=== design 1 ===
### M1 wires, design 1

The bar under the picture is 20 um long.
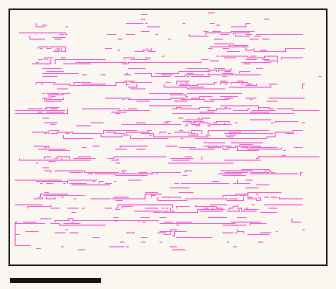
[config.mk]
export PLATFORM = sky130hd
export DESIGN_NAME = instr_fetch_reg
export DESIGN_NICKNAME = d
export VERILOG_FILES = /design/src/rtl/instr_fetch_reg_pkg.sv /design/src/rtl/instr_fetch_reg_pc_counter.sv /design/src/rtl/instr_fetch_reg.sv
export SDC_FILE = /design/constraint.sdc
export NUM_CORES = 1
export LEC_CHECK = 0
export ABC_AREA = 0
export CAP_MARGIN = 0
export CORE_ASPECT_RATIO = 0.8
export CORE_UTILIZATION = 40
export DETAILED_ROUTE_END_ITERATION = 7
export PLACE_DENSITY_LB_ADDON = 0.05
export SLEW_MARGIN = 15
export SYNTH_ARGS = -nofsm -noshare
export SYNTH_HDL_FRONTEND = slang
export SYNTH_SLANG_ARGS = --single-unit
[constraint.sdc]
create_clock -name clk -period 1.9 [get_ports clk]
set_input_delay 0.38 -clock clk [delete_from_list [all_inputs] [get_ports clk]]
set_output_delay 0.38 -clock clk [all_outputs]
set_load 0.02 [all_outputs]
[src/rtl/instr_fetch_reg_pkg.sv]
`default_nettype none
// ============================================================================
// Module      : instr_fetch_reg_pkg
// Description : Shared accumulator-CPU constants: widths, opcodes, instruction
//               field positions and the fetch-state encoding.
// Revision    : 1.0 - initial release
// ============================================================================
package instr_fetch_reg_pkg;

  localparam int CPU_ADDR_W  = 10;
  localparam int CPU_INSTR_W = 16;
  localparam int CPU_OPC_W   = 6;
  localparam int CPU_IMM_W   = 10;

  localparam int OPC_MSB = 15;
  localparam int OPC_LSB = 10;
  localparam int IMM_MSB = 9;
  localparam int IMM_LSB = 0;

  typedef enum logic [CPU_OPC_W-1:0] {
    OPC_NOP  = 6'h00,
    OPC_LDA  = 6'h01,
    OPC_LDI  = 6'h02,
    OPC_STA  = 6'h03,
    OPC_ADD  = 6'h04,
    OPC_SUB  = 6'h05,
    OPC_AND  = 6'h06,
    OPC_OR   = 6'h07,
    OPC_JMP  = 6'h10,
    OPC_JZ   = 6'h11,
    OPC_HALT = 6'h3F
  } cpu_opcode_e;

  localparam logic [CPU_OPC_W-1:0] CPU_HALT_OPC = OPC_HALT;

  typedef enum logic [2:0] {
    ST_IDLE   = 3'd0,
    ST_REQ    = 3'd1,
    ST_DECODE = 3'd2,
    ST_HOLD   = 3'd3,
    ST_HALTED = 3'd4
  } fetch_state_e;

endpackage
`default_nettype wire

[src/rtl/instr_fetch_reg_pc_counter.sv]
`default_nettype none
// ============================================================================
// Module      : instr_fetch_reg_pc_counter
// Description : Program counter with priority load over increment; the
//               increment wraps naturally at 2^ADDR_W.
// Revision    : 1.0 - initial release
// ============================================================================
module instr_fetch_reg_pc_counter
  import instr_fetch_reg_pkg::*;
#(
  parameter int                ADDR_W   = CPU_ADDR_W,
  parameter logic [ADDR_W-1:0] PC_RESET = '0
) (
  input  logic              clk,
  input  logic              rst,
  input  logic              load_i,
  input  logic [ADDR_W-1:0] target_i,
  input  logic              inc_i,
  output logic [ADDR_W-1:0] pc_o
);

  logic [ADDR_W-1:0] pc_q;
  logic [ADDR_W-1:0] pc_d;

  always_comb begin
    pc_d = pc_q;
    if (load_i) begin
      pc_d = target_i;
    end else if (inc_i) begin
      pc_d = pc_q + ADDR_W'(1);
    end
  end

  always_ff @(posedge clk) begin
    if (rst) begin
      pc_q <= PC_RESET;
    end else begin
      pc_q <= pc_d;
    end
  end

  assign pc_o = pc_q;

endmodule
`default_nettype wire

[src/rtl/instr_fetch_reg.sv]
`default_nettype none
// ============================================================================
// Module      : instr_fetch_reg
// Description : Fetch FSM and instruction register; splits IR into opcode and
//               imm10. Define IFR_FETCH_TIMEOUT_EN to add the ack-wait
//               timeout and the fetch_err output.
// Revision    : 1.0 - initial release
// ============================================================================
module instr_fetch_reg
  import instr_fetch_reg_pkg::*;
#(
  parameter int                ADDR_W   = CPU_ADDR_W,
  parameter int                INSTR_W  = CPU_INSTR_W,
  parameter int                OPC_W    = CPU_OPC_W,
  parameter logic [ADDR_W-1:0] PC_RESET = '0,
  parameter logic [OPC_W-1:0]  HALT_OPC = CPU_HALT_OPC
`ifdef IFR_FETCH_TIMEOUT_EN
  ,
  parameter int                TIMEOUT  = 16
`endif
) (
  input  logic               clk,
  input  logic               rst,
  input  logic               en,
  output logic               mem_req,
  output logic [ADDR_W-1:0]  mem_addr,
  input  logic               mem_ack,
  input  logic [INSTR_W-1:0] mem_rdata,
  input  logic               pc_load,
  input  logic [ADDR_W-1:0]  pc_target,
  input  logic               stall,
  output logic               instr_valid,
  output logic [OPC_W-1:0]   opcode,
  output logic [9:0]         imm10,
  output logic [ADDR_W-1:0]  pc,
  output logic               halted
`ifdef IFR_FETCH_TIMEOUT_EN
  ,
  output logic               fetch_err
`endif
);

  fetch_state_e       state_q;
  fetch_state_e       state_d;
  logic [INSTR_W-1:0] ir_q;
  logic               mem_req_q;
  logic               instr_valid_q;
  logic               halted_q;
  logic               ir_load_w;
  logic               pc_load_w;
  logic               pc_inc_w;
  logic [OPC_W-1:0]   ir_opc_w;

  assign ir_opc_w = ir_q[OPC_MSB -: OPC_W];

`ifdef IFR_FETCH_TIMEOUT_EN
  localparam int CNT_W = $clog2(TIMEOUT + 1);
  logic [CNT_W-1:0] wait_cnt_q;
  logic             fetch_err_q;
  logic             timeout_w;
`endif

  always_comb begin
    state_d   = state_q;
    ir_load_w = 1'b0;
    pc_inc_w  = 1'b0;
    pc_load_w = pc_load && (state_q != ST_HALTED);
`ifdef IFR_FETCH_TIMEOUT_EN
    timeout_w = 1'b0;
`endif
    case (state_q)
      ST_IDLE: begin
        if (en) begin
          state_d = ST_REQ;
        end
      end
      ST_REQ: begin
        // A branch load discards any word arriving in the same cycle.
        if (pc_load) begin
          state_d = ST_REQ;
        end else if (mem_ack) begin
          ir_load_w = 1'b1;
          pc_inc_w  = 1'b1;
          state_d   = ST_DECODE;
        end
`ifdef IFR_FETCH_TIMEOUT_EN
        else if (wait_cnt_q == CNT_W'(TIMEOUT - 1)) begin
          timeout_w = 1'b1;
          state_d   = ST_HALTED;
        end
`endif
      end
      ST_DECODE: begin
        if (ir_opc_w == HALT_OPC) begin
          state_d = ST_HALTED;
        end else if (stall) begin
          state_d = ST_HOLD;
        end else begin
          state_d = ST_REQ;
        end
      end
      ST_HOLD: begin
        if (!stall) begin
          state_d = ST_REQ;
        end
      end
      ST_HALTED: begin
        state_d = ST_HALTED;
      end
      default: begin
        state_d = ST_IDLE;
      end
    endcase
  end

  always_ff @(posedge clk) begin
    if (rst) begin
      state_q       <= ST_IDLE;
      ir_q          <= '0;
      mem_req_q     <= 1'b0;
      instr_valid_q <= 1'b0;
      halted_q      <= 1'b0;
    end else begin
      state_q       <= state_d;
      if (ir_load_w) begin
        ir_q <= mem_rdata;
      end
      mem_req_q     <= (state_d == ST_REQ);
      instr_valid_q <= (state_d == ST_DECODE);
      halted_q      <= (state_d == ST_HALTED);
    end
  end

`ifdef IFR_FETCH_TIMEOUT_EN
  // Counter is held at zero outside REQ, so every entry to REQ starts fresh.
  always_ff @(posedge clk) begin
    if (rst) begin
      wait_cnt_q  <= '0;
      fetch_err_q <= 1'b0;
    end else begin
      if ((state_q != ST_REQ) || pc_load || mem_ack) begin
        wait_cnt_q <= '0;
      end else if (!timeout_w) begin
        wait_cnt_q <= wait_cnt_q + CNT_W'(1);
      end
      fetch_err_q <= fetch_err_q | timeout_w;
    end
  end

  assign fetch_err = fetch_err_q;
`endif

  instr_fetch_reg_pc_counter #(
    .ADDR_W   (ADDR_W),
    .PC_RESET (PC_RESET)
  ) u_pc_counter (
    .clk      (clk),
    .rst      (rst),
    .load_i   (pc_load_w),
    .target_i (pc_target),
    .inc_i    (pc_inc_w),
    .pc_o     (pc)
  );

  assign mem_req     = mem_req_q;
  assign mem_addr    = pc;
  assign instr_valid = instr_valid_q;
  assign halted      = halted_q;
  assign opcode      = ir_opc_w;
  assign imm10       = ir_q[IMM_MSB:IMM_LSB];

endmodule
`default_nettype wire

==> Slide: Implementation Results <==
Synthesis and Place & Route Summary

Global route
  – Largest net degree at the start of global routing: 20
  – Grt total ovfl: 0

Worst hold path
  – Hold Crit Start: ir_q[7]$_SDFFE_PP0P_
  – Depth of the worst hold-timing path: 2

Die
  – Num ports: 71
  – Site Rows: 19
  – Die height: approximately 56 um

Placement
  – PortBufs: roughly 70
  – Placed cell count: about 280

Yosys
  – Ys async rst share: 0%
  – AO/OA Area Share: 18.62%
  – Simple-Gate Area Share: a little over a quarter

Final timing
  – Slew HR: about 80%
  – Clock Skew: 0.003059 ns

Critical path
  – FF-to-FF Start: state_q[2]$_SDFF_PP0_
  – Critical Path RT: 2.10 ns

Run status
  – Status: finished clean
About 'M1 wires' of design 1:
wire length on this layer = 1680 um
main direction = horizontal
DR vias: 1469
GR Util met1: 23.95%
final wirelength: 3660 um

==> state kept, by name (all words and copies together) (netlist names) <==
register and flops:
mem_req 1, instr_valid 1, u_pc_counter.pc_o 10, halted 1
state_q 3, ir_q 16
==> through the flow <==
step / util (%) / setup TNS (ns)
after floorplan: - / 0
after global placement: 62.83 / -4.025
after detailed placement: 62.83 / -3.664
after CTS: 65.44 / 0
after global routing: 65.77 / -0.006296
final: 65.77 / 0
==> area by class of cell <==
type	instances	area, sq um
Fill cell	296	1180
Timing Repair Buffer	80	779.5
Inverter	2	7.507
Tap cell	42	52.55
Clock buffer	8	90.09
Sequential cell	32	640.6
Multi-Input combinational cell	122	696.9
==> routing by layer <==
layer | vias to the layer above | track usage [%]
li1 | 735 | -
met1 | 676 | 23.95
met2 | 54 | 31.90
met3 | 4 | 8.333
met4 | 0 | 6.997
met5 | - | 0
==> cell usage in the layout (no fill, tap or decap), drive strengths merged, types with 2 or more instances in the layout <==
cell type and n:
a211oi 9, a21oi 20, and2 5, and3 3
buf 10, clkbuf 8, clkdlybuf4s50 70, dfxtp 32
inv 2, nand2 39, nand3 5, nand4 3
nor2 11, nor4 2, o21ai 4, o21bai 2

=== design 2 ===
## config.mk

```make
export PLATFORM = sky130hd
export DESIGN_NAME = bundle_fetch_queue
export DESIGN_NICKNAME = d
export VERILOG_FILES = /design/src/rtl/bundle_fetch_queue.sv
export SDC_FILE = /design/constraint.sdc
export NUM_CORES = 1
export LEC_CHECK = 0
export ABC_CLOCK_PERIOD_IN_PS = 10200
export CORE_UTILIZATION = 30
export DETAILED_ROUTE_END_ITERATION = 8
export DONT_BUFFER_PORTS = 1
export GPL_TIMING_DRIVEN = 0
export MAX_ROUTING_LAYER = met4
export PLACE_DENSITY = 0.56
export SYNTH_ARGS = -nofsm -noshare
export SYNTH_HDL_FRONTEND = slang
export SYNTH_SLANG_ARGS = --single-unit
```

## constraint.sdc

```tcl
create_clock -name clk -period 10.2 [get_ports clk]
set_input_delay 1.02 -clock clk [delete_from_list [all_inputs] [get_ports clk]]
set_output_delay 1.02 -clock clk [all_outputs]
set_load 0.05 [all_outputs]
```

## src/rtl/bundle_fetch_queue.sv

```systemverilog
// bundle_fetch_queue: VLIW bundle fetch and dispatch front end.
// Keeps one MMU fetch in flight, buffers up to DEPTH bundles in a circular
// queue and dispatches one bundle at a time when every FU is idle.
// Optional macro FETCH_PERF_EN adds the perfStarveCount output.
module bundle_fetch_queue #(
   parameter int unsigned NFU      = 2,
   parameter int unsigned DEPTH    = 4,
   parameter logic [63:0] RESET_PC = 64'h0
) (
   input  logic                       clk,
   input  logic                       rst,
   output logic [63:0]                fetchAddress,
   output logic                       fetchRequest,
   input  logic                       fetchDone,
   input  logic [NFU*32-1:0]          fetchData,
   input  logic                       redirectValid,
   input  logic [63:0]                redirectTarget,
   input  logic [NFU-1:0]             fuWorking,
   output logic [NFU*32-1:0]          instruction,
   output logic [63:0]                bundleAddr,
   output logic                       instructionReady,
   output logic [$clog2(DEPTH+1)-1:0] queueCount
`ifdef FETCH_PERF_EN
   ,
   output logic [31:0]                perfStarveCount
`endif
);
   localparam int unsigned BW = NFU * 32;
   localparam int unsigned CW = $clog2(DEPTH + 1);
   localparam int unsigned PW = $clog2(DEPTH);
   localparam int unsigned AW = $clog2(NFU * 4);
   localparam logic [63:0]   STEP       = 64'(NFU * 4);
   localparam logic [63:0]   ALIGN_MASK = ~((64'd1 << AW) - 64'd1);
   localparam logic [PW-1:0] LAST_PTR   = PW'(DEPTH - 1);
   localparam logic [CW-1:0] FULL_CNT   = CW'(DEPTH);

   typedef enum logic {S_IDLE, S_WAIT} state_t;
   state_t r_state, w_nextState;

   logic [BW-1:0] r_qData [DEPTH];
   logic [63:0]   r_qAddr [DEPTH];
   logic [PW-1:0] r_rdPtr, r_wrPtr;
   logic [CW-1:0] r_count;

   logic [63:0]   r_fetchPc, r_fetchAddress;
   logic          r_fetchRequest, r_discard, r_holdoff, r_instrReady;
   logic [BW-1:0] r_instruction;
   logic [63:0]   r_bundleAddr;

   logic w_issue, w_push, w_pop, w_setDiscard, w_clrDiscard;

   function automatic logic [PW-1:0] f_nextPtr(input logic [PW-1:0] p);
      return (p == LAST_PTR) ? '0 : p + PW'(1);
   endfunction

   // Dispatch when the queue holds a bundle, all FUs idle, no holdoff, no redirect
   assign w_pop = (r_count != '0) && (fuWorking == '0) && !r_holdoff && !redirectValid;

   // Fetch FSM next-state: issue from IDLE when a slot is free, complete/drop in WAIT
   always_comb begin
      w_nextState  = r_state;
      w_issue      = 1'b0;
      w_push       = 1'b0;
      w_setDiscard = 1'b0;
      w_clrDiscard = 1'b0;
      case (r_state)
         S_IDLE: begin
            if (!redirectValid && (r_count < FULL_CNT)) begin
               w_issue     = 1'b1;
               w_nextState = S_WAIT;
            end
         end
         S_WAIT: begin
            if (fetchDone) begin
               // A response coinciding with a redirect is stale and dropped outright
               w_nextState  = S_IDLE;
               w_clrDiscard = 1'b1;
               w_push       = !r_discard && !redirectValid;
            end else if (redirectValid) begin
               w_setDiscard = 1'b1;
            end
         end
         default: w_nextState = S_IDLE;
      endcase
   end

   // Fetch FSM state register
   always_ff @(posedge clk) begin
      if (rst) r_state <= S_IDLE;
      else     r_state <= w_nextState;
   end

   // Fetch PC, MMU request strobe/address and stale-response discard flag
   always_ff @(posedge clk) begin
      if (rst) begin
         r_fetchPc      <= RESET_PC;
         r_fetchAddress <= RESET_PC;
         r_fetchRequest <= 1'b0;
         r_discard      <= 1'b0;
      end else begin
         r_fetchRequest <= w_issue;
         if (w_issue) r_fetchAddress <= r_fetchPc;
         if (redirectValid)  r_fetchPc <= redirectTarget & ALIGN_MASK;
         else if (w_push)    r_fetchPc <= r_fetchPc + STEP;
         if (w_setDiscard)      r_discard <= 1'b1;
         else if (w_clrDiscard) r_discard <= 1'b0;
      end
   end

   // Queue pointers and occupancy; redirect flushes everything
   always_ff @(posedge clk) begin
      if (rst || redirectValid) begin
         r_rdPtr <= '0;
         r_wrPtr <= '0;
         r_count <= '0;
      end else begin
         if (w_push) r_wrPtr <= f_nextPtr(r_wrPtr);
         if (w_pop)  r_rdPtr <= f_nextPtr(r_rdPtr);
         case ({w_push, w_pop})
            2'b10:   r_count <= r_count + CW'(1);
            2'b01:   r_count <= r_count - CW'(1);
            default: r_count <= r_count;
         endcase
      end
   end

   // Queue storage write (no reset needed, validity tracked by pointers)
   always_ff @(posedge clk) begin
      if (w_push) begin
         r_qData[r_wrPtr] <= fetchData;
         r_qAddr[r_wrPtr] <= r_fetchAddress;
      end
   end

   // Dispatch register: latch head bundle, pulse ready, one-cycle holdoff
   always_ff @(posedge clk) begin
      if (rst) begin
         r_instruction <= '0;
         r_bundleAddr  <= '0;
         r_instrReady  <= 1'b0;
         r_holdoff     <= 1'b0;
      end else begin
         r_instrReady <= w_pop;
         r_holdoff    <= w_pop;
         if (w_pop) begin
            r_instruction <= r_qData[r_rdPtr];
            r_bundleAddr  <= r_qAddr[r_rdPtr];
         end
      end
   end

   assign fetchAddress     = r_fetchAddress;
   assign fetchRequest     = r_fetchRequest;
   assign instruction      = r_instruction;
   assign bundleAddr       = r_bundleAddr;
   assign instructionReady = r_instrReady;
   assign queueCount       = r_count;

`ifdef FETCH_PERF_EN
   logic [31:0] r_perfStarve;

   // Saturating count of cycles with an empty queue and idle FUs
   always_ff @(posedge clk) begin
      if (rst) begin
         r_perfStarve <= '0;
      end else if ((r_count == '0) && (fuWorking == '0) && (r_perfStarve != '1)) begin
         r_perfStarve <= r_perfStarve + 32'd1;
      end
   end

   assign perfStarveCount = r_perfStarve;
`endif

endmodule

```

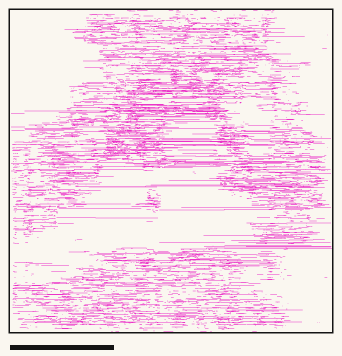
*M1 wires, design 2*
The bar under the picture is 100 um long.
share of all routed wire = 40%
wire length on this layer = 31.9 mm
longest straight run = 104 um
nets with wire on the layer = 2158
main direction = horizontal

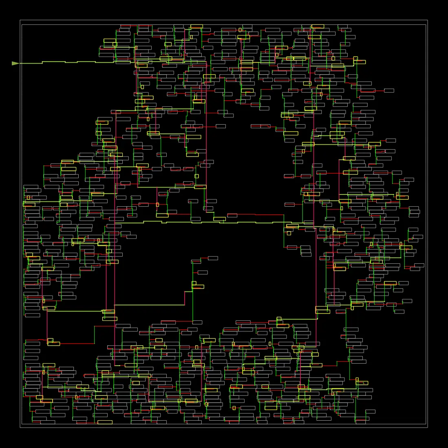
*Clock nets, design 2*
CTS Sinks: 758
num sequential: 758
CLK BUF: 111
Clock Skew: 0.03828 ns
worst skew pair latency: 0.67 ns

==> Slide: Implementation Results <==
Synthesis and Place & Route Summary

Run status
  – Status: finished clean

Yosys
  – Yosys warning count: 0

Worst hold path
  – HP Class: input pin to flop

Power
  – Gate power share: under 10%
  – Comb. pwr: roughly 140 uW
  – Tot Pwr: approximately 6700 uW
  – Sw Share: between 20% and 30%

Layout
  – Non-filler instance count after layout: 3448
  – Top reg by flops: r_qData
  – Fillcell total: 9070

Clock network
  – # Post-CTS Setup Buffers: 0

Drt
  – DRC errors left: 0
  – Met1 wire length: roughly 32000 um

Final timing
  – Worst slew pin tran: about 1.4 ns
  – RSZ-0062 raised after global routing: false
  – Fmax: 233.4 MHz

Placement
  – Placed cell count: between 3000 and 4000
  – Placed cell areas: around 31000 sq um

Critical path
  – Setup CP Type: flop to flop

Flow run
  – Number of logged tool warnings: 32

Die
  – Core Region: roughly 94000 sq um
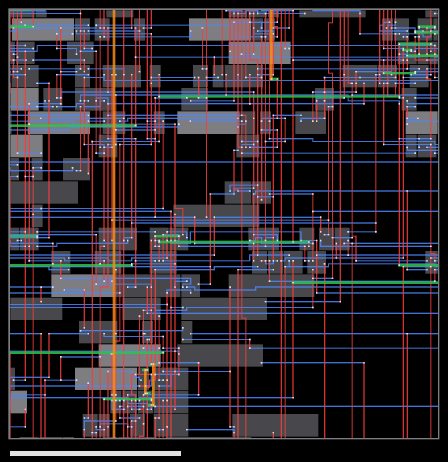
*A small window of the routed layout, design 2*
The bar under the picture is 20 um long. Region (130, 193) to (180, 243) um. Cells in grey, sequential cells in the stronger grey; small squares are vias.
metal 2 -> red
metal 3 -> green
metal 1 -> blue
metal 4 -> orange
sequential cells in the window = 10
netlist names of flops here include = r_fetchPc (8), r_wrPtr (2)
most frequent = dfxtp_1 (10), nand4_1 (9), nor3_1 (6)
cells with their middle in the window = 91

-- cell families (layout without fill, tap and decap cells) --
kind of cell	Yosys count	count (layout)	share of synthesized area [%]
buf+inv	140	308	2.002
flops	758	758	70.50
fa+ha+maj	8	8	0.3759
simple gates	647	647	10.47
other cells	1	30	0.01310
mux	129	129	9.975
compound gates	276	276	5.503
xor+xnor	38	38	1.163
-- synth_stat cells (all sizes together) (8+ instances only) --
cell type,instances,share of area (%)
a211oi,30,0.82
a21oi,198,3.5
a311oi,13,0.40
and2,9,0.20
and3,13,0.28
buf,38,0.66
clkbuf,90,1.2
dfxtp,258,18
edfxtp,500,52
inv,12,0.16
mux4,125,9.8
nand2,407,5.3
nand3,38,0.73
nand4,31,0.75
nor2,60,0.80
nor3,18,0.33
nor4,20,0.68
o21ai,16,0.28
o31ai,8,0.21
or3,15,0.33
or4,13,0.37
xnor2,21,0.64
xor2,17,0.52
-- final cells by class --
type	instances	area share (%)
Sequential cell	758	60.26
Multi-Input combinational cell	1104	23.64
Clock buffer	111	7.066
Tap cell	1254	4.686
Clock inverter	46	1.618
Buffer	128	1.581
Timing Repair Buffer	11	0.8332
Antenna cell	24	0.1794
Inverter	12	0.1345

=== design 3 ===
### Wiring heat map, design 3

The bar under the picture is 20 um long. 11 x 12 tiles, from dark blue (low) to red (high), scaled to the fullest tile. Values are wire area over tile area, all layers added.
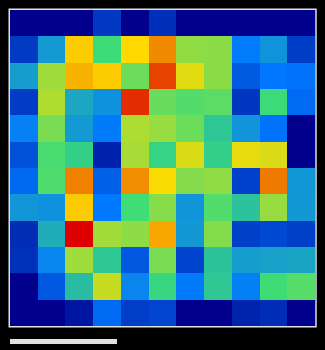
### Sequential cells grouped by signal name, design 3

The bar under the picture is 20 um long. Other sequential cells in the stronger grey, the rest of the logic in the fainter grey.
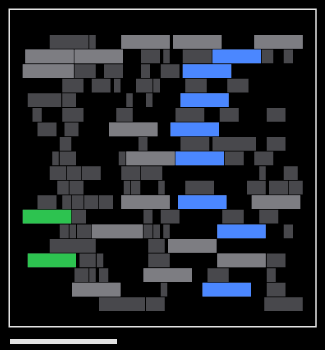
[config.mk]
export PLATFORM = sky130hd
export DESIGN_NAME = truth_table_lut
export DESIGN_NICKNAME = d
export VERILOG_FILES = /design/src/rtl/lut_pkg.sv /design/src/rtl/lut_cfg_loader.sv /design/src/rtl/truth_table_lut.sv
export SDC_FILE = /design/constraint.sdc
export NUM_CORES = 1
export LEC_CHECK = 0
export CORE_AREA = 2 2 55 57
export CTS_BUF_LIST = sky130_fd_sc_hd__clkbuf_2
export DETAILED_ROUTE_END_ITERATION = 8
export DIE_AREA = 0 0 57 59
export GPL_ROUTABILITY_DRIVEN = 0
export PLACE_DENSITY_LB_ADDON = 0.05
export SETUP_SLACK_MARGIN = 0.05
export SLEW_MARGIN = 20
export SYNTH_ARGS = -nofsm -noshare
export SYNTH_HDL_FRONTEND = slang
export SYNTH_HIERARCHICAL = 1
export SYNTH_SLANG_ARGS = --single-unit
[constraint.sdc]
create_clock -name clk -period 1 [get_ports clk]
set_input_delay 0.1 -clock clk [delete_from_list [all_inputs] [get_ports clk]]
set_output_delay 0.1 -clock clk [all_outputs]
set_load 0.01 [all_outputs]
[src/rtl/lut_pkg.sv]
// Shared types and helpers for the runtime-programmable truth-table gate.
// Provides the loader FSM state encoding, the beat-count helper and the
// largest supported input count.
package lut_pkg;

    typedef enum logic [1:0] {
        IDLE   = 2'd0,
        LOAD   = 2'd1,
        COMMIT = 2'd2
    } lut_state_t;

    localparam int MAX_N_IN = 6;

    // Number of config beats needed to cover 2^n_in table rows.
    function automatic int lut_beats(input int n_in, input int cfg_w);
        return ((1 << n_in) + cfg_w - 1) / cfg_w;
    endfunction

endpackage

[src/rtl/lut_cfg_loader.sv]
// Serial table loader: collects config beats into a shadow table, then commits it.
// Ports: cfg valid/ready/data/abort in; shadow_tbl and a one-cycle commit_pulse out.
// commit_pulse is high during the COMMIT cycle; cfg_ready is low only in COMMIT.
module lut_cfg_loader
    import lut_pkg::*;
#(
    parameter int N_IN  = 3,
    parameter int CFG_W = 4
) (
    input  logic                  clk,
    input  logic                  rst_n,
    input  logic                  cfg_valid,
    output logic                  cfg_ready,
    input  logic [CFG_W-1:0]      cfg_data,
    input  logic                  cfg_abort,
    output logic                  commit_pulse,
    output logic [(1<<N_IN)-1:0]  shadow_tbl,
    output logic                  busy
);

    localparam int ROWS  = 1 << N_IN;
    localparam int BEATS = lut_beats(N_IN, CFG_W);
    localparam int CNT_W = (BEATS > 1) ? $clog2(BEATS) : 1;

    lut_state_t        state;
    logic [CNT_W-1:0]  beat_cnt;
    logic [ROWS-1:0]   shadow;
    logic              take;
    logic              wr;

    assign take       = cfg_valid && cfg_ready;
    // An abort in LOAD drops any beat presented alongside it.
    assign wr         = take && !(state == LOAD && cfg_abort);
    assign shadow_tbl = shadow;

    always_ff @(posedge clk or negedge rst_n) begin
        if (!rst_n) begin
            state        <= IDLE;
            beat_cnt     <= '0;
            shadow       <= '0;
            cfg_ready    <= 1'b1;
            busy         <= 1'b0;
            commit_pulse <= 1'b0;
        end else begin
            commit_pulse <= 1'b0;
            case (state)
                IDLE: begin
                    if (take) begin
                        busy <= 1'b1;
                        if (BEATS == 1) begin
                            state        <= COMMIT;
                            cfg_ready    <= 1'b0;
                            commit_pulse <= 1'b1;
                        end else begin
                            state    <= LOAD;
                            beat_cnt <= CNT_W'(1);
                        end
                    end
                end
                LOAD: begin
                    if (cfg_abort) begin
                        state    <= IDLE;
                        beat_cnt <= '0;
                        busy     <= 1'b0;
                    end else if (take) begin
                        if (int'(beat_cnt) == BEATS - 1) begin
                            state        <= COMMIT;
                            beat_cnt     <= '0;
                            cfg_ready    <= 1'b0;
                            commit_pulse <= 1'b1;
                        end else begin
                            beat_cnt <= beat_cnt + 1'b1;
                        end
                    end
                end
                COMMIT: begin
                    state     <= IDLE;
                    cfg_ready <= 1'b1;
                    busy      <= 1'b0;
                end
                default: begin
                    state     <= IDLE;
                    cfg_ready <= 1'b1;
                    busy      <= 1'b0;
                end
            endcase

            if (state == LOAD && cfg_abort) begin
                shadow <= '0;
            end else if (wr) begin
                // Row r lives in beat r/CFG_W at bit r%CFG_W; padding bits of
                // the last beat have no row and are never stored.
                for (int r = 0; r < ROWS; r++) begin
                    if (int'(beat_cnt) == r / CFG_W) begin
                        shadow[r] <= cfg_data[r % CFG_W];
                    end
                end
            end
        end
    end

endmodule

[src/rtl/truth_table_lut.sv]
// Runtime-programmable N_IN-input truth-table gate with atomic table commit.
// Ports: cfg valid/ready load port, in_valid/in_vec request, out_valid/out result.
// Evaluation: 1-cycle latency, no backpressure; config stalls only in COMMIT.
module truth_table_lut
    import lut_pkg::*;
#(
    parameter int N_IN  = 3,
    parameter int CFG_W = 4
) (
    input  logic             clk,
    input  logic             rst_n,
    input  logic             cfg_valid,
    output logic             cfg_ready,
    input  logic [CFG_W-1:0] cfg_data,
    input  logic             cfg_abort,
    input  logic             in_valid,
    input  logic [N_IN-1:0]  in_vec,
    output logic             out_valid,
    output logic             out,
    output logic             table_loaded,
    output logic             busy
);

    localparam int ROWS = 1 << N_IN;

    logic            commit_pulse;
    logic [ROWS-1:0] shadow_tbl;
    logic [ROWS-1:0] active_tbl;

    lut_cfg_loader #(
        .N_IN  (N_IN),
        .CFG_W (CFG_W)
    ) u_loader (
        .clk          (clk),
        .rst_n        (rst_n),
        .cfg_valid    (cfg_valid),
        .cfg_ready    (cfg_ready),
        .cfg_data     (cfg_data),
        .cfg_abort    (cfg_abort),
        .commit_pulse (commit_pulse),
        .shadow_tbl   (shadow_tbl),
        .busy         (busy)
    );

    // The active table swaps at the end of COMMIT, so a request issued during
    // COMMIT still sees the old contents.
    always_ff @(posedge clk or negedge rst_n) begin
        if (!rst_n) begin
            active_tbl   <= '0;
            table_loaded <= 1'b0;
            out          <= 1'b0;
            out_valid    <= 1'b0;
        end else begin
            if (commit_pulse) begin
                active_tbl   <= shadow_tbl;
                table_loaded <= 1'b1;
            end
            out_valid <= in_valid;
            if (in_valid) begin
                out <= active_tbl[in_vec];
            end
        end
    end

endmodule

==> Slide: Implementation Results <==
Synthesis and Place & Route Summary

Final timing
  – Fmax: 820.1 MHz
  – Setup slack after layout: -0.2194 ns
  – Final setup vio count: 16

Power
  – Total sequential power: ~1700 uW
  – Top Consumer: sequential cells
  – Tot Pwr: between 3000 and 4000 uW

Placement
  – PortBufs: 16

Global route
  – First-pass GRT wire length: 3456 um
  – Largest net degree at the start of global routing: 26

Clock network
  – Post-CTS sizing: 26

Run status
  – Failing checks: setup timing
  – Status: complete, but fails checks

Layout
  – CLK BUF: 4
  – #MultiIn Comb: 53
  – Nonclk buf count: 30
  – Signal inverters: 2
  – Finished Cell Area: 1440 sq um
  – P&R area growth vs syn: 37.35%
  – Num sequential: 25
  – Comb area share: between 30 and 40%

Critical path
  – Startpoint Class: flop

Drt
  – Vias per cell: roughly 5

Die
  – Chip area: between 3000 and 4000 sq um
  – Site Rows: 19
About 'Wiring heat map' of design 3:
nearly empty tiles = 13%
mean over tiles = 0.099
fullest tile = 0.26
tiles over half the peak = 36%
emptiest ninth of the die = top right

About 'Sequential cells grouped by signal name' of design 3:
u_loader/state -> green  # sequential cells 2
active_tbl -> blue  # sequential cells 8
final design utilization: 53.14%
Flop area: 628.1 sq um

[critical path: stages, from the launching register on]
cell and delay, ns:
dfstp_2 0.59, buf_6 0.12, and3_4 0.21, o21a_1 0.16
a21oi_2 0.07
[how the worst max path moves through the flow]
stage	endpoint	slack [ns]	cells past startpoint
floorplan	u_loader/beat_cnt$_DFFE_PN0P_	-0.11	3
global placement	out$_DFFE_PN0P_	-0.46	4
detailed placement	out$_DFFE_PN0P_	-0.50	4
CTS	u_loader/beat_cnt$_DFFE_PN0P_	-0.23	4
global route	u_loader/beat_cnt$_DFFE_PN0P_	-0.25	4
finish	u_loader/beat_cnt$_DFFE_PN0P_	-0.22	4
[metal layers]
metal / GRT usage (%) / vias to the layer above / wire, um
li1: - / 351 / -
met1: 16.27 / 355 / 929
met2: 23.32 / 15 / 1067
met3: 3.057 / 2 / 118
met4: 5.980 / 0 / 13
met5: 0 / - / 0
[cell families (layout without fill, tap and decap cells)]
family,Yosys count,in the layout,share of synthesized area [%]
flops,25,25,59.79
simple gates,25,25,13.13
mux,18,18,19.33
compound gates,10,10,5.131
buf+inv,5,36,2.625

=== design 4 ===
### Sequential cells grouped by signal name, design 4

The bar under the picture is 20 um long. Other sequential cells in the stronger grey, the rest of the logic in the fainter grey.
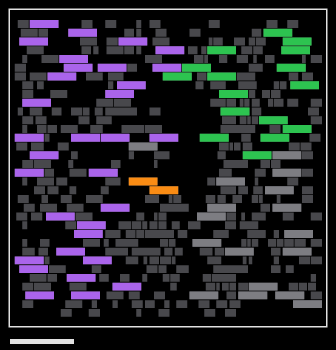
### M1 wires, design 4

The bar under the picture is 20 um long.
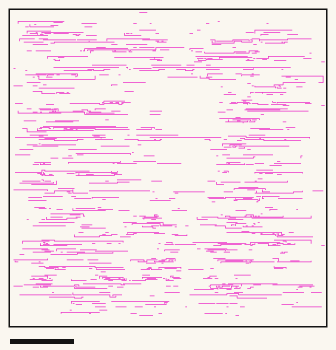
$ cat src/rtl/word_narrower_pkg.sv
// Shared types and constants for the 32-to-16 word narrower.
// State encoding and halfword width used by the RTL slice.
package word_narrower_pkg;

    localparam int HW = 16;
    localparam int WW = 2 * HW;

    typedef enum logic [1:0] {
        ST_IDLE = 2'd0,
        ST_LOW  = 2'd1,
        ST_HIGH = 2'd2
    } state_t;

endpackage

$ cat src/rtl/word_narrower_if.sv
// Word-in / halfword-out valid/ready stream bundle.
// slave is the narrower side, master is the producer/consumer side.
interface word_narrower_if;
    import word_narrower_pkg::*;

    logic          in_valid;
    logic          in_ready;
    logic [WW-1:0] in_data;
    logic          out_valid;
    logic          out_ready;
    logic [HW-1:0] out_data;
    logic          out_last;
    logic          out_zext;

    modport slave (
        input  in_valid, in_data, out_ready,
        output in_ready, out_valid, out_data, out_last, out_zext
    );

    modport master (
        output in_valid, in_data, out_ready,
        input  in_ready, out_valid, out_data, out_last, out_zext
    );

endinterface

$ cat src/rtl/word_narrower_wrap_counter.sv
// Free-running wrap-around event counter.
// Cleared asynchronously, steps by one when enabled.
module wrap_counter #(
    parameter int W = 16
) (
    input  logic         clk,
    input  logic         rst_n,
    input  logic         en,
    output logic [W-1:0] count
);

    // count enabled events, wrapping from all-ones to zero
    always_ff @(posedge clk or negedge rst_n) begin
        if (!rst_n) begin
            count <= '0;
        end else if (en) begin
            count <= count + W'(1);
        end
    end

endmodule

$ cat src/rtl/word_narrower.sv
// Narrows 32-bit words into one or two 16-bit beats.
// Zero-extended halfwords collapse to one beat when COMPRESS is set.
module word_narrower
    import word_narrower_pkg::*;
#(
    parameter bit COMPRESS = 1'b1,
    parameter int CNT_W    = 16
) (
    input  logic             clk,
    input  logic             rst_n,
    word_narrower_if.slave   bus,
    output logic [CNT_W-1:0] word_cnt,
    output logic [CNT_W-1:0] short_cnt
);

    state_t        state;
    state_t        state_nxt;
    logic [WW-1:0] word;
    logic          zflag;
    logic          zero_hi;
    logic          accept;

    logic          in_ready;
    logic          out_valid;
    logic [HW-1:0] out_data;
    logic          out_last;
    logic          out_zext;
    logic          word_done;
    logic          short_done;

    assign zero_hi = ~|bus.in_data[WW-1:HW];
    assign accept  = (state == ST_IDLE) & bus.in_valid;

    // state register
    always_ff @(posedge clk or negedge rst_n) begin
        if (!rst_n) begin
            state <= ST_IDLE;
        end else begin
            state <= state_nxt;
        end
    end

    // capture the word and its upper-half-zero flag on acceptance
    always_ff @(posedge clk or negedge rst_n) begin
        if (!rst_n) begin
            word  <= '0;
            zflag <= 1'b0;
        end else if (accept) begin
            word  <= bus.in_data;
            zflag <= zero_hi;
        end
    end

    // next state and state-decoded outputs
    always_comb begin
        state_nxt  = state;
        in_ready   = 1'b0;
        out_valid  = 1'b0;
        out_data   = '0;
        out_last   = 1'b0;
        out_zext   = 1'b0;
        word_done  = 1'b0;
        short_done = 1'b0;
        unique case (state)
            ST_IDLE: begin
                in_ready = 1'b1;
                if (bus.in_valid) begin
                    state_nxt = ST_LOW;
                end
            end
            ST_LOW: begin
                out_valid = 1'b1;
                out_data  = word[HW-1:0];
                out_last  = COMPRESS & zflag;
                out_zext  = zflag;
                if (bus.out_ready) begin
                    if (out_last) begin
                        state_nxt  = ST_IDLE;
                        word_done  = 1'b1;
                        short_done = 1'b1;
                    end else begin
                        state_nxt = ST_HIGH;
                    end
                end
            end
            ST_HIGH: begin
                out_valid = 1'b1;
                out_data  = word[WW-1:HW];
                out_last  = 1'b1;
                out_zext  = zflag;
                if (bus.out_ready) begin
                    state_nxt = ST_IDLE;
                    word_done = 1'b1;
                end
            end
            default: begin
                state_nxt = ST_IDLE;
            end
        endcase
    end

    assign bus.in_ready  = in_ready;
    assign bus.out_valid = out_valid;
    assign bus.out_data  = out_data;
    assign bus.out_last  = out_last;
    assign bus.out_zext  = out_zext;

    wrap_counter #(.W(CNT_W)) u_word_cnt (
        .clk   (clk),
        .rst_n (rst_n),
        .en    (word_done),
        .count (word_cnt)
    );

    wrap_counter #(.W(CNT_W)) u_short_cnt (
        .clk   (clk),
        .rst_n (rst_n),
        .en    (short_done),
        .count (short_cnt)
    );

endmodule
$ cat src/flat_wrapper.sv
// flat-port wrapper written by rule: the top's interface ports become plain ports
module word_narrower_flat import word_narrower_pkg::*;
#(
    parameter bit COMPRESS = 1'b1,
    parameter int CNT_W    = 16
)
  (clk, rst_n, word_cnt, short_cnt, bus_in_valid, bus_in_data, bus_out_ready, bus_in_ready, bus_out_valid, bus_out_data, bus_out_last, bus_out_zext);
  word_narrower_if bus_i ();
  input  logic clk;
  input  logic rst_n;
  output logic [CNT_W-1:0] word_cnt;
  output logic [CNT_W-1:0] short_cnt;
  input wire logic [$bits(bus_i.in_valid)-1:0] bus_in_valid;
  input wire logic [$bits(bus_i.in_data)-1:0] bus_in_data;
  input wire logic [$bits(bus_i.out_ready)-1:0] bus_out_ready;
  output wire logic [$bits(bus_i.in_ready)-1:0] bus_in_ready;
  output wire logic [$bits(bus_i.out_valid)-1:0] bus_out_valid;
  output wire logic [$bits(bus_i.out_data)-1:0] bus_out_data;
  output wire logic [$bits(bus_i.out_last)-1:0] bus_out_last;
  output wire logic [$bits(bus_i.out_zext)-1:0] bus_out_zext;
  assign bus_i.in_valid = bus_in_valid;
  assign bus_i.in_data = bus_in_data;
  assign bus_i.out_ready = bus_out_ready;
  assign bus_in_ready = bus_i.in_ready;
  assign bus_out_valid = bus_i.out_valid;
  assign bus_out_data = bus_i.out_data;
  assign bus_out_last = bus_i.out_last;
  assign bus_out_zext = bus_i.out_zext;
  word_narrower #(.COMPRESS(COMPRESS), .CNT_W(CNT_W)) u_core (.clk(clk), .rst_n(rst_n), .bus(bus_i), .word_cnt(word_cnt), .short_cnt(short_cnt));
endmodule
$ cat config.mk
export PLATFORM = sky130hd
export DESIGN_NAME = word_narrower_flat
export DESIGN_NICKNAME = d
export VERILOG_FILES = /design/src/rtl/word_narrower_pkg.sv /design/src/rtl/word_narrower_if.sv /design/src/rtl/word_narrower_wrap_counter.sv /design/src/rtl/word_narrower.sv /design/src/flat_wrapper.sv
export SDC_FILE = /design/constraint.sdc
export NUM_CORES = 1
export LEC_CHECK = 0
export CAP_MARGIN = 20
export CELL_PAD_IN_SITES_DETAIL_PLACEMENT = 0
export CELL_PAD_IN_SITES_GLOBAL_PLACEMENT = 1
export CORE_UTILIZATION = 34
export DETAILED_ROUTE_END_ITERATION = 8
export PLACE_DENSITY_LB_ADDON = 0.1
export SYNTH_ARGS = -nofsm -noshare
export SYNTH_HDL_FRONTEND = slang
export SYNTH_HIERARCHICAL = 1
export SYNTH_SLANG_ARGS = --single-unit
$ cat constraint.sdc
create_clock -name clk -period 1.9 [get_ports clk]
set_clock_uncertainty 0.1 [all_clocks]
set_input_delay 0.19 -clock clk [delete_from_list [all_inputs] [get_ports clk]]
set_output_delay 0.19 -clock clk [all_outputs]
set_load 0.01 [all_outputs]
==> Slide: Implementation Results <==
Synthesis and Place & Route Summary

Run status
  – Status: complete, but fails checks
  – Failing checks: DRC, setup timing

Clock network
  – H-tree depth: 3
  – Clk slew on worst S/H paths: approximately 0.07 ns

Critical path
  – Critical path fanouts, max: 6
  – Setup CP Type: flop to primary output

Die
  – Initial core utilization: between 30% and 40%
  – Chip area: between 9000 and 10000 sq um

Power
  – Cell Pwr Density: about 1300 nW/um^2

Global route
  – GR Util met1: between 20 and 25%
  – Gr usage total: between 15 and 20%

Layout
  – Fillcell total: between 800 and 900
  – Top Layout Cells: clkdlybuf4s50_1, dfrtp_1, mux2_4
  – Finished Cell Area: 4607 sq um

Final timing
  – Final setup vio count: 20
  – Setup slack after layout: -0.08217 ns

Drt
  – Vias per cell: ~4.7
  – DRC errors left: 5

Yosys
  – Largest logic family: multiplexers
About 'Sequential cells grouped by signal name' of design 4:
u_core/state -> orange  # sequential cells 2
u_core/word -> purple  # sequential cells 32
u_core/u_word_cnt/count -> green  # sequential cells 16, where top right

About 'M1 wires' of design 4:
share of all routed wire = 47%
nets with wire on the layer = 329
wire length on this layer = 3220 um

-- how the worst max path moves through the flow --
stage	to	slack, ns
finish	bus_out_data[14]	-0.08
global route	bus_out_data[14]	-0.14
CTS	bus_out_data[14]	-0.11
detailed placement	bus_out_data[7]	-0.18
global placement	bus_out_data[7]	-0.15
floorplan	u_core/u_short_cnt/count[12]$_DFFE_PN0P_	0.01
-- cell usage after synthesis (all sizes together) --
cell,number
mux2,34
nor4,6
xnor2,18
nor2b,1
buf,5
and2,3
clkbuf,2
a22o,16
dfrtp,67
nor2,7
o21ba,1
nand4,9
nor3,4
o21a,1
a21oi,3
and4,2
o21ai,2
ha,6
nand3,10
xor2,12
inv,5
mux2i,1
o32ai,1
nand2,14
and3,3
-- worst max-delay path, stage by stage, from the launching register on --
cell     delay, ns
dfrtp_1       0.39
inv_2         0.09
ha_4          0.21
and2_4        0.17
buf_16        0.14
a22o_1        0.22
buf_2         0.13
-- registers in the layout, summed over array words and instances (netlist names) --
signal,count
u_core/state,2
u_core/u_short_cnt/count,16
u_core/u_word_cnt/count,16
u_core/word,32
u_core/zflag,1
-- per-layer routing --
layer,wire [um],part of all wire [%]
met5,0,0
met1,3222,47
met2,3251,47
met4,91,1.3
met3,352,5.1

=== design 5 ===
File: config.mk
export PLATFORM = sky130hd
export DESIGN_NAME = cell_draw_ctrl
export DESIGN_NICKNAME = d
export VERILOG_FILES = /design/src/rtl/cell_draw_ctrl.sv
export SDC_FILE = /design/constraint.sdc
export NUM_CORES = 1
export LEC_CHECK = 0
export CAP_MARGIN = 20
export CORE_MARGIN = 2
export CORE_UTILIZATION = 43
export CTS_CLUSTER_DIAMETER = 120
export CTS_CLUSTER_SIZE = 10
export DETAILED_ROUTE_END_ITERATION = 8
export PLACE_DENSITY_LB_ADDON = 0.15
export SYNTH_ARGS = -nofsm -noshare
export SYNTH_HDL_FRONTEND = slang
export SYNTH_SLANG_ARGS = --single-unit
File: constraint.sdc
create_clock -name clk -period 4.6 [get_ports clk]
set_input_delay 0.92 -clock clk [delete_from_list [all_inputs] [get_ports clk]]
set_output_delay 0.92 -clock clk [all_outputs]
set_load 0.05 [all_outputs]
File: src/rtl/cell_draw_ctrl.sv
// Cell rasteriser: walks a CELL_W x CELL_H rectangle in row-major order and
// emits one frame-buffer pixel write per cycle (filled, outline or clear).
module cell_draw_ctrl #(
    parameter int CELL_W = 8,
    parameter int CELL_H = 6
) (
    input  logic       clk,
    input  logic       reset,
    input  logic       start,
    input  logic [7:0] X,
    input  logic [7:0] Y,
    input  logic [2:0] colour,
    input  logic       draw_full,
    input  logic       clear,
    output logic [7:0] vga_x,
    output logic [7:0] vga_y,
    output logic [2:0] vga_colour,
    output logic       plot,
    output logic       busy,
    output logic       done
);

    typedef enum logic [1:0] {
        IDLE = 2'd0,
        DRAW = 2'd1,
        DONE = 2'd2
    } state_t;

    localparam logic [3:0] LAST_X = 4'(CELL_W - 1);
    localparam logic [3:0] LAST_Y = 4'(CELL_H - 1);

    state_t     r_state;
    state_t     w_next;
    logic [7:0] r_bx;
    logic [7:0] r_by;
    logic [2:0] r_colour;
    logic       r_full;
    logic       r_clear;
    logic [3:0] r_dx;
    logic [3:0] r_dy;
    logic       w_last_x;
    logic       w_last_y;
    logic       w_border;

    assign w_last_x = (r_dx == LAST_X);
    assign w_last_y = (r_dy == LAST_Y);
    assign w_border = (r_dx == 4'd0) || w_last_x || (r_dy == 4'd0) || w_last_y;

    // NOTE: sequential state uses non-blocking assignments so every register
    // samples pre-edge values regardless of process evaluation order.
    always_ff @(posedge clk or negedge reset) begin
        if (!reset) begin
            r_state <= IDLE;
        end else begin
            r_state <= w_next;
        end
    end

    // NOTE: w_next is defaulted before the case so no path leaves it unassigned,
    // which would otherwise infer a latch.
    always_comb begin
        w_next = r_state;
        case (r_state)
            IDLE:    if (start) w_next = DRAW;
            DRAW:    if (w_last_x && w_last_y) w_next = DONE;
            DONE:    w_next = IDLE;
            default: w_next = IDLE;
        endcase
    end

    always_ff @(posedge clk or negedge reset) begin
        if (!reset) begin
            r_bx     <= 8'd0;
            r_by     <= 8'd0;
            r_colour <= 3'd0;
            r_full   <= 1'b0;
            r_clear  <= 1'b0;
            r_dx     <= 4'd0;
            r_dy     <= 4'd0;
        end else begin
            case (r_state)
                IDLE: begin
                    if (start) begin
                        r_bx     <= X;
                        r_by     <= Y;
                        r_colour <= colour;
                        r_full   <= draw_full;
                        r_clear  <= clear;
                        r_dx     <= 4'd0;
                        r_dy     <= 4'd0;
                    end
                end
                DRAW: begin
                    if (w_last_x) begin
                        r_dx <= 4'd0;
                        r_dy <= w_last_y ? 4'd0 : r_dy + 4'd1;
                    end else begin
                        r_dx <= r_dx + 4'd1;
                    end
                end
                default: ;
            endcase
        end
    end

    // Outputs derive only from registered state, so reset clears them at once
    // and input changes mid-cell cannot leak through; 8-bit sums wrap at 256.
    assign vga_x      = r_bx + {4'd0, r_dx};
    assign vga_y      = r_by + {4'd0, r_dy};
    assign vga_colour = r_clear ? 3'b000 : r_colour;
    assign plot       = (r_state == DRAW) && (r_clear || r_full || w_border);
    assign busy       = (r_state != IDLE);
    assign done       = (r_state == DONE);

endmodule
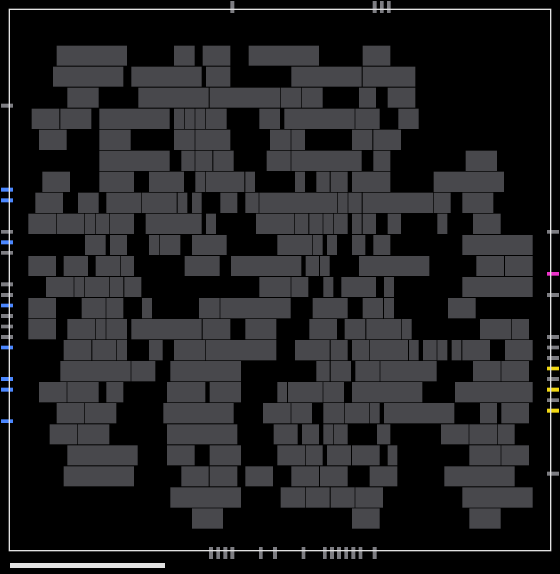
*I/O pins on the die edge, design 5*
The bar under the picture is 20 um long. Pins as bars across the die edge, other pins in grey.
colour -> yellow  # pins 3, direction input, edge right
Y -> blue  # pins 8, direction input, edge left
draw_full -> magenta  # pins 1, direction input, edge right
all pins by edge = 16 left, 14 bottom, 12 right, 4 top
die height: 69.82 um
PortBufs: 45
chip width: 69.82 um

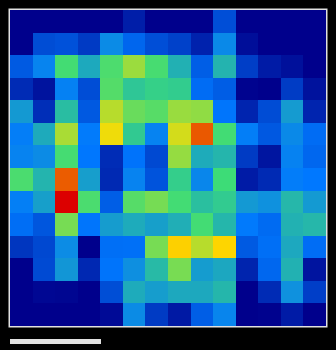
*Wiring heat map, design 5*
The bar under the picture is 20 um long. 14 x 14 tiles, from dark blue (low) to red (high), scaled to the fullest tile. Values are wire area over tile area, all layers added.
mean over tiles = 0.13
emptiest ninth of the die = top right
nearly empty tiles = 17%
fullest tile = 0.50
DR vias: 1480
final wirelength: 4100 um
Avg WL per Cell: 14.86 um
gr usage total: 17.90%

==> Slide: Implementation Results <==
Synthesis and Place & Route Summary

Layout
  – N_diodes: 0
  – Finished Cell Area: between 2000 and 2500 sq um

Final timing
  – Final max-slew violation count: 0
  – Final hold violation count: 0
  – RSZ-0062 raised after global routing: false

Critical path
  – Critical Path RT: 3.68 ns
  – Worst setup path start: r_dx[0]$_DFFE_PN0P_
  – Critical Path Slowest Stage Cell: clkdlybuf4s50_1

Yosys
  – Post-synth EDFFs: 0
  – Synth Flop Type: dfrtp_1
  – Most common cell in the synthesized netlist: dfrtp_1
  – Synth top cells by count: dfrtp_1, inv_1, ha_1

Clock network
  – H-tree depth: 2
  – CTS Buf Count: 5

Run status
  – Status: finished clean

Global route
  – Vias in the first global route: about 1500

Die
  – Core Region: about 4100 sq um
path summary, 6_finish.rpt:
path                                      endpoint  slack [ns]  cells past startpoint
min in group asynchronous  r_colour[0]$_DFFE_PN0P_        0.94                      1
max reg2reg                    r_dy[3]$_DFFE_PN0P_        3.02                      5
max                                       vga_x[6]        0.94                      8
min reg2reg                r_colour[2]$_DFFE_PN0P_        0.48                      1
max in group asynchronous      r_bx[4]$_DFFE_PN0P_        3.04                      3
min                        r_colour[2]$_DFFE_PN0P_        0.48                      1
cells by family (layout without fill, tap and decap cells):
group           Yosys count  count (layout)
compound gates           35              35
xor+xnor                 10              10
fa+ha+maj                15              15
buf+inv                  18              70
flops                    31              31
mux                      17              17
simple gates             48              48
worst register-to-register path, stage by stage, from the launching register on:
cell      delay, ns
dfrtp_1        0.44
nor3b_4        0.20
buf_4          0.36
a41oi_4        0.10
o21bai_1       0.20
a21o_1         0.18
metal layers:
layer  share of wire, %  global-route usage [%]
met1                 40                   18.75
met2                 53                   34.29
met3                5.8                   5.669
met4               0.93                   4.274
met5                  0                       0
state kept, by name, indices dropped and copies added (netlist names):
signal and count:
r_dx 4, r_by 8, r_full 1, r_clear 1, r_bx 8, r_dy 4, r_state 2, r_colour 3

=== design 6 ===
## src/rtl/sub8u_pkg.sv

```systemverilog
// Shared constants and types for the bit-serial unsigned subtractor.
package sub8u_pkg;

   function automatic int cnt_width(input int w);
      return $clog2(w + 1);
   endfunction

   localparam int SUB8U_WIDTH = 8;
   localparam int SUB8U_CNT_W = cnt_width(SUB8U_WIDTH);

   typedef enum logic [1:0] {
      ST_IDLE = 2'd0,
      ST_RUN  = 2'd1,
      ST_DONE = 2'd2
   } state_t;

endpackage

```

## src/rtl/sub8u_serial_fsub1.sv

```systemverilog
// One-bit full subtractor built only from gate primitives: diff = x - y - bin.
module fsub1 (
   input  logic x,
   input  logic y,
   input  logic bin,
   output logic diff,
   output logic bout
);

   logic x_xor_y;
   logic x_n;
   logic xy_n;
   logic brw_gen;
   logic brw_prop;

   xor g_xy   (x_xor_y, x, y);
   xor g_diff (diff, x_xor_y, bin);
   not g_xn   (x_n, x);
   and g_gen  (brw_gen, x_n, y);
   // Incoming borrow ripples through only when x and y are equal.
   not g_xyn  (xy_n, x_xor_y);
   and g_prop (brw_prop, xy_n, bin);
   or  g_bout (bout, brw_gen, brw_prop);

endmodule

```

## src/rtl/sub8u_serial.sv

```systemverilog
// Recovers an addend from a sum word by LSB-first bit-serial subtraction, d = s - a.
module sub8u_serial
   import sub8u_pkg::*;
#(
   parameter int WIDTH = SUB8U_WIDTH
) (
   input  logic             clk,
   input  logic             rst,
   input  logic             in_valid,
   output logic             in_ready,
   input  logic [WIDTH:0]   s,
   input  logic [WIDTH-1:0] a,
   output logic             out_valid,
   input  logic             out_ready,
   output logic [WIDTH-1:0] d,
   output logic             borrow,
   output logic             range_err
);

   localparam int CW = cnt_width(WIDTH);
   localparam logic [CW-1:0] LAST_BIT = CW'(WIDTH);

   state_t           state_q, state_d;
   logic [WIDTH:0]   s_q, s_d;
   logic [WIDTH:0]   a_q, a_d;
   logic [WIDTH:0]   res_q, res_d;
   logic [CW-1:0]    cnt_q, cnt_d;
   logic             bor_q, bor_d;
   logic             in_ready_q, in_ready_d;
   logic             out_valid_q, out_valid_d;
   logic [WIDTH-1:0] d_q, d_d;
   logic             borrow_q, borrow_d;
   logic             range_err_q, range_err_d;
   logic             diff_bit;
   logic             bout_bit;

   // Operands are shifted right each bit, so the subtractor always sees bit 0.
   fsub1 u_fsub1 (
      .x    (s_q[0]),
      .y    (a_q[0]),
      .bin  (bor_q),
      .diff (diff_bit),
      .bout (bout_bit)
   );

   always_comb begin
      state_d     = state_q;
      s_d         = s_q;
      a_d         = a_q;
      res_d       = res_q;
      cnt_d       = cnt_q;
      bor_d       = bor_q;
      in_ready_d  = in_ready_q;
      out_valid_d = out_valid_q;
      d_d         = d_q;
      borrow_d    = borrow_q;
      range_err_d = range_err_q;
      case (state_q)
         ST_IDLE: begin
            if (in_valid && in_ready_q) begin
               s_d        = s;
               a_d        = {1'b0, a};
               res_d      = '0;
               cnt_d      = '0;
               bor_d      = 1'b0;
               in_ready_d = 1'b0;
               state_d    = ST_RUN;
            end
         end
         ST_RUN: begin
            s_d   = {1'b0, s_q[WIDTH:1]};
            a_d   = {1'b0, a_q[WIDTH:1]};
            res_d = {diff_bit, res_q[WIDTH:1]};
            bor_d = bout_bit;
            cnt_d = cnt_q + CW'(1);
            if (cnt_q == LAST_BIT) begin
               cnt_d       = '0;
               out_valid_d = 1'b1;
               d_d         = res_d[WIDTH-1:0];
               borrow_d    = bout_bit;
               range_err_d = diff_bit & ~bout_bit;
               state_d     = ST_DONE;
            end
         end
         ST_DONE: begin
            if (out_ready) begin
               out_valid_d = 1'b0;
               in_ready_d  = 1'b1;
               state_d     = ST_IDLE;
            end
         end
         default: begin
            state_d     = ST_IDLE;
            in_ready_d  = 1'b1;
            out_valid_d = 1'b0;
         end
      endcase
   end

   always_ff @(posedge clk) begin
      if (rst) begin
         state_q     <= ST_IDLE;
         s_q         <= '0;
         a_q         <= '0;
         res_q       <= '0;
         cnt_q       <= '0;
         bor_q       <= 1'b0;
         in_ready_q  <= 1'b1;
         out_valid_q <= 1'b0;
         d_q         <= '0;
         borrow_q    <= 1'b0;
         range_err_q <= 1'b0;
      end else begin
         state_q     <= state_d;
         s_q         <= s_d;
         a_q         <= a_d;
         res_q       <= res_d;
         cnt_q       <= cnt_d;
         bor_q       <= bor_d;
         in_ready_q  <= in_ready_d;
         out_valid_q <= out_valid_d;
         d_q         <= d_d;
         borrow_q    <= borrow_d;
         range_err_q <= range_err_d;
      end
   end

   assign in_ready  = in_ready_q;
   assign out_valid = out_valid_q;
   assign d         = d_q;
   assign borrow    = borrow_q;
   assign range_err = range_err_q;

endmodule

```

## config.mk

```make
export PLATFORM = sky130hd
export DESIGN_NAME = sub8u_serial
export DESIGN_NICKNAME = d
export VERILOG_FILES = /design/src/rtl/sub8u_pkg.sv /design/src/rtl/sub8u_serial_fsub1.sv /design/src/rtl/sub8u_serial.sv
export SDC_FILE = /design/constraint.sdc
export NUM_CORES = 1
export LEC_CHECK = 0
export CAP_MARGIN = 20
export CORE_MARGIN = 4
export CORE_UTILIZATION = 50
export DETAILED_ROUTE_END_ITERATION = 10
export HOLD_SLACK_MARGIN = 0.05
export PLACE_DENSITY = 0.78
export SLEW_MARGIN = 0
export SYNTH_ARGS = -nofsm -noshare
export SYNTH_HDL_FRONTEND = slang
export SYNTH_SLANG_ARGS = --single-unit
export TNS_END_PERCENT = 30
```

## constraint.sdc

```tcl
create_clock -name clk -period 3.9 [get_ports clk]
set_clock_uncertainty 0.1 [all_clocks]
set_input_delay 1.17 -clock clk [delete_from_list [all_inputs] [get_ports clk]]
set_output_delay 1.17 -clock clk [all_outputs]
set_load 0.03 [all_outputs]
```

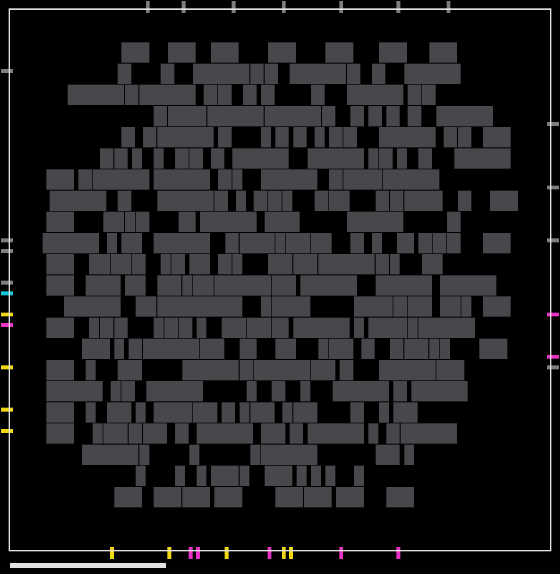
*I/O pins on the die edge, design 6*
The bar under the picture is 20 um long. Pins as bars across the die edge, other pins in grey.
a -> magenta  # pins 8, direction input, edge 5 bottom, 2 right, 1 left
s -> yellow  # pins 9, direction input, edge 5 bottom, 4 left
in_ready -> cyan  # pins 1, direction output, edge left
chip width: 69.39 um
PortBufs: 32

-- how the worst max path moves through the flow --
stage,end,cells past startpoint,slack [ns],start
2_1_floorplan,a_q[5]$_SDFFE_PP0P_,4,1.80,in_valid
3_3_place_gp,cnt_q[2]$_SDFFE_PP0P_,4,1.13,rst
3_5_place_dp,cnt_q[2]$_SDFFE_PP0P_,4,1.12,in_valid
4_1_cts,in_ready,1,1.24,in_ready$_SDFFE_PP1P_
5_1_grt,in_ready,1,1.18,in_ready$_SDFFE_PP1P_
6_report,in_ready,1,1.25,in_ready$_SDFFE_PP1P_
-- per-layer routing --
layer	track usage (%)	vias to the layer above	routed length (um)
li1	-	866	-
met1	22.74	780	2037
met2	24.47	36	1830
met3	5.507	8	163
met4	6.508	0	59
met5	0	-	0
-- state kept, by name (all words and copies together) (netlist names) --
register,flops
state_q,2
borrow,1
s_q,9
cnt_q,4
res_q,8
out_valid,1
d,8
in_ready,1
a_q,8
range_err,1
bor_q,1
-- power breakdown --
part,leakage (uW),internal (uW),switching [uW],total (uW)
Combinational,0.000383,72.5,99.9,172
Clock,0.0000645,226,151,377
Sequential,0.000359,482,25.3,507
Total,0.000807,780,276,1060
==> Slide: Implementation Results <==
Synthesis and Place & Route Summary

Yosys
  – Synth Area in Adders: approximately 2.4%
  – Simple-Gate Area Share: ~16%
  – XORs/XNORs by Area: 0%
  – # Cells Yosys: ~230
  – Seq share, synth: 46.75%
  – Cells after synthesis: roughly 230
  – Syn Nets: roughly 250
  – Synth cell types: 31
  – Cell taking the most area after synthesis: dfxtp_1
  – Post-synthesis cell area: 1884 sq um
  – Yosys warning count: 0

Power
  – Tot Pwr: around 1100 uW

Clock network
  – # Post-CTS Setup Buffers: 0
  – Clk slew on worst S/H paths: ~0.08 ns
  – Root buffer cell: clkbuf_8
  – H-tree depth: 2

Final timing
  – Slew HR: around 43%
  – Fmax: 376.9 MHz
  – Setup slack after layout: ~1.2 ns

Placement
  – Placed cell areas: 2211 sq um

Critical path
  – Critical Path RT: ~2.6 ns
  – CP delay by family, top: buffers and inverters
  – CP cell instances: clkdlybuf4s50_1

Layout
  – Combinational gate area: between 800 and 900 sq um
  – Leading cell kind: combinational gates
  – Clock-cell share: under 10%
  – #MultiIn Comb: about 160

Flow run
  – Number of logged tool warnings: 27

Run status
  – Status: finished clean

=== design 7 ===
### Sequential cells grouped by signal name, design 7

The bar under the picture is 20 um long. Other sequential cells in the stronger grey, the rest of the logic in the fainter grey.
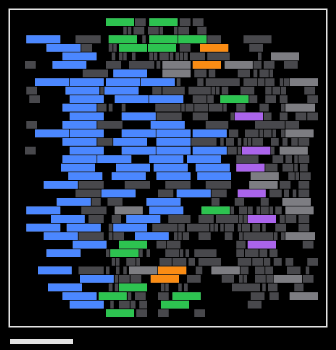
### I/O pins on the die edge, design 7

The bar under the picture is 20 um long. Pins as bars across the die edge, other pins in grey.
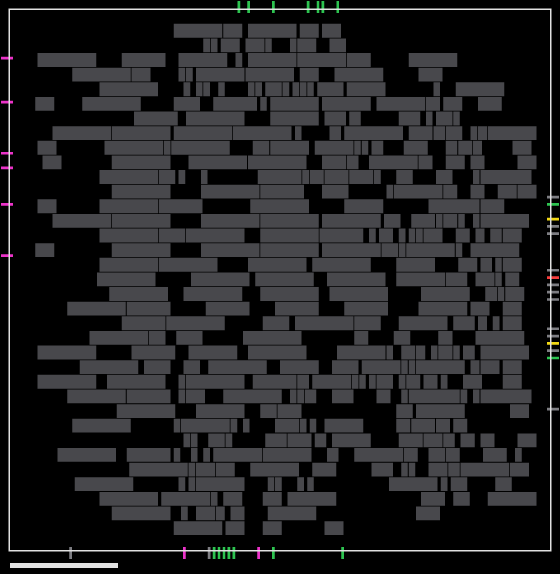
### Clock nets, design 7

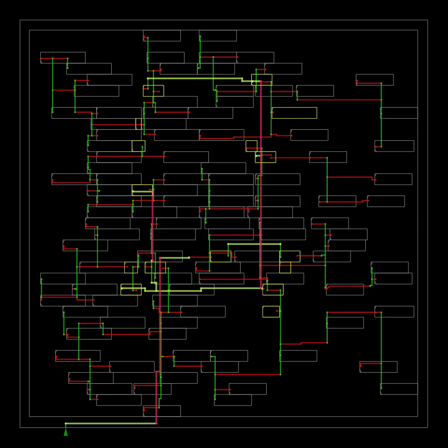
`src/rtl/poc_pkg.sv`:
```
`default_nettype none
// ============================================================================
//  Module   : poc_pkg
//  Purpose  : Shared types and constants for the multi-channel programmable
//             output controller (poc_mc / poc_chan).
//  Contents : poc_state_t  - per-channel handshake FSM states
//             MODE_POLL    - channel operates in polling mode
//             MODE_INT     - channel raises irq when drained
//  Revision : 1.0 - initial release
// ============================================================================
package poc_pkg;

  typedef enum logic [1:0] {
    IDLE    = 2'd0,
    STROBE  = 2'd1,
    WAIT_LO = 2'd2,
    WAIT_HI = 2'd3
  } poc_state_t;

  localparam logic MODE_POLL = 1'b0;
  localparam logic MODE_INT  = 1'b1;

endpackage : poc_pkg
`default_nettype wire

```
`src/rtl/poc_chan.sv`:
```
`default_nettype none
// ============================================================================
//  Module   : poc_chan
//  Purpose  : One output channel: FIFO, TR/RDY handshake FSM and the
//             mode / overflow / interrupt / ready status registers.
//  Ports    : clk, rst_n      - clock, asynchronous active-low reset
//             push, wdata     - decoded CPU data write for this channel
//             mode_we,mode_val- decoded mode write (also clears ovf)
//             rdy             - peripheral ready input
//             tr, data        - transfer strobe and held data word
//             ready, irq, ovf - registered status outputs
//  Revision : 1.0 - initial release
// ============================================================================
module poc_chan
  import poc_pkg::*;
#(
  parameter int DATA_W = 8,
  parameter int DEPTH  = 4
) (
  input  logic              clk,
  input  logic              rst_n,
  input  logic              push,
  input  logic [DATA_W-1:0] wdata,
  input  logic              mode_we,
  input  logic              mode_val,
  input  logic              rdy,
  output logic              tr,
  output logic [DATA_W-1:0] data,
  output logic              ready,
  output logic              irq,
  output logic              ovf
);

  localparam int            AW   = $clog2(DEPTH);
  localparam logic [AW:0]   FULL = (AW + 1)'(DEPTH);

  logic [DATA_W-1:0] r_mem [DEPTH];
  logic [AW-1:0]     r_wp;
  logic [AW-1:0]     r_rp;
  logic [AW:0]       r_cnt;
  poc_state_t        r_state;
  logic              r_mode;

  logic w_empty;
  logic w_pop;
  logic w_accept;

  assign w_empty  = (r_cnt == '0);
  assign w_pop    = (r_state == IDLE) && !w_empty && rdy;
  // A push into a full FIFO still fits when the head leaves in the same cycle.
  assign w_accept = push && ((r_cnt != FULL) || w_pop);

  // Storage carries no reset: occupancy is tracked solely by r_cnt.
  always_ff @(posedge clk) begin
    if (w_accept) begin
      r_mem[r_wp] <= wdata;
    end
  end

  always_ff @(posedge clk or negedge rst_n) begin
    if (!rst_n) begin
      r_wp    <= '0;
      r_rp    <= '0;
      r_cnt   <= '0;
      r_state <= IDLE;
      r_mode  <= MODE_POLL;
      tr      <= 1'b0;
      data    <= '0;
      ready   <= 1'b1;
      irq     <= 1'b0;
      ovf     <= 1'b0;
    end else begin
      case ({w_accept, w_pop})
        2'b10:   r_cnt <= r_cnt + 1'b1;
        2'b01:   r_cnt <= r_cnt - 1'b1;
        default: r_cnt <= r_cnt;
      endcase
      if (w_accept) r_wp <= r_wp + 1'b1;
      if (w_pop)    r_rp <= r_rp + 1'b1;

      case (r_state)
        IDLE: begin
          if (w_pop) begin
            data    <= r_mem[r_rp];
            tr      <= 1'b1;
            r_state <= STROBE;
          end
        end
        STROBE: begin
          tr      <= 1'b0;
          r_state <= WAIT_LO;
        end
        WAIT_LO: if (!rdy) r_state <= WAIT_HI;
        WAIT_HI: if (rdy)  r_state <= IDLE;
        default: r_state <= IDLE;
      endcase

      if (mode_we) r_mode <= mode_val;

      // A rejected push in the same cycle as a mode write leaves ovf set:
      // the overflow is the more recent event.
      if (push && !w_accept) begin
        ovf <= 1'b1;
      end else if (mode_we) begin
        ovf <= 1'b0;
      end

      ready <= (r_cnt != FULL);
      irq   <= (r_mode == MODE_INT) && w_empty && (r_state == IDLE);
    end
  end

endmodule : poc_chan
`default_nettype wire

```
`src/rtl/poc_mc.sv`:
```
`default_nettype none
// ============================================================================
//  Module   : poc_mc
//  Purpose  : Multi-channel programmable output controller. Decodes CPU
//             data/mode writes to a channel and instantiates one poc_chan
//             per channel; channels run fully independently.
//  Ports    : CLK, RSTn              - clock, asynchronous active-low reset
//             cpu_we, cpu_ch,
//             cpu_wdata              - data write strobe, channel, word
//             mode_we, mode_val      - mode write (0 poll, 1 interrupt)
//             pr_rdy / pr_tr /
//             pr_data                - per-channel peripheral handshake
//             ready, irq, ovf        - per-channel status
//  Revision : 1.0 - initial release
// ============================================================================
module poc_mc
  import poc_pkg::*;
#(
  parameter int DATA_W   = 8,
  parameter int CHANNELS = 2,
  parameter int DEPTH    = 4,
  parameter int CH_W     = (CHANNELS > 1) ? $clog2(CHANNELS) : 1
) (
  input  logic                       CLK,
  input  logic                       RSTn,
  input  logic                       cpu_we,
  input  logic [CH_W-1:0]            cpu_ch,
  input  logic [DATA_W-1:0]          cpu_wdata,
  input  logic                       mode_we,
  input  logic                       mode_val,
  input  logic [CHANNELS-1:0]        pr_rdy,
  output logic [CHANNELS-1:0]        pr_tr,
  output logic [CHANNELS*DATA_W-1:0] pr_data,
  output logic [CHANNELS-1:0]        ready,
  output logic [CHANNELS-1:0]        irq,
  output logic [CHANNELS-1:0]        ovf
);

  // Channel indices >= CHANNELS match no instance and are thereby ignored.
  for (genvar i = 0; i < CHANNELS; i++) begin : g_ch
    logic w_sel;
    assign w_sel = (cpu_ch == CH_W'(i));

    poc_chan #(
      .DATA_W (DATA_W),
      .DEPTH  (DEPTH)
    ) u_chan (
      .clk      (CLK),
      .rst_n    (RSTn),
      .push     (cpu_we && w_sel),
      .wdata    (cpu_wdata),
      .mode_we  (mode_we && w_sel),
      .mode_val (mode_val),
      .rdy      (pr_rdy[i]),
      .tr       (pr_tr[i]),
      .data     (pr_data[i*DATA_W +: DATA_W]),
      .ready    (ready[i]),
      .irq      (irq[i]),
      .ovf      (ovf[i])
    );
  end

endmodule : poc_mc
`default_nettype wire
```
`config.mk`:
```
export PLATFORM = sky130hd
export DESIGN_NAME = poc_mc
export DESIGN_NICKNAME = d
export VERILOG_FILES = /design/src/rtl/poc_pkg.sv /design/src/rtl/poc_chan.sv /design/src/rtl/poc_mc.sv
export SDC_FILE = /design/constraint.sdc
export NUM_CORES = 1
export LEC_CHECK = 0
export CORE_MARGIN = 2
export CORE_UTILIZATION = 50
export CTS_CLUSTER_SIZE = 10
export DETAILED_ROUTE_END_ITERATION = 10
export PLACE_DENSITY = 0.76
export REMOVE_ABC_BUFFERS = 1
export SLEW_MARGIN = 15
export SYNTH_ARGS = -nofsm -noshare
export SYNTH_HDL_FRONTEND = slang
export SYNTH_SLANG_ARGS = --single-unit
```
`constraint.sdc`:
```
create_clock -name CLK -period 2.2 [get_ports CLK]
set_input_delay 0.44 -clock CLK [delete_from_list [all_inputs] [get_ports CLK]]
set_output_delay 0.44 -clock CLK [all_outputs]
set_load 0.03 [all_outputs]
```
==> Slide: Implementation Results <==
Synthesis and Place & Route Summary

Run status
  – Status: finished clean

Yosys
  – Seq share, synth: 65.09%
  – Synth Area in Adders: about 6.2%
  – Most common cell in the synthesized netlist: edfxtp_1
  – MUX area fraction: about a tenth
  – Simple-Gate Area Share: between 8 and 9%
  – Post-synth EDFFs: 64
  – Synth Flop Type: edfxtp_1

Clock network
  – Root buffer cell: clkbuf_8
  – CTS Sinks: around 110
  – CTS Buffer Depth: 2

Global route
  – Largest net degree at the start of global routing: approximately 45
  – Global routing usage on met3: under 10%

Final timing
  – Slew HR: about three fifths
  – Final TNS setup: 0 ns
  – Final setup vio count: 0

Layout
  – CLK BUF: 10
  – Nonclk buf count: around 67
  – Finished Cell Area: approximately 5600 sq um

Drt
  – Vias per cell: 5.275
  – Metal2 WL: between 4000 and 5000 um

Power
  – Max VDD drop: 416.5 uV
  – Cell Pwr Density: approximately 1300 nW/um^2

Placement
  – Pre-CTS WS: -0.1542 ns
  – GP Congestion: ~0.77

Die
  – Chip area: between 10000 and 15000 sq um

Flow run
  – Number of logged tool warnings: 39

Critical path
  – Crit path capture: g_ch[0].u_chan.r_cnt[2]$_DFFE_PN0P_
  – Setup CP Type: flop to flop
  – Worst setup path start: g_ch[0].u_chan.r_cnt[0]$_DFFE_PN0P_
Notes on 'Sequential cells grouped by signal name' of design 7 above:
g_ch.u_chan.r_cnt -> purple  # sequential cells 6, where right middle
g_ch.u_chan.r_wp -> orange  # sequential cells 4
g_ch.u_chan.r_mem -> blue  # sequential cells 64
g_ch.u_chan.data -> green  # sequential cells 16
not coloured = 18
Flop area: 3025 sq um
total sequential power: 3140 uW
flop share of the area: 54.07%
final design utilization: 61.43%

Notes on 'I/O pins on the die edge' of design 7 above:
cpu_wdata -> magenta  # pins 8, direction input, edge 6 left, 2 bottom
ready -> yellow  # pins 2, direction output, edge right
cpu_ch -> red  # pins 1, direction input, edge right
pr_data -> green  # pins 16, direction output, edge 7 top, 7 bottom, 2 right
all pins by edge = 16 right, 11 bottom, 7 top, 6 left
PortBufs: 39
chip width: 100.4 um
die height: 100.4 um

Notes on 'Clock nets' of design 7 above:
worst skew pair latency: 0.37 ns
num sequential: 108
CTS Buf Count: 9
Clock Skew: 0.01266 ns

placed cells by master (no fill, tap or decap), drive strengths merged:
cell type	netlist	routed
edfxtp	64	64
nand2	58	58
dfrtp	42	42
clkdlybuf4s50	0	38
buf	16	29
inv	20	21
ha	20	20
mux4	16	16
clkbuf	1	10
and2	8	8
xnor2	8	8
nor2	7	7
mux2	6	6
a221oi	4	4
xor2	4	4
nand2b	3	3
o21ai	3	3
nor2b	3	3
nand3	3	3
o311ai	2	2
and4b	2	2
o31ai	2	2
a21o	2	2
or4b	2	2
a32o	2	2
a2111oi	2	2
mux2i	2	2
fa	2	2
clkinv	0	2
clkinvlp	0	2
dfstp	2	2
a31oi	2	2
o22ai	1	1
o2bb2ai	1	1
bufinv	0	1
where the power goes:
part	switching [uW]	internal, uW	leakage (uW)
Sequential	471	2670	0.00112
Combinational	1400	1430	0.00101
Clock	682	539	0.0000946
worst reg2reg max path: stages (launching register included):
cell and delay (ns):
dfrtp_1 0.48, nor2_1 0.27, a31oi_2 0.15, inv_1 0.08
ha_1 0.17, inv_1 0.06, fa_1 0.37, xor2_1 0.15
nor2_1 0.11, xor2_1 0.16
timing repair:
item	CTS	global route
gates resized	0	7
setup endpoints to repair	1	4
buffers inserted	1	0

=== design 8 ===
--- config.mk ---
export PLATFORM = sky130hd
export DESIGN_NAME = datapath_writeback_flat
export DESIGN_NICKNAME = d
export VERILOG_FILES = /design/src/rtl/datapath_writeback_if.sv /design/src/rtl/datapath_writeback.sv /design/src/flat_wrapper.sv
export SDC_FILE = /design/constraint.sdc
export NUM_CORES = 1
export LEC_CHECK = 0
export CAP_MARGIN = 0
export CORE_MARGIN = 10
export CORE_UTILIZATION = 35
export DETAILED_ROUTE_END_ITERATION = 12
export GPL_ROUTABILITY_DRIVEN = 0
export GPL_TIMING_DRIVEN = 0
export PLACE_DENSITY = 0.59
export SKIP_CTS_REPAIR_TIMING = 1
export SLEW_MARGIN = 20
export SYNTH_ARGS = -nofsm -noshare
export SYNTH_HDL_FRONTEND = slang
export SYNTH_SLANG_ARGS = --single-unit
--- constraint.sdc ---
create_clock -name clk -period 5.9 [get_ports clk]
set_input_delay 0.885 -clock clk [delete_from_list [all_inputs] [get_ports clk]]
set_output_delay 0.885 -clock clk [all_outputs]
set_load 0.01 [all_outputs]
--- src/rtl/datapath_writeback_if.sv ---
// Writeback stage bus: EX_WB bundle, load return data, decode read ports,
// forwarding pair, flags, stall and retire count.
interface datapath_writeback_if;
  logic [79:0] EX_WB;
  logic        wb_valid;
  logic [15:0] i_ldst_rddata;
  logic        i_ldst_rddata_valid;
  logic [2:0]  rd_addr1;
  logic [2:0]  rd_addr2;
  logic [15:0] rd_data1;
  logic [15:0] rd_data2;
  logic [15:0] dataw;
  logic [2:0]  regw;
  logic        regw_valid;
  logic        Z;
  logic        N;
  logic        o_stall;
  logic [15:0] o_retired;

  modport master (
    output EX_WB, wb_valid,
    output i_ldst_rddata, i_ldst_rddata_valid,
    output rd_addr1, rd_addr2,
    input  rd_data1, rd_data2,
    input  dataw, regw, regw_valid,
    input  Z, N, o_stall, o_retired
  );

  modport slave (
    input  EX_WB, wb_valid,
    input  i_ldst_rddata, i_ldst_rddata_valid,
    input  rd_addr1, rd_addr2,
    output rd_data1, rd_data2,
    output dataw, regw, regw_valid,
    output Z, N, o_stall, o_retired
  );
endinterface

--- src/rtl/datapath_writeback.sv ---
// Writeback stage: register file, Z/N flags, retire counter, load-wait stall.
// Optional WB_BYPASS_EN makes the read ports write-through.
module datapath_writeback #(
  parameter int NREGS = 8,
  parameter int DW    = 16
) (
  input logic clk,
  input logic reset,
  datapath_writeback_if.slave wb
);
  localparam int AW = $clog2(NREGS);

  typedef enum logic {RUN, LDWAIT} state_t;

  state_t        state_q, state_d;
  logic [DW-1:0] rf_q [NREGS];
  logic          z_q, n_q;
  logic [15:0]   ret_q;

  logic [15:0]   pc, alu, instr;
  logic [4:0]    op;
  logic [AW-1:0] rx;
  logic          is_alu_wr, is_ld, is_call, is_flag;
  logic          retire, stall;
  logic          wr_en;
  logic [AW-1:0] wr_idx;
  logic [DW-1:0] wr_data;
  logic          unused_ok;

  assign pc    = wb.EX_WB[79:64];
  assign alu   = wb.EX_WB[31:16];
  assign instr = wb.EX_WB[15:0];
  assign op    = instr[4:0];
  assign rx    = instr[7:5];

  assign unused_ok = ^{wb.EX_WB[63:32], instr[15:8]};

  always_comb begin
    is_alu_wr = 1'b0;
    is_ld     = 1'b0;
    is_call   = 1'b0;
    is_flag   = 1'b0;
    unique case (op)
      5'b00000: is_alu_wr = 1'b1;
      5'b00001: begin is_alu_wr = 1'b1; is_flag = 1'b1; end
      5'b00010: begin is_alu_wr = 1'b1; is_flag = 1'b1; end
      5'b00011: is_flag = 1'b1;
      5'b10000: is_alu_wr = 1'b1;
      5'b10001: begin is_alu_wr = 1'b1; is_flag = 1'b1; end
      5'b10010: begin is_alu_wr = 1'b1; is_flag = 1'b1; end
      5'b10011: is_flag = 1'b1;
      5'b10110: is_alu_wr = 1'b1;
      5'b00100: is_ld = 1'b1;
      5'b11100: is_call = 1'b1;
      5'b01100: is_call = 1'b1;
      default: ;
    endcase
  end

  // EX_WB is held by upstream during LDWAIT, so the live opcode is still ld
  always_comb begin
    state_d = state_q;
    stall   = 1'b0;
    retire  = 1'b0;
    if (!reset) begin
      unique case (state_q)
        RUN: begin
          if (wb.wb_valid) begin
            if (is_ld && !wb.i_ldst_rddata_valid) begin
              state_d = LDWAIT;
              stall   = 1'b1;
            end else begin
              retire = 1'b1;
            end
          end
        end
        LDWAIT: begin
          stall = 1'b1;
          if (wb.wb_valid && wb.i_ldst_rddata_valid) begin
            stall   = 1'b0;
            retire  = 1'b1;
            state_d = RUN;
          end
        end
        default: state_d = RUN;
      endcase
    end
  end

  always_comb begin
    wr_en   = retire && (is_alu_wr || is_ld || is_call);
    wr_idx  = is_call ? AW'(NREGS - 1) : rx;
    wr_data = alu;
    if (is_ld) wr_data = wb.i_ldst_rddata;
    else if (is_call) wr_data = pc;
  end

  always_ff @(posedge clk) begin
    if (reset) begin
      state_q <= RUN;
      z_q     <= 1'b0;
      n_q     <= 1'b0;
      ret_q   <= '0;
      for (int i = 0; i < NREGS; i++) rf_q[i] <= '0;
    end else begin
      state_q <= state_d;
      if (wr_en) rf_q[wr_idx] <= wr_data;
      if (retire && is_flag) begin
        z_q <= (alu == '0);
        n_q <= alu[15];
      end
      if (retire) ret_q <= ret_q + 16'd1;
    end
  end

  assign wb.regw_valid = wr_en;
  assign wb.regw       = wr_en ? wr_idx : '0;
  assign wb.dataw      = wr_en ? wr_data : '0;
  assign wb.Z          = z_q;
  assign wb.N          = n_q;
  assign wb.o_stall    = stall;
  assign wb.o_retired  = ret_q;

`ifdef WB_BYPASS_EN
  assign wb.rd_data1 = (wr_en && wr_idx == wb.rd_addr1)
                       ? wr_data : rf_q[wb.rd_addr1];
  assign wb.rd_data2 = (wr_en && wr_idx == wb.rd_addr2)
                       ? wr_data : rf_q[wb.rd_addr2];
`else
  assign wb.rd_data1 = rf_q[wb.rd_addr1];
  assign wb.rd_data2 = rf_q[wb.rd_addr2];
`endif
endmodule

--- src/flat_wrapper.sv ---
// flat-port wrapper written by rule: the top's interface ports become plain ports
module datapath_writeback_flat 
#(
  parameter int NREGS = 8,
  parameter int DW    = 16
)
  (clk, reset, wb_EX_WB, wb_wb_valid, wb_i_ldst_rddata, wb_i_ldst_rddata_valid, wb_rd_addr1, wb_rd_addr2, wb_rd_data1, wb_rd_data2, wb_dataw, wb_regw, wb_regw_valid, wb_Z, wb_N, wb_o_stall, wb_o_retired);
  datapath_writeback_if wb_i ();
  input logic clk;
  input logic reset;
  input wire logic [$bits(wb_i.EX_WB)-1:0] wb_EX_WB;
  input wire logic [$bits(wb_i.wb_valid)-1:0] wb_wb_valid;
  input wire logic [$bits(wb_i.i_ldst_rddata)-1:0] wb_i_ldst_rddata;
  input wire logic [$bits(wb_i.i_ldst_rddata_valid)-1:0] wb_i_ldst_rddata_valid;
  input wire logic [$bits(wb_i.rd_addr1)-1:0] wb_rd_addr1;
  input wire logic [$bits(wb_i.rd_addr2)-1:0] wb_rd_addr2;
  output wire logic [$bits(wb_i.rd_data1)-1:0] wb_rd_data1;
  output wire logic [$bits(wb_i.rd_data2)-1:0] wb_rd_data2;
  output wire logic [$bits(wb_i.dataw)-1:0] wb_dataw;
  output wire logic [$bits(wb_i.regw)-1:0] wb_regw;
  output wire logic [$bits(wb_i.regw_valid)-1:0] wb_regw_valid;
  output wire logic [$bits(wb_i.Z)-1:0] wb_Z;
  output wire logic [$bits(wb_i.N)-1:0] wb_N;
  output wire logic [$bits(wb_i.o_stall)-1:0] wb_o_stall;
  output wire logic [$bits(wb_i.o_retired)-1:0] wb_o_retired;
  assign wb_i.EX_WB = wb_EX_WB;
  assign wb_i.wb_valid = wb_wb_valid;
  assign wb_i.i_ldst_rddata = wb_i_ldst_rddata;
  assign wb_i.i_ldst_rddata_valid = wb_i_ldst_rddata_valid;
  assign wb_i.rd_addr1 = wb_rd_addr1;
  assign wb_i.rd_addr2 = wb_rd_addr2;
  assign wb_rd_data1 = wb_i.rd_data1;
  assign wb_rd_data2 = wb_i.rd_data2;
  assign wb_dataw = wb_i.dataw;
  assign wb_regw = wb_i.regw;
  assign wb_regw_valid = wb_i.regw_valid;
  assign wb_Z = wb_i.Z;
  assign wb_N = wb_i.N;
  assign wb_o_stall = wb_i.o_stall;
  assign wb_o_retired = wb_i.o_retired;
  datapath_writeback #(.NREGS(NREGS), .DW(DW)) u_core (.clk(clk), .reset(reset), .wb(wb_i));
endmodule
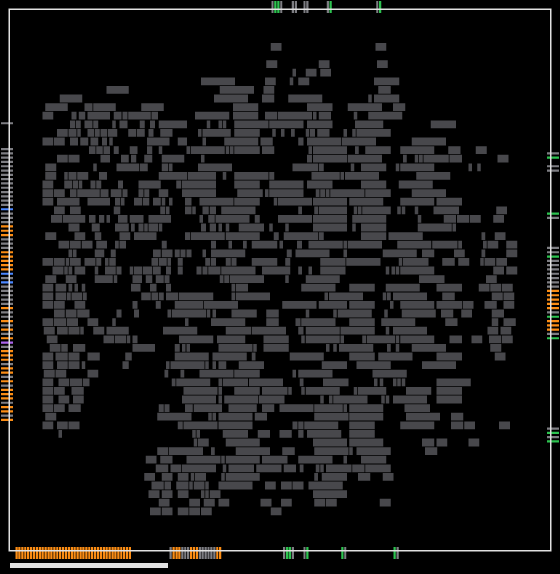
*I/O pins on the die edge, design 8*
The bar under the picture is 50 um long. Pins as bars across the die edge, other pins in grey.
wb_rd_data2 -> green  # pins 16, direction output, edge 7 right, 5 bottom, 4 top
wb_Z -> purple  # pins 1, direction output, edge left
wb_regw -> blue  # pins 3, direction output, edge left
wb_EX_WB -> orange  # pins 80, direction input, edge 48 bottom, 24 left, 8 right
all pins by edge = 68 bottom, 65 left, 32 right, 12 top

==> Slide: Implementation Results <==
Synthesis and Place & Route Summary

Yosys
  – Synth top cells by count: nor2_1, edfxtp_1, mux4_2
  – Synth cell types: 43

Layout
  – CLK BUF: 21
  – Comb area share: between 30% and 40%
  – Finished Cell Area: between 10000 and 15000 sq um
  – Fillcell total: roughly 2000
  – Combinational gate area: ~3500 sq um

Global route
  – Global routing usage on met3: around 5.2%

Drt
  – Top routing layer in use: met4
  – Avg WL per Cell: about 24 um
  – Vias per cell: 5.610
  – DR WL met3: 2282 um

Critical path
  – Setup CP Type: input pin to primary output

Placement
  – Pre-CTS WS: approximately 1.1 ns

Die
  – Die height: 170.8 um
  – Core Region: around 23000 sq um

Flow run
  – Maximum capacitance violations: 0

Run status
  – Status: finished clean
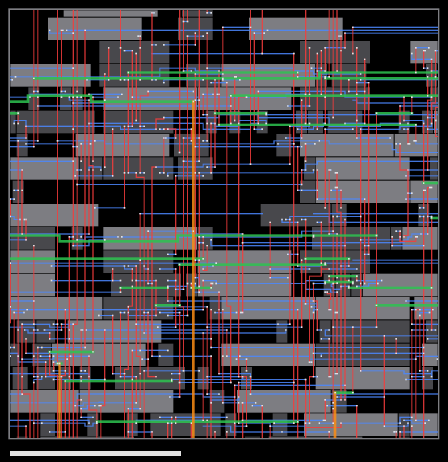
*A small window of the routed layout, design 8*
The bar under the picture is 20 um long. Region (60, 95) to (110, 145) um. Cells in grey, sequential cells in the stronger grey; small squares are vias.
metal 3 -> green
metal 2 -> red
metal 4 -> orange
metal 1 -> blue
netlist names of flops here include = u_core.rf_q (27)
most frequent = nor2_1 (30), edfxtp_1 (27), mux4_2 (13)
cells with their middle in the window = 105
sequential cells in the window = 27

==> logic make-up after synthesis <==
logic type	count (synthesis)	synth area share, %
fa+ha+maj	1	0.1572
compound gates	40	3.412
xor+xnor	1	0.1101
buf+inv	45	2.672
mux	130	27.18
simple gates	231	13.39
flops	147	53.07
==> final timing paths <==
check | from | endpoint | slack (ns) | cells after the start
max | wb_EX_WB[3] | wb_dataw[15] | 1.05 | 7
max reg2reg | u_core.state_q$_DFF_P_ | u_core.rf_q[5][2]$_SDFFCE_PN0P_ | 3.29 | 5
min reg2reg | u_core.wb.Z$_SDFFE_PP0P_ | u_core.wb.Z$_SDFFE_PP0P_ | 0.47 | 2
min | u_core.wb.Z$_SDFFE_PP0P_ | u_core.wb.Z$_SDFFE_PP0P_ | 0.47 | 2
==> power by group <==
group          leakage, uW  switching, uW  internal (uW)
combinational      0.00187            191            217
clock             0.000276            406            659
sequential         0.00137           26.8           1180
total              0.00352            624           2060
==> critical path: stages <==
cell             delay, ns
clkdlybuf4s50_1       0.59
nor2_1                0.08
nand3_1               0.46
buf_2                 0.42
mux2i_1               0.86
nor2_1                0.12
clkdlybuf4s50_1       0.53

=== design 9 ===
### Clock nets, design 9

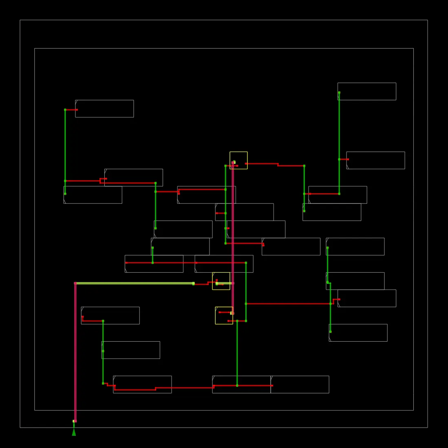
### Wiring heat map, design 9

The bar under the picture is 20 um long. 13 x 13 tiles, from dark blue (low) to red (high), scaled to the fullest tile. Values are wire area over tile area, all layers added.
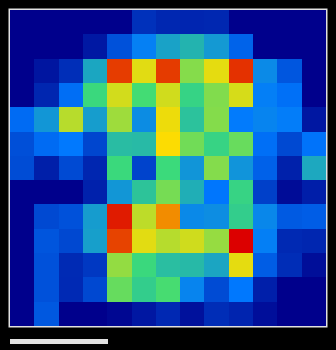
===== src/rtl/dcm_ps_responder.sv =====
`default_nettype none
// ============================================================================
//  Module   : dcm_ps_responder
//  Function : Cycle-accurate stand-in for the DCM dynamic phase-shift port.
//             Accepts psen/psincdec requests, holds a saturating signed fine
//             phase offset and returns a one-cycle psdone after a fixed
//             shift latency.
//  Revision : 1.0  initial release
// ============================================================================
module dcm_ps_responder #(
    parameter int PS_LATENCY = 12,
    parameter int PS_MIN     = -255,
    parameter int PS_MAX     = 255,
    parameter int PS_W       = 9
) (
    input  logic            clk,
    input  logic            rst,
    input  logic            psen,
    input  logic            psincdec,
    output logic            psdone,
    output logic            ps_busy,
    output logic [PS_W-1:0] ps_value,
    output logic            ps_overflow,
    output logic            protocol_err
);

    typedef enum logic [1:0] {
        ST_IDLE = 2'd0,
        ST_BUSY = 2'd1,
        ST_DONE = 2'd2
    } state_t;

    localparam logic signed [PS_W-1:0] MAX_V    = PS_W'(PS_MAX);
    localparam logic signed [PS_W-1:0] MIN_V    = PS_W'(PS_MIN);
    localparam logic signed [PS_W-1:0] ONE_V    = PS_W'(1);
    localparam logic        [7:0]      CNT_LOAD = 8'(PS_LATENCY - 1);

    state_t                  state_q, state_d;
    logic [7:0]              cnt_q, cnt_d;
    logic                    dir_q, dir_d;
    logic signed [PS_W-1:0]  value_q, value_d;
    logic                    ovf_q, ovf_d;
    logic                    err_q, err_d;
    logic                    done_q, done_d;
    logic                    busy_q, busy_d;

    // State, counter and every output are registered; reset aborts any shift.
    always_ff @(posedge clk or posedge rst) begin
        if (rst) begin
            state_q <= ST_IDLE;
            cnt_q   <= 8'd0;
            dir_q   <= 1'b0;
            value_q <= '0;
            ovf_q   <= 1'b0;
            err_q   <= 1'b0;
            done_q  <= 1'b0;
            busy_q  <= 1'b0;
        end else begin
            state_q <= state_d;
            cnt_q   <= cnt_d;
            dir_q   <= dir_d;
            value_q <= value_d;
            ovf_q   <= ovf_d;
            err_q   <= err_d;
            done_q  <= done_d;
            busy_q  <= busy_d;
        end
    end

    // Next-state logic; the offset update is committed on the edge entering DONE
    // so that ps_value and psdone change together.
    always_comb begin
        state_d = state_q;
        cnt_d   = cnt_q;
        dir_d   = dir_q;
        value_d = value_q;
        ovf_d   = ovf_q;
        err_d   = err_q;
        done_d  = 1'b0;
        unique case (state_q)
            ST_IDLE: begin
                if (psen) begin
                    dir_d   = psincdec;
                    cnt_d   = CNT_LOAD;
                    state_d = ST_BUSY;
                end
            end
            ST_BUSY: begin
                if (psen) begin
                    err_d = 1'b1;
                end
                if (cnt_q == 8'd1) begin
                    state_d = ST_DONE;
                    done_d  = 1'b1;
                    // Saturation is tested before the add, so the value never wraps.
                    if (dir_q) begin
                        if (value_q < MAX_V) begin
                            value_d = value_q + ONE_V;
                            ovf_d   = 1'b0;
                        end else begin
                            ovf_d   = 1'b1;
                        end
                    end else begin
                        if (value_q > MIN_V) begin
                            value_d = value_q - ONE_V;
                            ovf_d   = 1'b0;
                        end else begin
                            ovf_d   = 1'b1;
                        end
                    end
                end else begin
                    cnt_d = cnt_q - 8'd1;
                end
            end
            ST_DONE: begin
                // A request seen here is not queued; it only flags the error.
                if (psen) begin
                    err_d = 1'b1;
                end
                state_d = ST_IDLE;
            end
            default: begin
                state_d = ST_IDLE;
            end
        endcase
        busy_d = (state_d != ST_IDLE);
    end

    assign psdone       = done_q;
    assign ps_busy      = busy_q;
    assign ps_value     = value_q;
    assign ps_overflow  = ovf_q;
    assign protocol_err = err_q;

endmodule
`default_nettype wire


===== config.mk =====
export PLATFORM = sky130hd
export DESIGN_NAME = dcm_ps_responder
export DESIGN_NICKNAME = d
export VERILOG_FILES = /design/src/rtl/dcm_ps_responder.sv
export SDC_FILE = /design/constraint.sdc
export NUM_CORES = 1
export LEC_CHECK = 0
export CAP_MARGIN = 20
export CORE_MARGIN = 2
export CORE_UTILIZATION = 40
export CTS_CLUSTER_DIAMETER = 100
export DETAILED_ROUTE_END_ITERATION = 8
export PLACE_DENSITY_LB_ADDON = 0.25
export SYNTH_ARGS = -nofsm -noshare
export SYNTH_HDL_FRONTEND = slang
export SYNTH_SLANG_ARGS = --single-unit

===== constraint.sdc =====
create_clock -name clk -period 3.9 [get_ports clk]
set_input_delay 0.975 -clock clk [delete_from_list [all_inputs] [get_ports clk]]
set_output_delay 0.975 -clock clk [all_outputs]
set_load 0.005 [all_outputs]

==> Slide: Implementation Results <==
Synthesis and Place & Route Summary

Layout
  – Share of layout cells above drive strength 1: under 10%
  – Fillcell total: around 320
  – Combinational gate area: between 800 and 900 sq um
  – #MultiIn Comb: about 110
  – Comb area share: 47.69%

Critical path
  – Crit. End Element: flop
  – Critical path fanouts, max: 8
  – Critical Path RT: between 4 and 5 ns

Final timing
  – Final period util: between 60% and 70%
  – Final max-slew violation count: 0
  – RSZ-0062 raised after global routing: false

Yosys
  – Synth Area in Adders: between 10% and 20%
  – Most common cell in the synthesized netlist: dfrtp_1
  – Seq share, synth: between 40% and 50%
  – Cell taking the most area after synthesis: dfrtp_1

Run status
  – Status: finished clean

Power
  – Sw Share: about 42%

Placement
  – PortBufs: 16

Clock network
  – CTS Buffer Depth: 2

Flow run
  – Number of logged tool warnings: 28

Global route
  – Largest net degree at the start of global routing: 25

Drt
  – First drt pass iteration count: 4
## Picture notes: 'Clock nets' of design 9
num sequential: 24
Clock Skew: 0.002045 ns
CTS Sinks: 24
CTS Buf Count: 3
Clock Power: 108 uW

## Picture notes: 'Wiring heat map' of design 9
densest ninth of the die = middle
tiles over half the peak = 20%
mean over tiles = 0.098
fullest tile = 0.36

## worst max-delay path, stage by stage, from the launching register on
cell and delay [ns]:
dfrtp_1 0.46, inv_1 0.19, fa_1 0.46, a211oi_1 0.35, o21ai_0 0.22, a211oi_1 0.39
o21bai_4 0.09, xnor2_2 0.13
## per-layer routing
metal	global-route usage, %	vias up
li1	-	557
met1	19.82	526
met2	22.92	17
met3	1.585	5
met4	5.585	0
met5	0	-
## per-stage QoR
stage                     total power (uW)  utilization (%)
after floorplan                      840.6                -
after detailed placement              1025            48.50
after global placement                1008            48.50
final                                 1123            49.16
after global routing                  1232            49.16
after CTS                             1136            49.16
## final timing paths
check	from	to	slack (ns)	depth (start not counted)
setup / recovery	dir_q$_DFFE_PP0P_	ps_value[8]$_DFFE_PP0P_	1.51	7
hold / removal	protocol_err$_DFFE_PP0P_	protocol_err$_DFFE_PP0P_	0.47	1
setup reg to reg	dir_q$_DFFE_PP0P_	ps_value[8]$_DFFE_PP0P_	1.51	7
hold reg to reg	protocol_err$_DFFE_PP0P_	protocol_err$_DFFE_PP0P_	0.47	1
max in group asynchronous	rst	ps_value[6]$_DFFE_PP0P_	2.22	2
min in group asynchronous	rst	cnt_q[5]$_DFFE_PP0P_	1.14	2

=== design 10 ===
**src/rtl/cv32e40p_fetch_realigner_if.sv**
```systemverilog
// Fetch-side and decoder-side handshake bundle for the realigner.
// master is the realigner itself, slave is its environment.
interface cv32e40p_fetch_realigner_if;
   logic        fetch_valid_i;
   logic        fetch_ready_o;
   logic [31:0] fetch_rdata_i;
   logic        instr_valid_o;
   logic        instr_ready_i;
   logic [31:0] instr_o;
   logic        instr_compressed_o;
   logic [31:0] pc_o;
   logic        branch_i;
   logic [31:0] branch_addr_i;

   modport master (
      input  fetch_valid_i,
      input  fetch_rdata_i,
      input  instr_ready_i,
      input  branch_i,
      input  branch_addr_i,
      output fetch_ready_o,
      output instr_valid_o,
      output instr_o,
      output instr_compressed_o,
      output pc_o
   );

   modport slave (
      output fetch_valid_i,
      output fetch_rdata_i,
      output instr_ready_i,
      output branch_i,
      output branch_addr_i,
      input  fetch_ready_o,
      input  instr_valid_o,
      input  instr_o,
      input  instr_compressed_o,
      input  pc_o
   );
endinterface

```
**src/rtl/cv32e40p_fetch_realigner.sv**
```systemverilog
// Realigns word fetches into one instruction per handshake,
// stitching straddling 32-bit instructions via a halfword residue.
module cv32e40p_fetch_realigner #(
   parameter logic [31:0] BOOT_ADDR = 32'h0000_0080
) (
   input logic clk,
   input logic rst,
   cv32e40p_fetch_realigner_if.master bus
);

   typedef enum logic [1:0] {
      ALIGNED,
      MISALIGNED,
      BR_SKIP
   } state_t;

   state_t      state_q;
   logic [15:0] resid_q;
   logic [31:0] pc_q;

   logic [31:0] w;
   logic        valid;
   logic        ready;
   logic [31:0] instr;
   logic        hs;
   logic        w_comp;
   logic        r_comp;
   logic [31:0] br_pc;
   logic [31:0] boot_pc;

   assign w       = bus.fetch_rdata_i;
   assign w_comp  = (w[1:0] != 2'b11);
   assign r_comp  = (resid_q[1:0] != 2'b11);
   assign br_pc   = bus.branch_addr_i & ~32'h1;
   assign boot_pc = BOOT_ADDR & ~32'h1;

   always_comb begin
      valid = 1'b0;
      ready = 1'b0;
      instr = 32'h0;
      unique case (state_q)
         ALIGNED: begin
            valid = bus.fetch_valid_i;
            ready = bus.instr_ready_i;
            instr = w_comp ? {16'h0, w[15:0]} : w;
         end
         MISALIGNED: begin
            if (r_comp) begin
               valid = 1'b1;
               instr = {16'h0, resid_q};
            end else begin
               valid = bus.fetch_valid_i;
               ready = bus.instr_ready_i;
               instr = {w[15:0], resid_q};
            end
         end
         BR_SKIP: begin
            ready = 1'b1;
         end
         default: ;
      endcase
      // A redirect or reset stalls both sides for this cycle
      if (rst || bus.branch_i) begin
         valid = 1'b0;
         ready = 1'b0;
      end
   end

   assign hs                     = valid && bus.instr_ready_i;
   assign bus.instr_valid_o      = valid;
   assign bus.fetch_ready_o      = ready;
   assign bus.instr_o            = instr;
   assign bus.instr_compressed_o = valid && (instr[1:0] != 2'b11);
   assign bus.pc_o               = pc_q;

   always_ff @(posedge clk) begin
      if (rst) begin
         state_q <= BOOT_ADDR[1] ? BR_SKIP : ALIGNED;
         pc_q    <= boot_pc;
         resid_q <= 16'h0;
      end else if (bus.branch_i) begin
         state_q <= bus.branch_addr_i[1] ? BR_SKIP : ALIGNED;
         pc_q    <= br_pc;
         resid_q <= 16'h0;
      end else begin
         unique case (state_q)
            ALIGNED: begin
               if (hs && w_comp) begin
                  resid_q <= w[31:16];
                  pc_q    <= pc_q + 32'd2;
                  state_q <= MISALIGNED;
               end else if (hs) begin
                  pc_q    <= pc_q + 32'd4;
               end
            end
            MISALIGNED: begin
               if (hs && r_comp) begin
                  pc_q    <= pc_q + 32'd2;
                  state_q <= ALIGNED;
               end else if (hs) begin
                  resid_q <= w[31:16];
                  pc_q    <= pc_q + 32'd4;
               end
            end
            BR_SKIP: begin
               // Low halfword precedes the target; keep only the upper one
               if (bus.fetch_valid_i) begin
                  resid_q <= w[31:16];
                  state_q <= MISALIGNED;
               end
            end
            default: state_q <= ALIGNED;
         endcase
      end
   end

endmodule

```
**src/flat_wrapper.sv**
```systemverilog
// flat-port wrapper written by rule: the top's interface ports become plain ports
module cv32e40p_fetch_realigner_flat 
#(
   parameter logic [31:0] BOOT_ADDR = 32'h0000_0080
)
  (clk, rst, bus_fetch_valid_i, bus_fetch_rdata_i, bus_instr_ready_i, bus_branch_i, bus_branch_addr_i, bus_fetch_ready_o, bus_instr_valid_o, bus_instr_o, bus_instr_compressed_o, bus_pc_o);
  cv32e40p_fetch_realigner_if bus_i ();
  input logic clk;
  input logic rst;
  input wire logic [$bits(bus_i.fetch_valid_i)-1:0] bus_fetch_valid_i;
  input wire logic [$bits(bus_i.fetch_rdata_i)-1:0] bus_fetch_rdata_i;
  input wire logic [$bits(bus_i.instr_ready_i)-1:0] bus_instr_ready_i;
  input wire logic [$bits(bus_i.branch_i)-1:0] bus_branch_i;
  input wire logic [$bits(bus_i.branch_addr_i)-1:0] bus_branch_addr_i;
  output wire logic [$bits(bus_i.fetch_ready_o)-1:0] bus_fetch_ready_o;
  output wire logic [$bits(bus_i.instr_valid_o)-1:0] bus_instr_valid_o;
  output wire logic [$bits(bus_i.instr_o)-1:0] bus_instr_o;
  output wire logic [$bits(bus_i.instr_compressed_o)-1:0] bus_instr_compressed_o;
  output wire logic [$bits(bus_i.pc_o)-1:0] bus_pc_o;
  assign bus_i.fetch_valid_i = bus_fetch_valid_i;
  assign bus_i.fetch_rdata_i = bus_fetch_rdata_i;
  assign bus_i.instr_ready_i = bus_instr_ready_i;
  assign bus_i.branch_i = bus_branch_i;
  assign bus_i.branch_addr_i = bus_branch_addr_i;
  assign bus_fetch_ready_o = bus_i.fetch_ready_o;
  assign bus_instr_valid_o = bus_i.instr_valid_o;
  assign bus_instr_o = bus_i.instr_o;
  assign bus_instr_compressed_o = bus_i.instr_compressed_o;
  assign bus_pc_o = bus_i.pc_o;
  cv32e40p_fetch_realigner #(.BOOT_ADDR(BOOT_ADDR)) u_core (.clk(clk), .rst(rst), .bus(bus_i));
endmodule
```
**config.mk**
```make
export PLATFORM = sky130hd
export DESIGN_NAME = cv32e40p_fetch_realigner_flat
export DESIGN_NICKNAME = d
export VERILOG_FILES = /design/src/rtl/cv32e40p_fetch_realigner_if.sv /design/src/rtl/cv32e40p_fetch_realigner.sv /design/src/flat_wrapper.sv
export SDC_FILE = /design/constraint.sdc
export NUM_CORES = 1
export LEC_CHECK = 0
export CAP_MARGIN = 20
export CORE_MARGIN = 4
export CORE_UTILIZATION = 46
export DETAILED_ROUTE_END_ITERATION = 8
export PLACE_DENSITY = 0.83
export SLEW_MARGIN = 20
export SYNTH_ARGS = -nofsm -noshare
export SYNTH_HDL_FRONTEND = slang
export SYNTH_SLANG_ARGS = --single-unit
```
**constraint.sdc**
```tcl
create_clock -name clk -period 3.15 [get_ports clk]
set_input_delay 0.945 -clock clk [delete_from_list [all_inputs] [get_ports clk]]
set_output_delay 0.945 -clock clk [all_outputs]
set_load 0.02 [all_outputs]
```
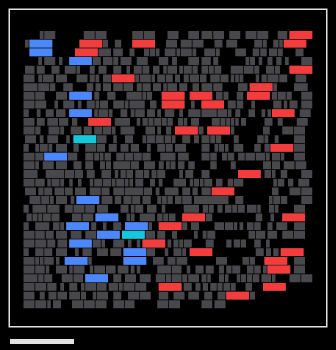
*Sequential cells grouped by signal name, design 10*
The bar under the picture is 20 um long. Other cells in grey.
u_core.state_q -> cyan  # sequential cells 2
u_core.resid_q -> blue  # sequential cells 16
u_core.bus.pc_o -> red  # sequential cells 31
total sequential power: 713 uW
flop share of the area: 17.40%
Flop area: 980.9 sq um
final design utilization: 71.49%

==> Slide: Implementation Results <==
Synthesis and Place & Route Summary

Run status
  – Status: finished clean

Critical path
  – Crit. End Element: primary output
  – CP delay by family, top: buffers and inverters
  – R2R depth: 7

Power
  – Gate power share: about a third

Yosys
  – Area leader share: approximately 26%

Layout
  – Finished Cell Area: 5639 sq um
  – CLK BUF: 7
  – Combinational gate area: 2646 sq um

Worst hold path
  – Hold Path End: u_core.resid_q[5]$_SDFFE_PP0P_

Drt
  – First drt pass iteration count: 5

Die
  – Die height: around 99 um
  – Chip width: slightly below 100 um

Flow run
  – Number of logged tool warnings: 27

Clock network
  – # hold bufs at CTS: 0
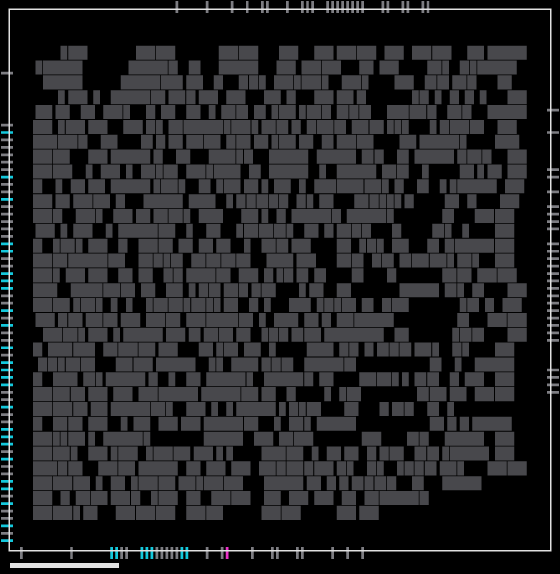
*I/O pins on the die edge, design 10*
The bar under the picture is 20 um long. Pins as bars across the die edge, other pins in grey.
bus_fetch_valid_i -> magenta  # pins 1, direction input, edge bottom
bus_fetch_rdata_i -> cyan  # pins 32, direction input, edge 25 left, 7 bottom
all pins by edge = 58 left, 27 bottom, 27 right, 24 top

per-layer routing:
layer / GRT usage [%] / vias up / wire, um
li1: - / 2289 / -
met1: 35.14 / 2309 / 5996
met2: 50.98 / 303 / 7607
met3: 6.299 / 53 / 1518
met4: 15.13 / 0 / 617
met5: 0 / - / 0
flip-flops by register name, summed over array words and instances (netlist names):
signal,cells
u_core.state_q,2
u_core.bus.pc_o,31
u_core.resid_q,16
worst max-delay path by stage:
stage                         startpoint  depth (start not counted)                     end
finish                 bus_fetch_valid_i                          5  bus_instr_compressed_o
global route           bus_fetch_valid_i                          5  bus_instr_compressed_o
CTS                 bus_fetch_rdata_i[3]                          4          bus_instr_o[3]
detailed placement  bus_fetch_rdata_i[0]                          6         bus_instr_o[28]
global placement    bus_fetch_rdata_i[1]                          6         bus_instr_o[17]
floorplan                   bus_branch_i                          5  bus_instr_compressed_o
kinds of logic after synthesis:
logic type / synth area share (%)
fa+ha+maj: 0.6576
flops: 25.78
xor+xnor: 0.6907
buf+inv: 5.163
compound gates: 28.15
simple gates: 29.37
mux: 10.10
other cells: 0.09856

=== design 11 ===
### Sequential cells grouped by signal name, design 11

The bar under the picture is 20 um long. Other sequential cells in the stronger grey, the rest of the logic in the fainter grey.
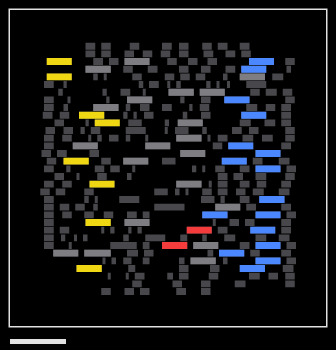
### Clock nets, design 11

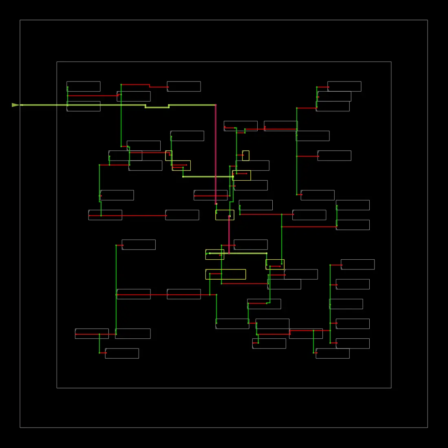
[config.mk]
export PLATFORM = sky130hd
export DESIGN_NAME = peribus_arbiter
export DESIGN_NICKNAME = d
export VERILOG_FILES = /design/src/rtl/peribus_pkg.sv /design/src/rtl/peribus_arbiter_rr_picker.sv /design/src/rtl/peribus_arbiter.sv
export SDC_FILE = /design/constraint.sdc
export NUM_CORES = 1
export LEC_CHECK = 0
export CELL_PAD_IN_SITES_DETAIL_PLACEMENT = 2
export CELL_PAD_IN_SITES_GLOBAL_PLACEMENT = 2
export CORE_MARGIN = 10
export CORE_UTILIZATION = 24
export DETAILED_ROUTE_END_ITERATION = 16
export GPL_TIMING_DRIVEN = 0
export PLACE_DENSITY_LB_ADDON = 0.25
export SYNTH_ARGS = -nofsm -noshare
export SYNTH_HDL_FRONTEND = slang
export SYNTH_SLANG_ARGS = --single-unit
[constraint.sdc]
create_clock -name peribus_clock -period 4.5 [get_ports peribus_clock]
set_clock_uncertainty 0.05 [all_clocks]
set_input_delay 0.675 -clock peribus_clock [delete_from_list [all_inputs] [get_ports peribus_clock]]
set_output_delay 0.675 -clock peribus_clock [all_outputs]
set_load 0.05 [all_outputs]
[src/rtl/peribus_pkg.sv]
// Shared types and defaults for the peripheral bus arbiter.
package peribus_pkg;
  localparam int ADDR_WIDTH_DEF = 8;
  localparam int DATA_WIDTH_DEF = 16;
  localparam int MAX_REQ        = 8;

  typedef enum logic [1:0] {
    IDLE = 2'd0,
    ADDR = 2'd1,
    ACK  = 2'd2
  } state_t;

  // Wide enough for any supported master count.
  typedef logic [$clog2(MAX_REQ)-1:0] grant_idx_t;
endpackage

[src/rtl/peribus_arbiter_rr_picker.sv]
// Combinational round-robin priority encoder: scans masters starting just after
// last_grant, optionally skipping the master named by mask_idx.
module rr_picker
  import peribus_pkg::*;
#(
  parameter int NUM_REQ = 2
) (
  input  logic [NUM_REQ-1:0]         req,
  input  logic [$clog2(NUM_REQ)-1:0] last_grant,
  input  logic                       mask_en,
  input  logic [$clog2(NUM_REQ)-1:0] mask_idx,
  output logic                       found,
  output logic [$clog2(NUM_REQ)-1:0] idx
);
  localparam int IW = $clog2(NUM_REQ);

  grant_idx_t cand;

  always_comb begin
    found = 1'b0;
    idx   = '0;
    cand  = '0;
    // Offset NUM_REQ lands back on last_grant, so it has lowest priority.
    for (int off = 1; off <= NUM_REQ; off++) begin
      cand = grant_idx_t'((int'(last_grant) + off) % NUM_REQ);
      if (!found && req[cand[IW-1:0]] && !(mask_en && cand[IW-1:0] == mask_idx)) begin
        found = 1'b1;
        idx   = cand[IW-1:0];
      end
    end
  end
endmodule

[src/rtl/peribus_arbiter.sv]
// Round-robin arbiter serialising master accesses onto the peripheral bus as
// IDLE -> ADDR -> ACK transactions, with back-to-back ADDR from ACK.
module peribus_arbiter
  import peribus_pkg::*;
#(
  parameter int NUM_REQ    = 2,
  parameter int ADDR_WIDTH = ADDR_WIDTH_DEF,
  parameter int DATA_WIDTH = DATA_WIDTH_DEF
) (
  input  logic                          peribus_clock,
  input  logic                          reset_bar,
  input  logic [NUM_REQ-1:0]            req,
  input  logic [NUM_REQ-1:0]            req_we,
  input  logic [NUM_REQ*ADDR_WIDTH-1:0] req_addr,
  input  logic [NUM_REQ*DATA_WIDTH-1:0] req_wdata,
  output logic [NUM_REQ-1:0]            ack,
  output logic [DATA_WIDTH-1:0]         rdata,
  output logic [$clog2(NUM_REQ)-1:0]    grant_id,
  output logic                          busy,
  output logic [ADDR_WIDTH-1:0]         bus_addr,
  output logic [DATA_WIDTH-1:0]         bus_wdata,
  output logic                          bus_write_enable,
  output logic                          bus_read_enable,
  input  logic [DATA_WIDTH-1:0]         bus_rdata
);
  localparam int IW = $clog2(NUM_REQ);

  state_t state, state_next;
  logic [IW-1:0] last_grant, arb_last, pick_idx;
  logic          arb_mask, pick_found, load;

  logic [ADDR_WIDTH-1:0] addr_arr  [NUM_REQ];
  logic [DATA_WIDTH-1:0] wdata_arr [NUM_REQ];

  always_comb begin
    for (int i = 0; i < NUM_REQ; i++) begin
      addr_arr[i]  = req_addr[i*ADDR_WIDTH +: ADDR_WIDTH];
      wdata_arr[i] = req_wdata[i*DATA_WIDTH +: DATA_WIDTH];
    end
  end

  // In ACK the current grantee becomes last_grant and its req is ignored.
  assign arb_last = (state == ACK) ? grant_id : last_grant;
  assign arb_mask = (state == ACK);

  rr_picker #(.NUM_REQ(NUM_REQ)) u_picker (
    .req        (req),
    .last_grant (arb_last),
    .mask_en    (arb_mask),
    .mask_idx   (grant_id),
    .found      (pick_found),
    .idx        (pick_idx)
  );

  always_ff @(posedge peribus_clock or negedge reset_bar) begin
    if (!reset_bar) state <= IDLE;
    else            state <= state_next;
  end

  always_comb begin
    state_next = state;
    load       = 1'b0;
    case (state)
      IDLE: if (pick_found) begin
        load       = 1'b1;
        state_next = ADDR;
      end
      ADDR: state_next = ACK;
      ACK: begin
        if (pick_found) begin
          load       = 1'b1;
          state_next = ADDR;
        end else begin
          state_next = IDLE;
        end
      end
      default: state_next = IDLE;
    endcase
  end

  always_comb begin
    ack = '0;
    if (state == ACK) ack[grant_id] = 1'b1;
  end

  assign busy = (state != IDLE);

  // Enables are registered alongside the latched address so they line up with ADDR.
  always_ff @(posedge peribus_clock or negedge reset_bar) begin
    if (!reset_bar) begin
      last_grant       <= IW'(NUM_REQ - 1);
      grant_id         <= '0;
      rdata            <= '0;
      bus_addr         <= '0;
      bus_wdata        <= '0;
      bus_write_enable <= 1'b0;
      bus_read_enable  <= 1'b0;
    end else begin
      bus_write_enable <= 1'b0;
      bus_read_enable  <= load;
      if (load) begin
        grant_id         <= pick_idx;
        bus_addr         <= addr_arr[pick_idx];
        bus_wdata        <= wdata_arr[pick_idx];
        bus_write_enable <= req_we[pick_idx];
      end
      if (state == ADDR && !bus_write_enable) rdata <= bus_rdata;
      if (state == ACK) last_grant <= grant_id;
    end
  end
endmodule

==> Slide: Implementation Results <==
Synthesis and Place & Route Summary

Final timing
  – Final hold violation count: 0
  – Setup slack after layout: ~1.8 ns
  – RSZ-0062 raised after global routing: false

Drt
  – ANT nets after route: 0
  – First drt pass iteration count: 4
  – Top routing layer in use: met4

Critical path
  – Critical Path RT: ~3.8 ns
  – Crit path capture: ack[0]
  – Setup CP Type: flop to primary output

Yosys
  – Synth Flop Type: dfrtp_1
  – Synth cell types: 25
  – Top cells by area: dfrtp_1, mux2i_1, mux2_2, a21oi_1, nor2_1
  – Simple-Gate Area Share: around 7.2%
  – MUX area fraction: 21.62%

Layout
  – Finished Cell Area: ~3400 sq um
  – # nets final: approximately 360

Run status
  – Status: finished clean

Flow run
  – Maximum capacitance violations: 0

Die
  – Num ports: around 120

Placement
  – Placed cell areas: between 3000 and 4000 sq um
  – PortBufs: 115

Clock network
  – # hold bufs at CTS: 0
  – Post-CTS sizing: 0

Power
  – Static Leak: between 0.001 and 0.0015 uW
## Picture notes: 'Sequential cells grouped by signal name' of design 11
state -> red  # sequential cells 2
bus_addr -> yellow  # sequential cells 8
rdata -> blue  # sequential cells 16
not coloured = 20
final design utilization: 41.70%
total sequential power: 737 uW

## Picture notes: 'Clock nets' of design 11
CTS Sinks: 46
worst skew pair latency: 0.29 ns
CTS Buf Count: 5
Clock Power: 303 uW

==> flip-flops by register name (all words and copies together), names as in the netlist <==
signal,flops
bus_wdata,16
rdata,16
bus_addr,8
state,2
bus_read_enable,1
bus_write_enable,1
grant_id,1
last_grant,1
==> area by class of cell <==
class	instances	area [sq um]
fillers	888	4815
multi-input cells	103	775.7
well taps	105	131.4
plain buffers	10	93.84
flip-flops and latches	46	1152
inverters	4	15.01
clock buffers	5	68.82
clock inverters	3	40.04
repair buffers	116	1166
==> critical path, cell delays in order (launching register included) <==
cell	delay [ns]
dfrtp_1	0.47
nor2b_2	0.22
and2_1	0.16
clkdlybuf4s50_1	0.80
==> cell families (layout without fill, tap and decap cells) <==
logic type | count (synthesis) | count (layout)
DFF | 46 | 46
buffers and inverters | 14 | 138
AOI/OAI and AO/OA | 29 | 29
muxes | 42 | 42
and+or+nand+nor | 32 | 32
==> power groups by stage <==
stage / logic [uW] / clock network [uW] / registers, uW
2_1_floorplan: 483 / 0 / 1410
3_3_place_gp: 1770 / 0 / 736
3_5_place_dp: 1800 / 0 / 750
4_1_cts: 1800 / 320 / 744
5_1_grt: 1870 / 335 / 774
6_report: 1760 / 303 / 737

=== design 12 ===
**config.mk**
```make
export PLATFORM = sky130hd
export DESIGN_NAME = instr_fetch_unit
export DESIGN_NICKNAME = d
export VERILOG_FILES = /design/src/rtl/if_pkg.sv /design/src/rtl/if_prefetch_fifo.sv /design/src/rtl/instr_fetch_unit.sv
export SDC_FILE = /design/constraint.sdc
export NUM_CORES = 1
export LEC_CHECK = 0
export CORE_MARGIN = 4
export CORE_UTILIZATION = 55
export CTS_CLUSTER_SIZE = 8
export DETAILED_ROUTE_END_ITERATION = 10
export PLACE_DENSITY = 0.78
export SLEW_MARGIN = 25
export SYNTH_ARGS = -nofsm -noshare
export SYNTH_HDL_FRONTEND = slang
export SYNTH_SLANG_ARGS = --single-unit
```
**constraint.sdc**
```tcl
create_clock -name clk -period 4.5 [get_ports clk]
set_clock_uncertainty 0.05 [all_clocks]
set_input_delay 0.675 -clock clk [delete_from_list [all_inputs] [get_ports clk]]
set_output_delay 0.675 -clock clk [all_outputs]
set_load 0.02 [all_outputs]
```
**src/rtl/if_pkg.sv**
```systemverilog
// Shared types and constants for the instruction fetch unit.
// The IF_PERF_CNT_EN build option uses the saturating helper below.
package if_pkg;

  localparam int unsigned ADDR_W = 16;
  localparam int unsigned DATA_W = 16;
  localparam logic [ADDR_W-1:0] RESET_PC = 16'h0000;

  // One prefetched instruction together with the PC it was fetched from.
  typedef struct packed {
    logic [ADDR_W-1:0] pc;
    logic [DATA_W-1:0] instr;
  } fetch_entry_t;

  // 16-bit add that sticks at all-ones instead of wrapping.
  function automatic logic [15:0] sat_add16(input logic [15:0] a, input logic [15:0] b);
    logic [16:0] sum;
    sum = {1'b0, a} + {1'b0, b};
    return sum[16] ? 16'hFFFF : sum[15:0];
  endfunction

endpackage

```
**src/rtl/if_prefetch_fifo.sv**
```systemverilog
// Prefetch FIFO holding fetch entries between instruction memory and decode.
// Flush empties the queue and takes priority over push and pop on the same edge.
module if_prefetch_fifo
  import if_pkg::*;
#(
  parameter int unsigned DEPTH = 4
) (
  input  logic                   clk,
  input  logic                   rst,
  input  logic                   push_i,
  input  fetch_entry_t           wdata_i,
  input  logic                   pop_i,
  input  logic                   flush_i,
  output fetch_entry_t           head_o,
  output logic [$clog2(DEPTH):0] count_o
);

  localparam int unsigned PtrW = $clog2(DEPTH);
  localparam int unsigned CntW = PtrW + 1;

  fetch_entry_t    mem_q [DEPTH];
  logic [PtrW-1:0] wr_ptr_q, rd_ptr_q;
  logic [CntW-1:0] count_q;

  // Pointer and occupancy bookkeeping; flush rewinds everything to empty.
  always_ff @(posedge clk or negedge rst) begin
    if (!rst) begin
      wr_ptr_q <= '0;
      rd_ptr_q <= '0;
      count_q  <= '0;
    end else if (flush_i) begin
      wr_ptr_q <= '0;
      rd_ptr_q <= '0;
      count_q  <= '0;
    end else begin
      if (push_i) wr_ptr_q <= wr_ptr_q + PtrW'(1);
      if (pop_i)  rd_ptr_q <= rd_ptr_q + PtrW'(1);
      count_q <= count_q + CntW'(push_i) - CntW'(pop_i);
    end
  end

  // Entry storage; cleared on reset so the head reads as zero out of reset.
  always_ff @(posedge clk or negedge rst) begin
    if (!rst) begin
      for (int i = 0; i < int'(DEPTH); i++) mem_q[i] <= '0;
    end else if (push_i && !flush_i) begin
      mem_q[wr_ptr_q] <= wdata_i;
    end
  end

  assign head_o  = mem_q[rd_ptr_q];
  assign count_o = count_q;

endmodule

```
**src/rtl/instr_fetch_unit.sv**
```systemverilog
// Instruction fetch unit: owns the PC, issues single-cycle-latency reads to
// instruction memory and queues the returned words for decode.
// Build option IF_PERF_CNT_EN adds stall and flush counters as outputs.
module instr_fetch_unit
  import if_pkg::*;
#(
  parameter int unsigned FIFO_DEPTH = 4
) (
  input  logic              clk,
  input  logic              rst,
  output logic              C_IMRead,
  output logic [ADDR_W-1:0] A_InstrAddress,
  input  logic [DATA_W-1:0] D_Instruction,
  output logic              C_IFValid,
  output logic [DATA_W-1:0] D_IFInstr,
  output logic [ADDR_W-1:0] D_IFPC,
  input  logic              C_IDReady,
  input  logic              C_Redirect,
  input  logic [ADDR_W-1:0] A_RedirectPC
`ifdef IF_PERF_CNT_EN
  ,
  output logic [15:0]       D_IFStallCnt,
  output logic [15:0]       D_IFFlushCnt
`endif
);

  localparam int unsigned CntW = $clog2(FIFO_DEPTH) + 1;

  logic [ADDR_W-1:0] pc_q, pc_d;
  logic [ADDR_W-1:0] rsp_pc_q, rsp_pc_d;
  logic              inflight_q, inflight_d;
  logic              kill_q, kill_d;
  logic              credit, issue, push, pop;
  logic [CntW-1:0]   count;
  fetch_entry_t      head, rsp_entry;

  // Credit counts queued entries plus the outstanding read, so a push never
  // overflows. Only registered state feeds it; a pop frees credit next cycle.
  assign credit = (count + CntW'(inflight_q)) < CntW'(FIFO_DEPTH);
  assign issue  = credit & rst;

  assign C_IMRead       = issue;
  assign A_InstrAddress = pc_q;

  // Redirect beats everything: the queue is flushed, so no push or pop lands.
  assign push = inflight_q & ~kill_q & ~C_Redirect;
  assign pop  = C_IFValid & C_IDReady & ~C_Redirect;

  assign rsp_entry = '{pc: rsp_pc_q, instr: D_Instruction};

  // Next PC, response tag and kill tracking for the read issued this cycle.
  always_comb begin
    pc_d       = pc_q;
    rsp_pc_d   = rsp_pc_q;
    inflight_d = issue;
    kill_d     = 1'b0;
    if (issue) begin
      rsp_pc_d = pc_q;
      pc_d     = pc_q + ADDR_W'(1);
    end
    if (C_Redirect) begin
      pc_d   = A_RedirectPC;
      // The read issued alongside the redirect returns next cycle for a stale PC.
      kill_d = issue;
    end
  end

  // Fetch control state register.
  always_ff @(posedge clk or negedge rst) begin
    if (!rst) begin
      pc_q       <= RESET_PC;
      rsp_pc_q   <= RESET_PC;
      inflight_q <= 1'b0;
      kill_q     <= 1'b0;
    end else begin
      pc_q       <= pc_d;
      rsp_pc_q   <= rsp_pc_d;
      inflight_q <= inflight_d;
      kill_q     <= kill_d;
    end
  end

  if_prefetch_fifo #(
    .DEPTH (FIFO_DEPTH)
  ) u_fifo (
    .clk     (clk),
    .rst     (rst),
    .push_i  (push),
    .wdata_i (rsp_entry),
    .pop_i   (pop),
    .flush_i (C_Redirect),
    .head_o  (head),
    .count_o (count)
  );

  assign C_IFValid = (count != '0);
  assign D_IFInstr = head.instr;
  assign D_IFPC    = head.pc;

`ifdef IF_PERF_CNT_EN
  logic [15:0] stall_cnt_q, flush_cnt_q;
  logic [15:0] flush_amt;

  // Entries thrown away by a redirect: queued ones plus a response still live.
  assign flush_amt = 16'(count) + 16'(inflight_q & ~kill_q);

  // Saturating stall and flush counters.
  always_ff @(posedge clk or negedge rst) begin
    if (!rst) begin
      stall_cnt_q <= '0;
      flush_cnt_q <= '0;
    end else begin
      if (C_IFValid && !C_IDReady) stall_cnt_q <= sat_add16(stall_cnt_q, 16'd1);
      if (C_Redirect)              flush_cnt_q <= sat_add16(flush_cnt_q, flush_amt);
    end
  end

  assign D_IFStallCnt = stall_cnt_q;
  assign D_IFFlushCnt = flush_cnt_q;
`endif

endmodule

```
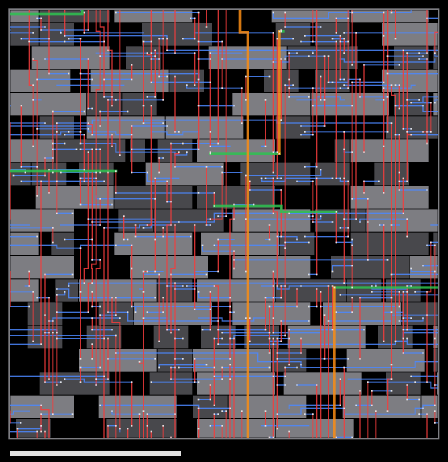
*A small window of the routed layout, design 12*
The bar under the picture is 20 um long. Region (38, 63) to (88, 113) um. Cells in grey, sequential cells in the stronger grey; small squares are vias.
metal 1 -> blue
metal 4 -> orange
metal 3 -> green
metal 2 -> red
cells with their middle in the window = 105
most frequent = dfrtp_1 (45), mux2_2 (35), mux4_2 (11)
sequential cells in the window = 45
netlist names of flops here include = u_fifo.mem_q (43), rsp_pc_q (2)

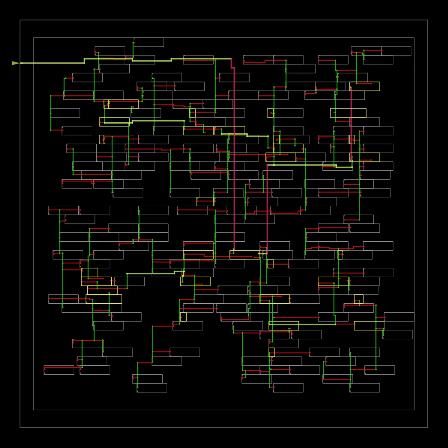
*Clock nets, design 12*
CLK BUF: 23
CTS Buf Count: 17
worst skew pair latency: 0.41 ns
Clock Power: 1390 uW

==> Slide: Implementation Results <==
Synthesis and Place & Route Summary

Layout
  – Number of flip-flops in the largest register: ~130
  – Top reg by flops: u_fifo.mem_q
  – Finished Cell Area: roughly 9100 sq um

Flow run
  – Maximum capacitance violations: 0

Drt
  – DRC errors left: 0
  – Starting DRC count in detailed routing: approximately 320
  – ANT nets after route: 0

Final timing
  – Worst slew pin tran: roughly 0.78 ns
  – Min cycle time layout: approximately 3.4 ns
  – Slew HR: around half
  – Hold WS: 0.4325 ns

Clock network
  – # Post-CTS Setup Buffers: 0
  – H-tree depth: 4
  – CTS Buffer Depth: 2

Critical path
  – Crit. End Element: primary output

Power
  – Switching pwr: about 1700 uW
  – Power share of the clock group: about a quarter
  – Static Leak: around 0.004 uW
  – Cell Pwr Density: ~640 nW/um^2

Placement
  – Placed cell areas: around 8500 sq um
  – Dpl hpwl: 9718 um
  – Placed cell count: about 740

Global route
  – Global routing usage on met3: around 5.4%
  – Met2 usage: between 30% and 40%
  – First-pass GRT wire length: 25100 um

Worst hold path
  – Hold Path End: u_fifo.mem_q[126]$_DFFE_PN0P_

Yosys
  – Post-synthesis cell area: between 7000 and 8000 sq um
  – Register bit total from synthesis: between 150 and 200
  – Yosys chip area: 7543 sq um

Run status
  – Status: finished clean
[placed cells by master (no fill, tap or decap), types with 8 or more instances in the layout]
master	instances
dfrtp_1	168
xor2_1	8
mux2_2	126
o31ai_1	8
mux2_1	18
a31oi_1	9
nand2_1	11
nor2_1	17
buf_4	9
clkbuf_16	17
or4_1	8
clkdlybuf4s50_1	84
mux4_2	32
[logic make-up after synthesis]
| kind of cell | count (synthesis) | synth area share [%] |
|---|---|---|
| AND/OR/NAND/NOR | 60 | 4.362 |
| XOR/XNOR | 11 | 1.277 |
| buffers and inverters | 39 | 2.438 |
| multiplexers | 177 | 31.18 |
| adder cells (fa/ha/maj) | 8 | 1.426 |
| flip-flops | 169 | 56.06 |
| AND-OR/OR-AND | 34 | 3.251 |
[critical path, cell delays in order, from the launching register on]
cell and delay, ns:
dfrtp_2 0.76, buf_4 0.34, mux4_2 0.56, clkdlybuf4s50_1 0.56
[final cells by class]
type,instances,area (sq um)
multi-input cells,290,3131
clock inverters,9,97.59
well taps,176,220.2
fillers,926,4223
clock buffers,23,467.9
flip-flops and latches,169,4230
repair buffers,97,952.2
inverters,7,26.28


## Gallery

Clock nets.
image #1
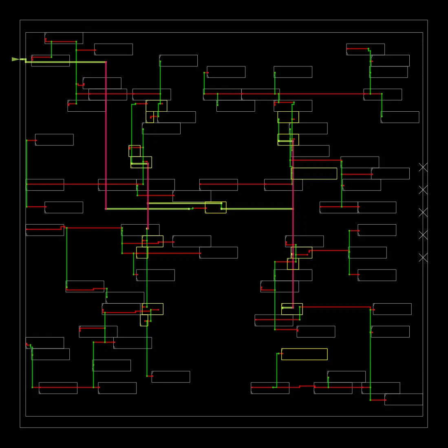
image #2
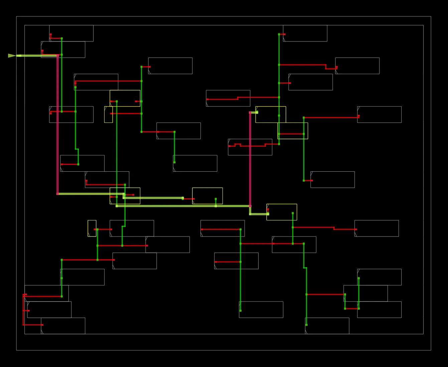
image #3
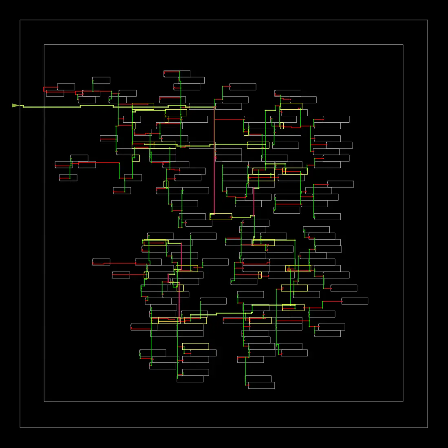
image #4
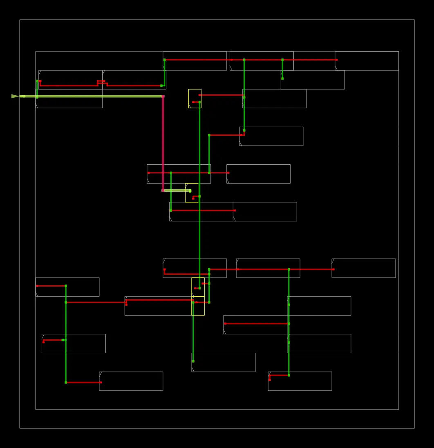
image #5
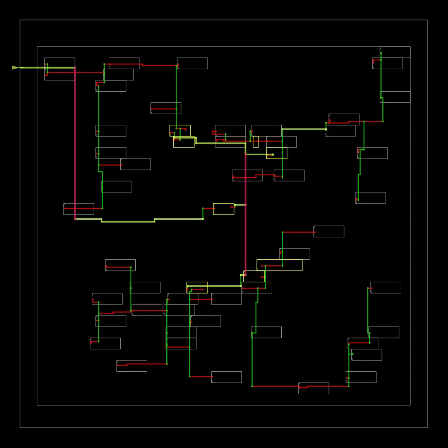
image #6
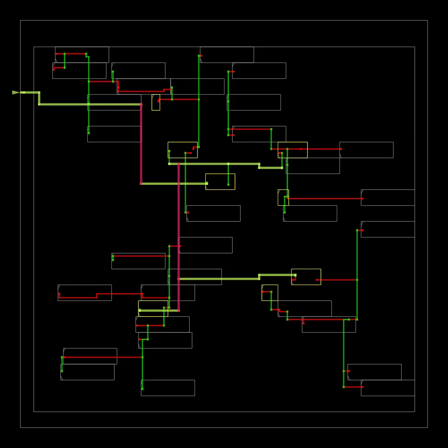
| picture | from |
|---|---|
| image #5 | design 10 |
| image #4 | design 3 |
| image #3 | design 8 |
| image #6 | design 5 |
| image #1 | design 4 |
| image #2 | design 1 |


## Gallery

Sequential cells grouped by signal name.
panel A
The bar under the picture is 50 um long. Other sequential cells in the stronger grey, the rest of the logic in the fainter grey.
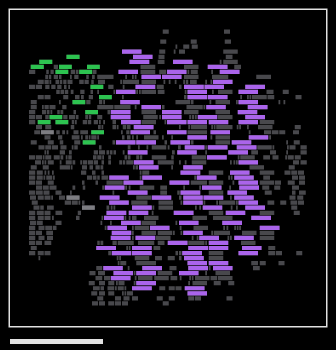
panel B
The bar under the picture is 50 um long. Other sequential cells in the stronger grey, the rest of the logic in the fainter grey.
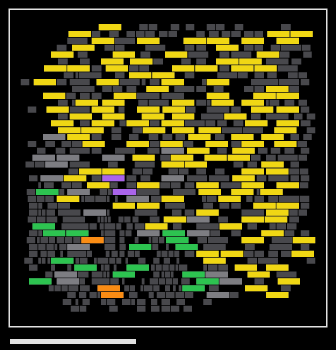
panel C
The bar under the picture is 20 um long. Other sequential cells in the stronger grey, the rest of the logic in the fainter grey.
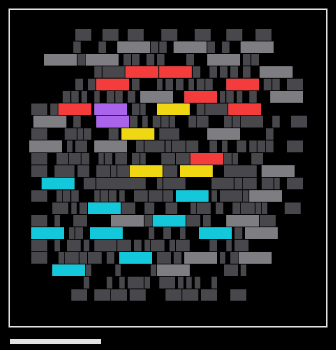
panel D
The bar under the picture is 20 um long. Other sequential cells in the stronger grey, the rest of the logic in the fainter grey.
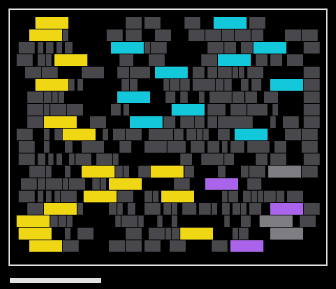
panel E
The bar under the picture is 100 um long. Other sequential cells in the stronger grey, the rest of the logic in the fainter grey.
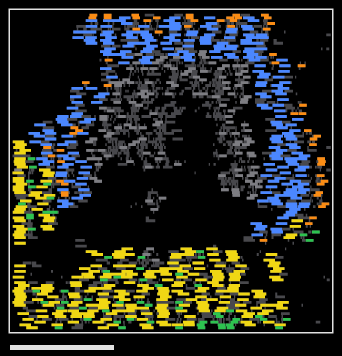
panel F
The bar under the picture is 20 um long. Other sequential cells in the stronger grey, the rest of the logic in the fainter grey.
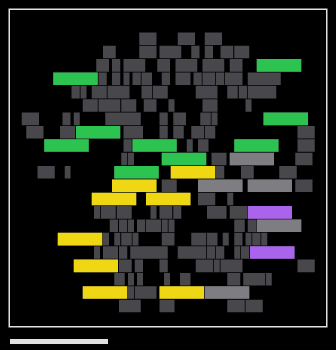
panel C: design 6
panel D: design 1
panel E: design 2
panel A: design 8
panel F: design 9
panel B: design 12
The one with the fewest sequential cells is panel F.

Power is estimated from default activity; no workload was simulated.
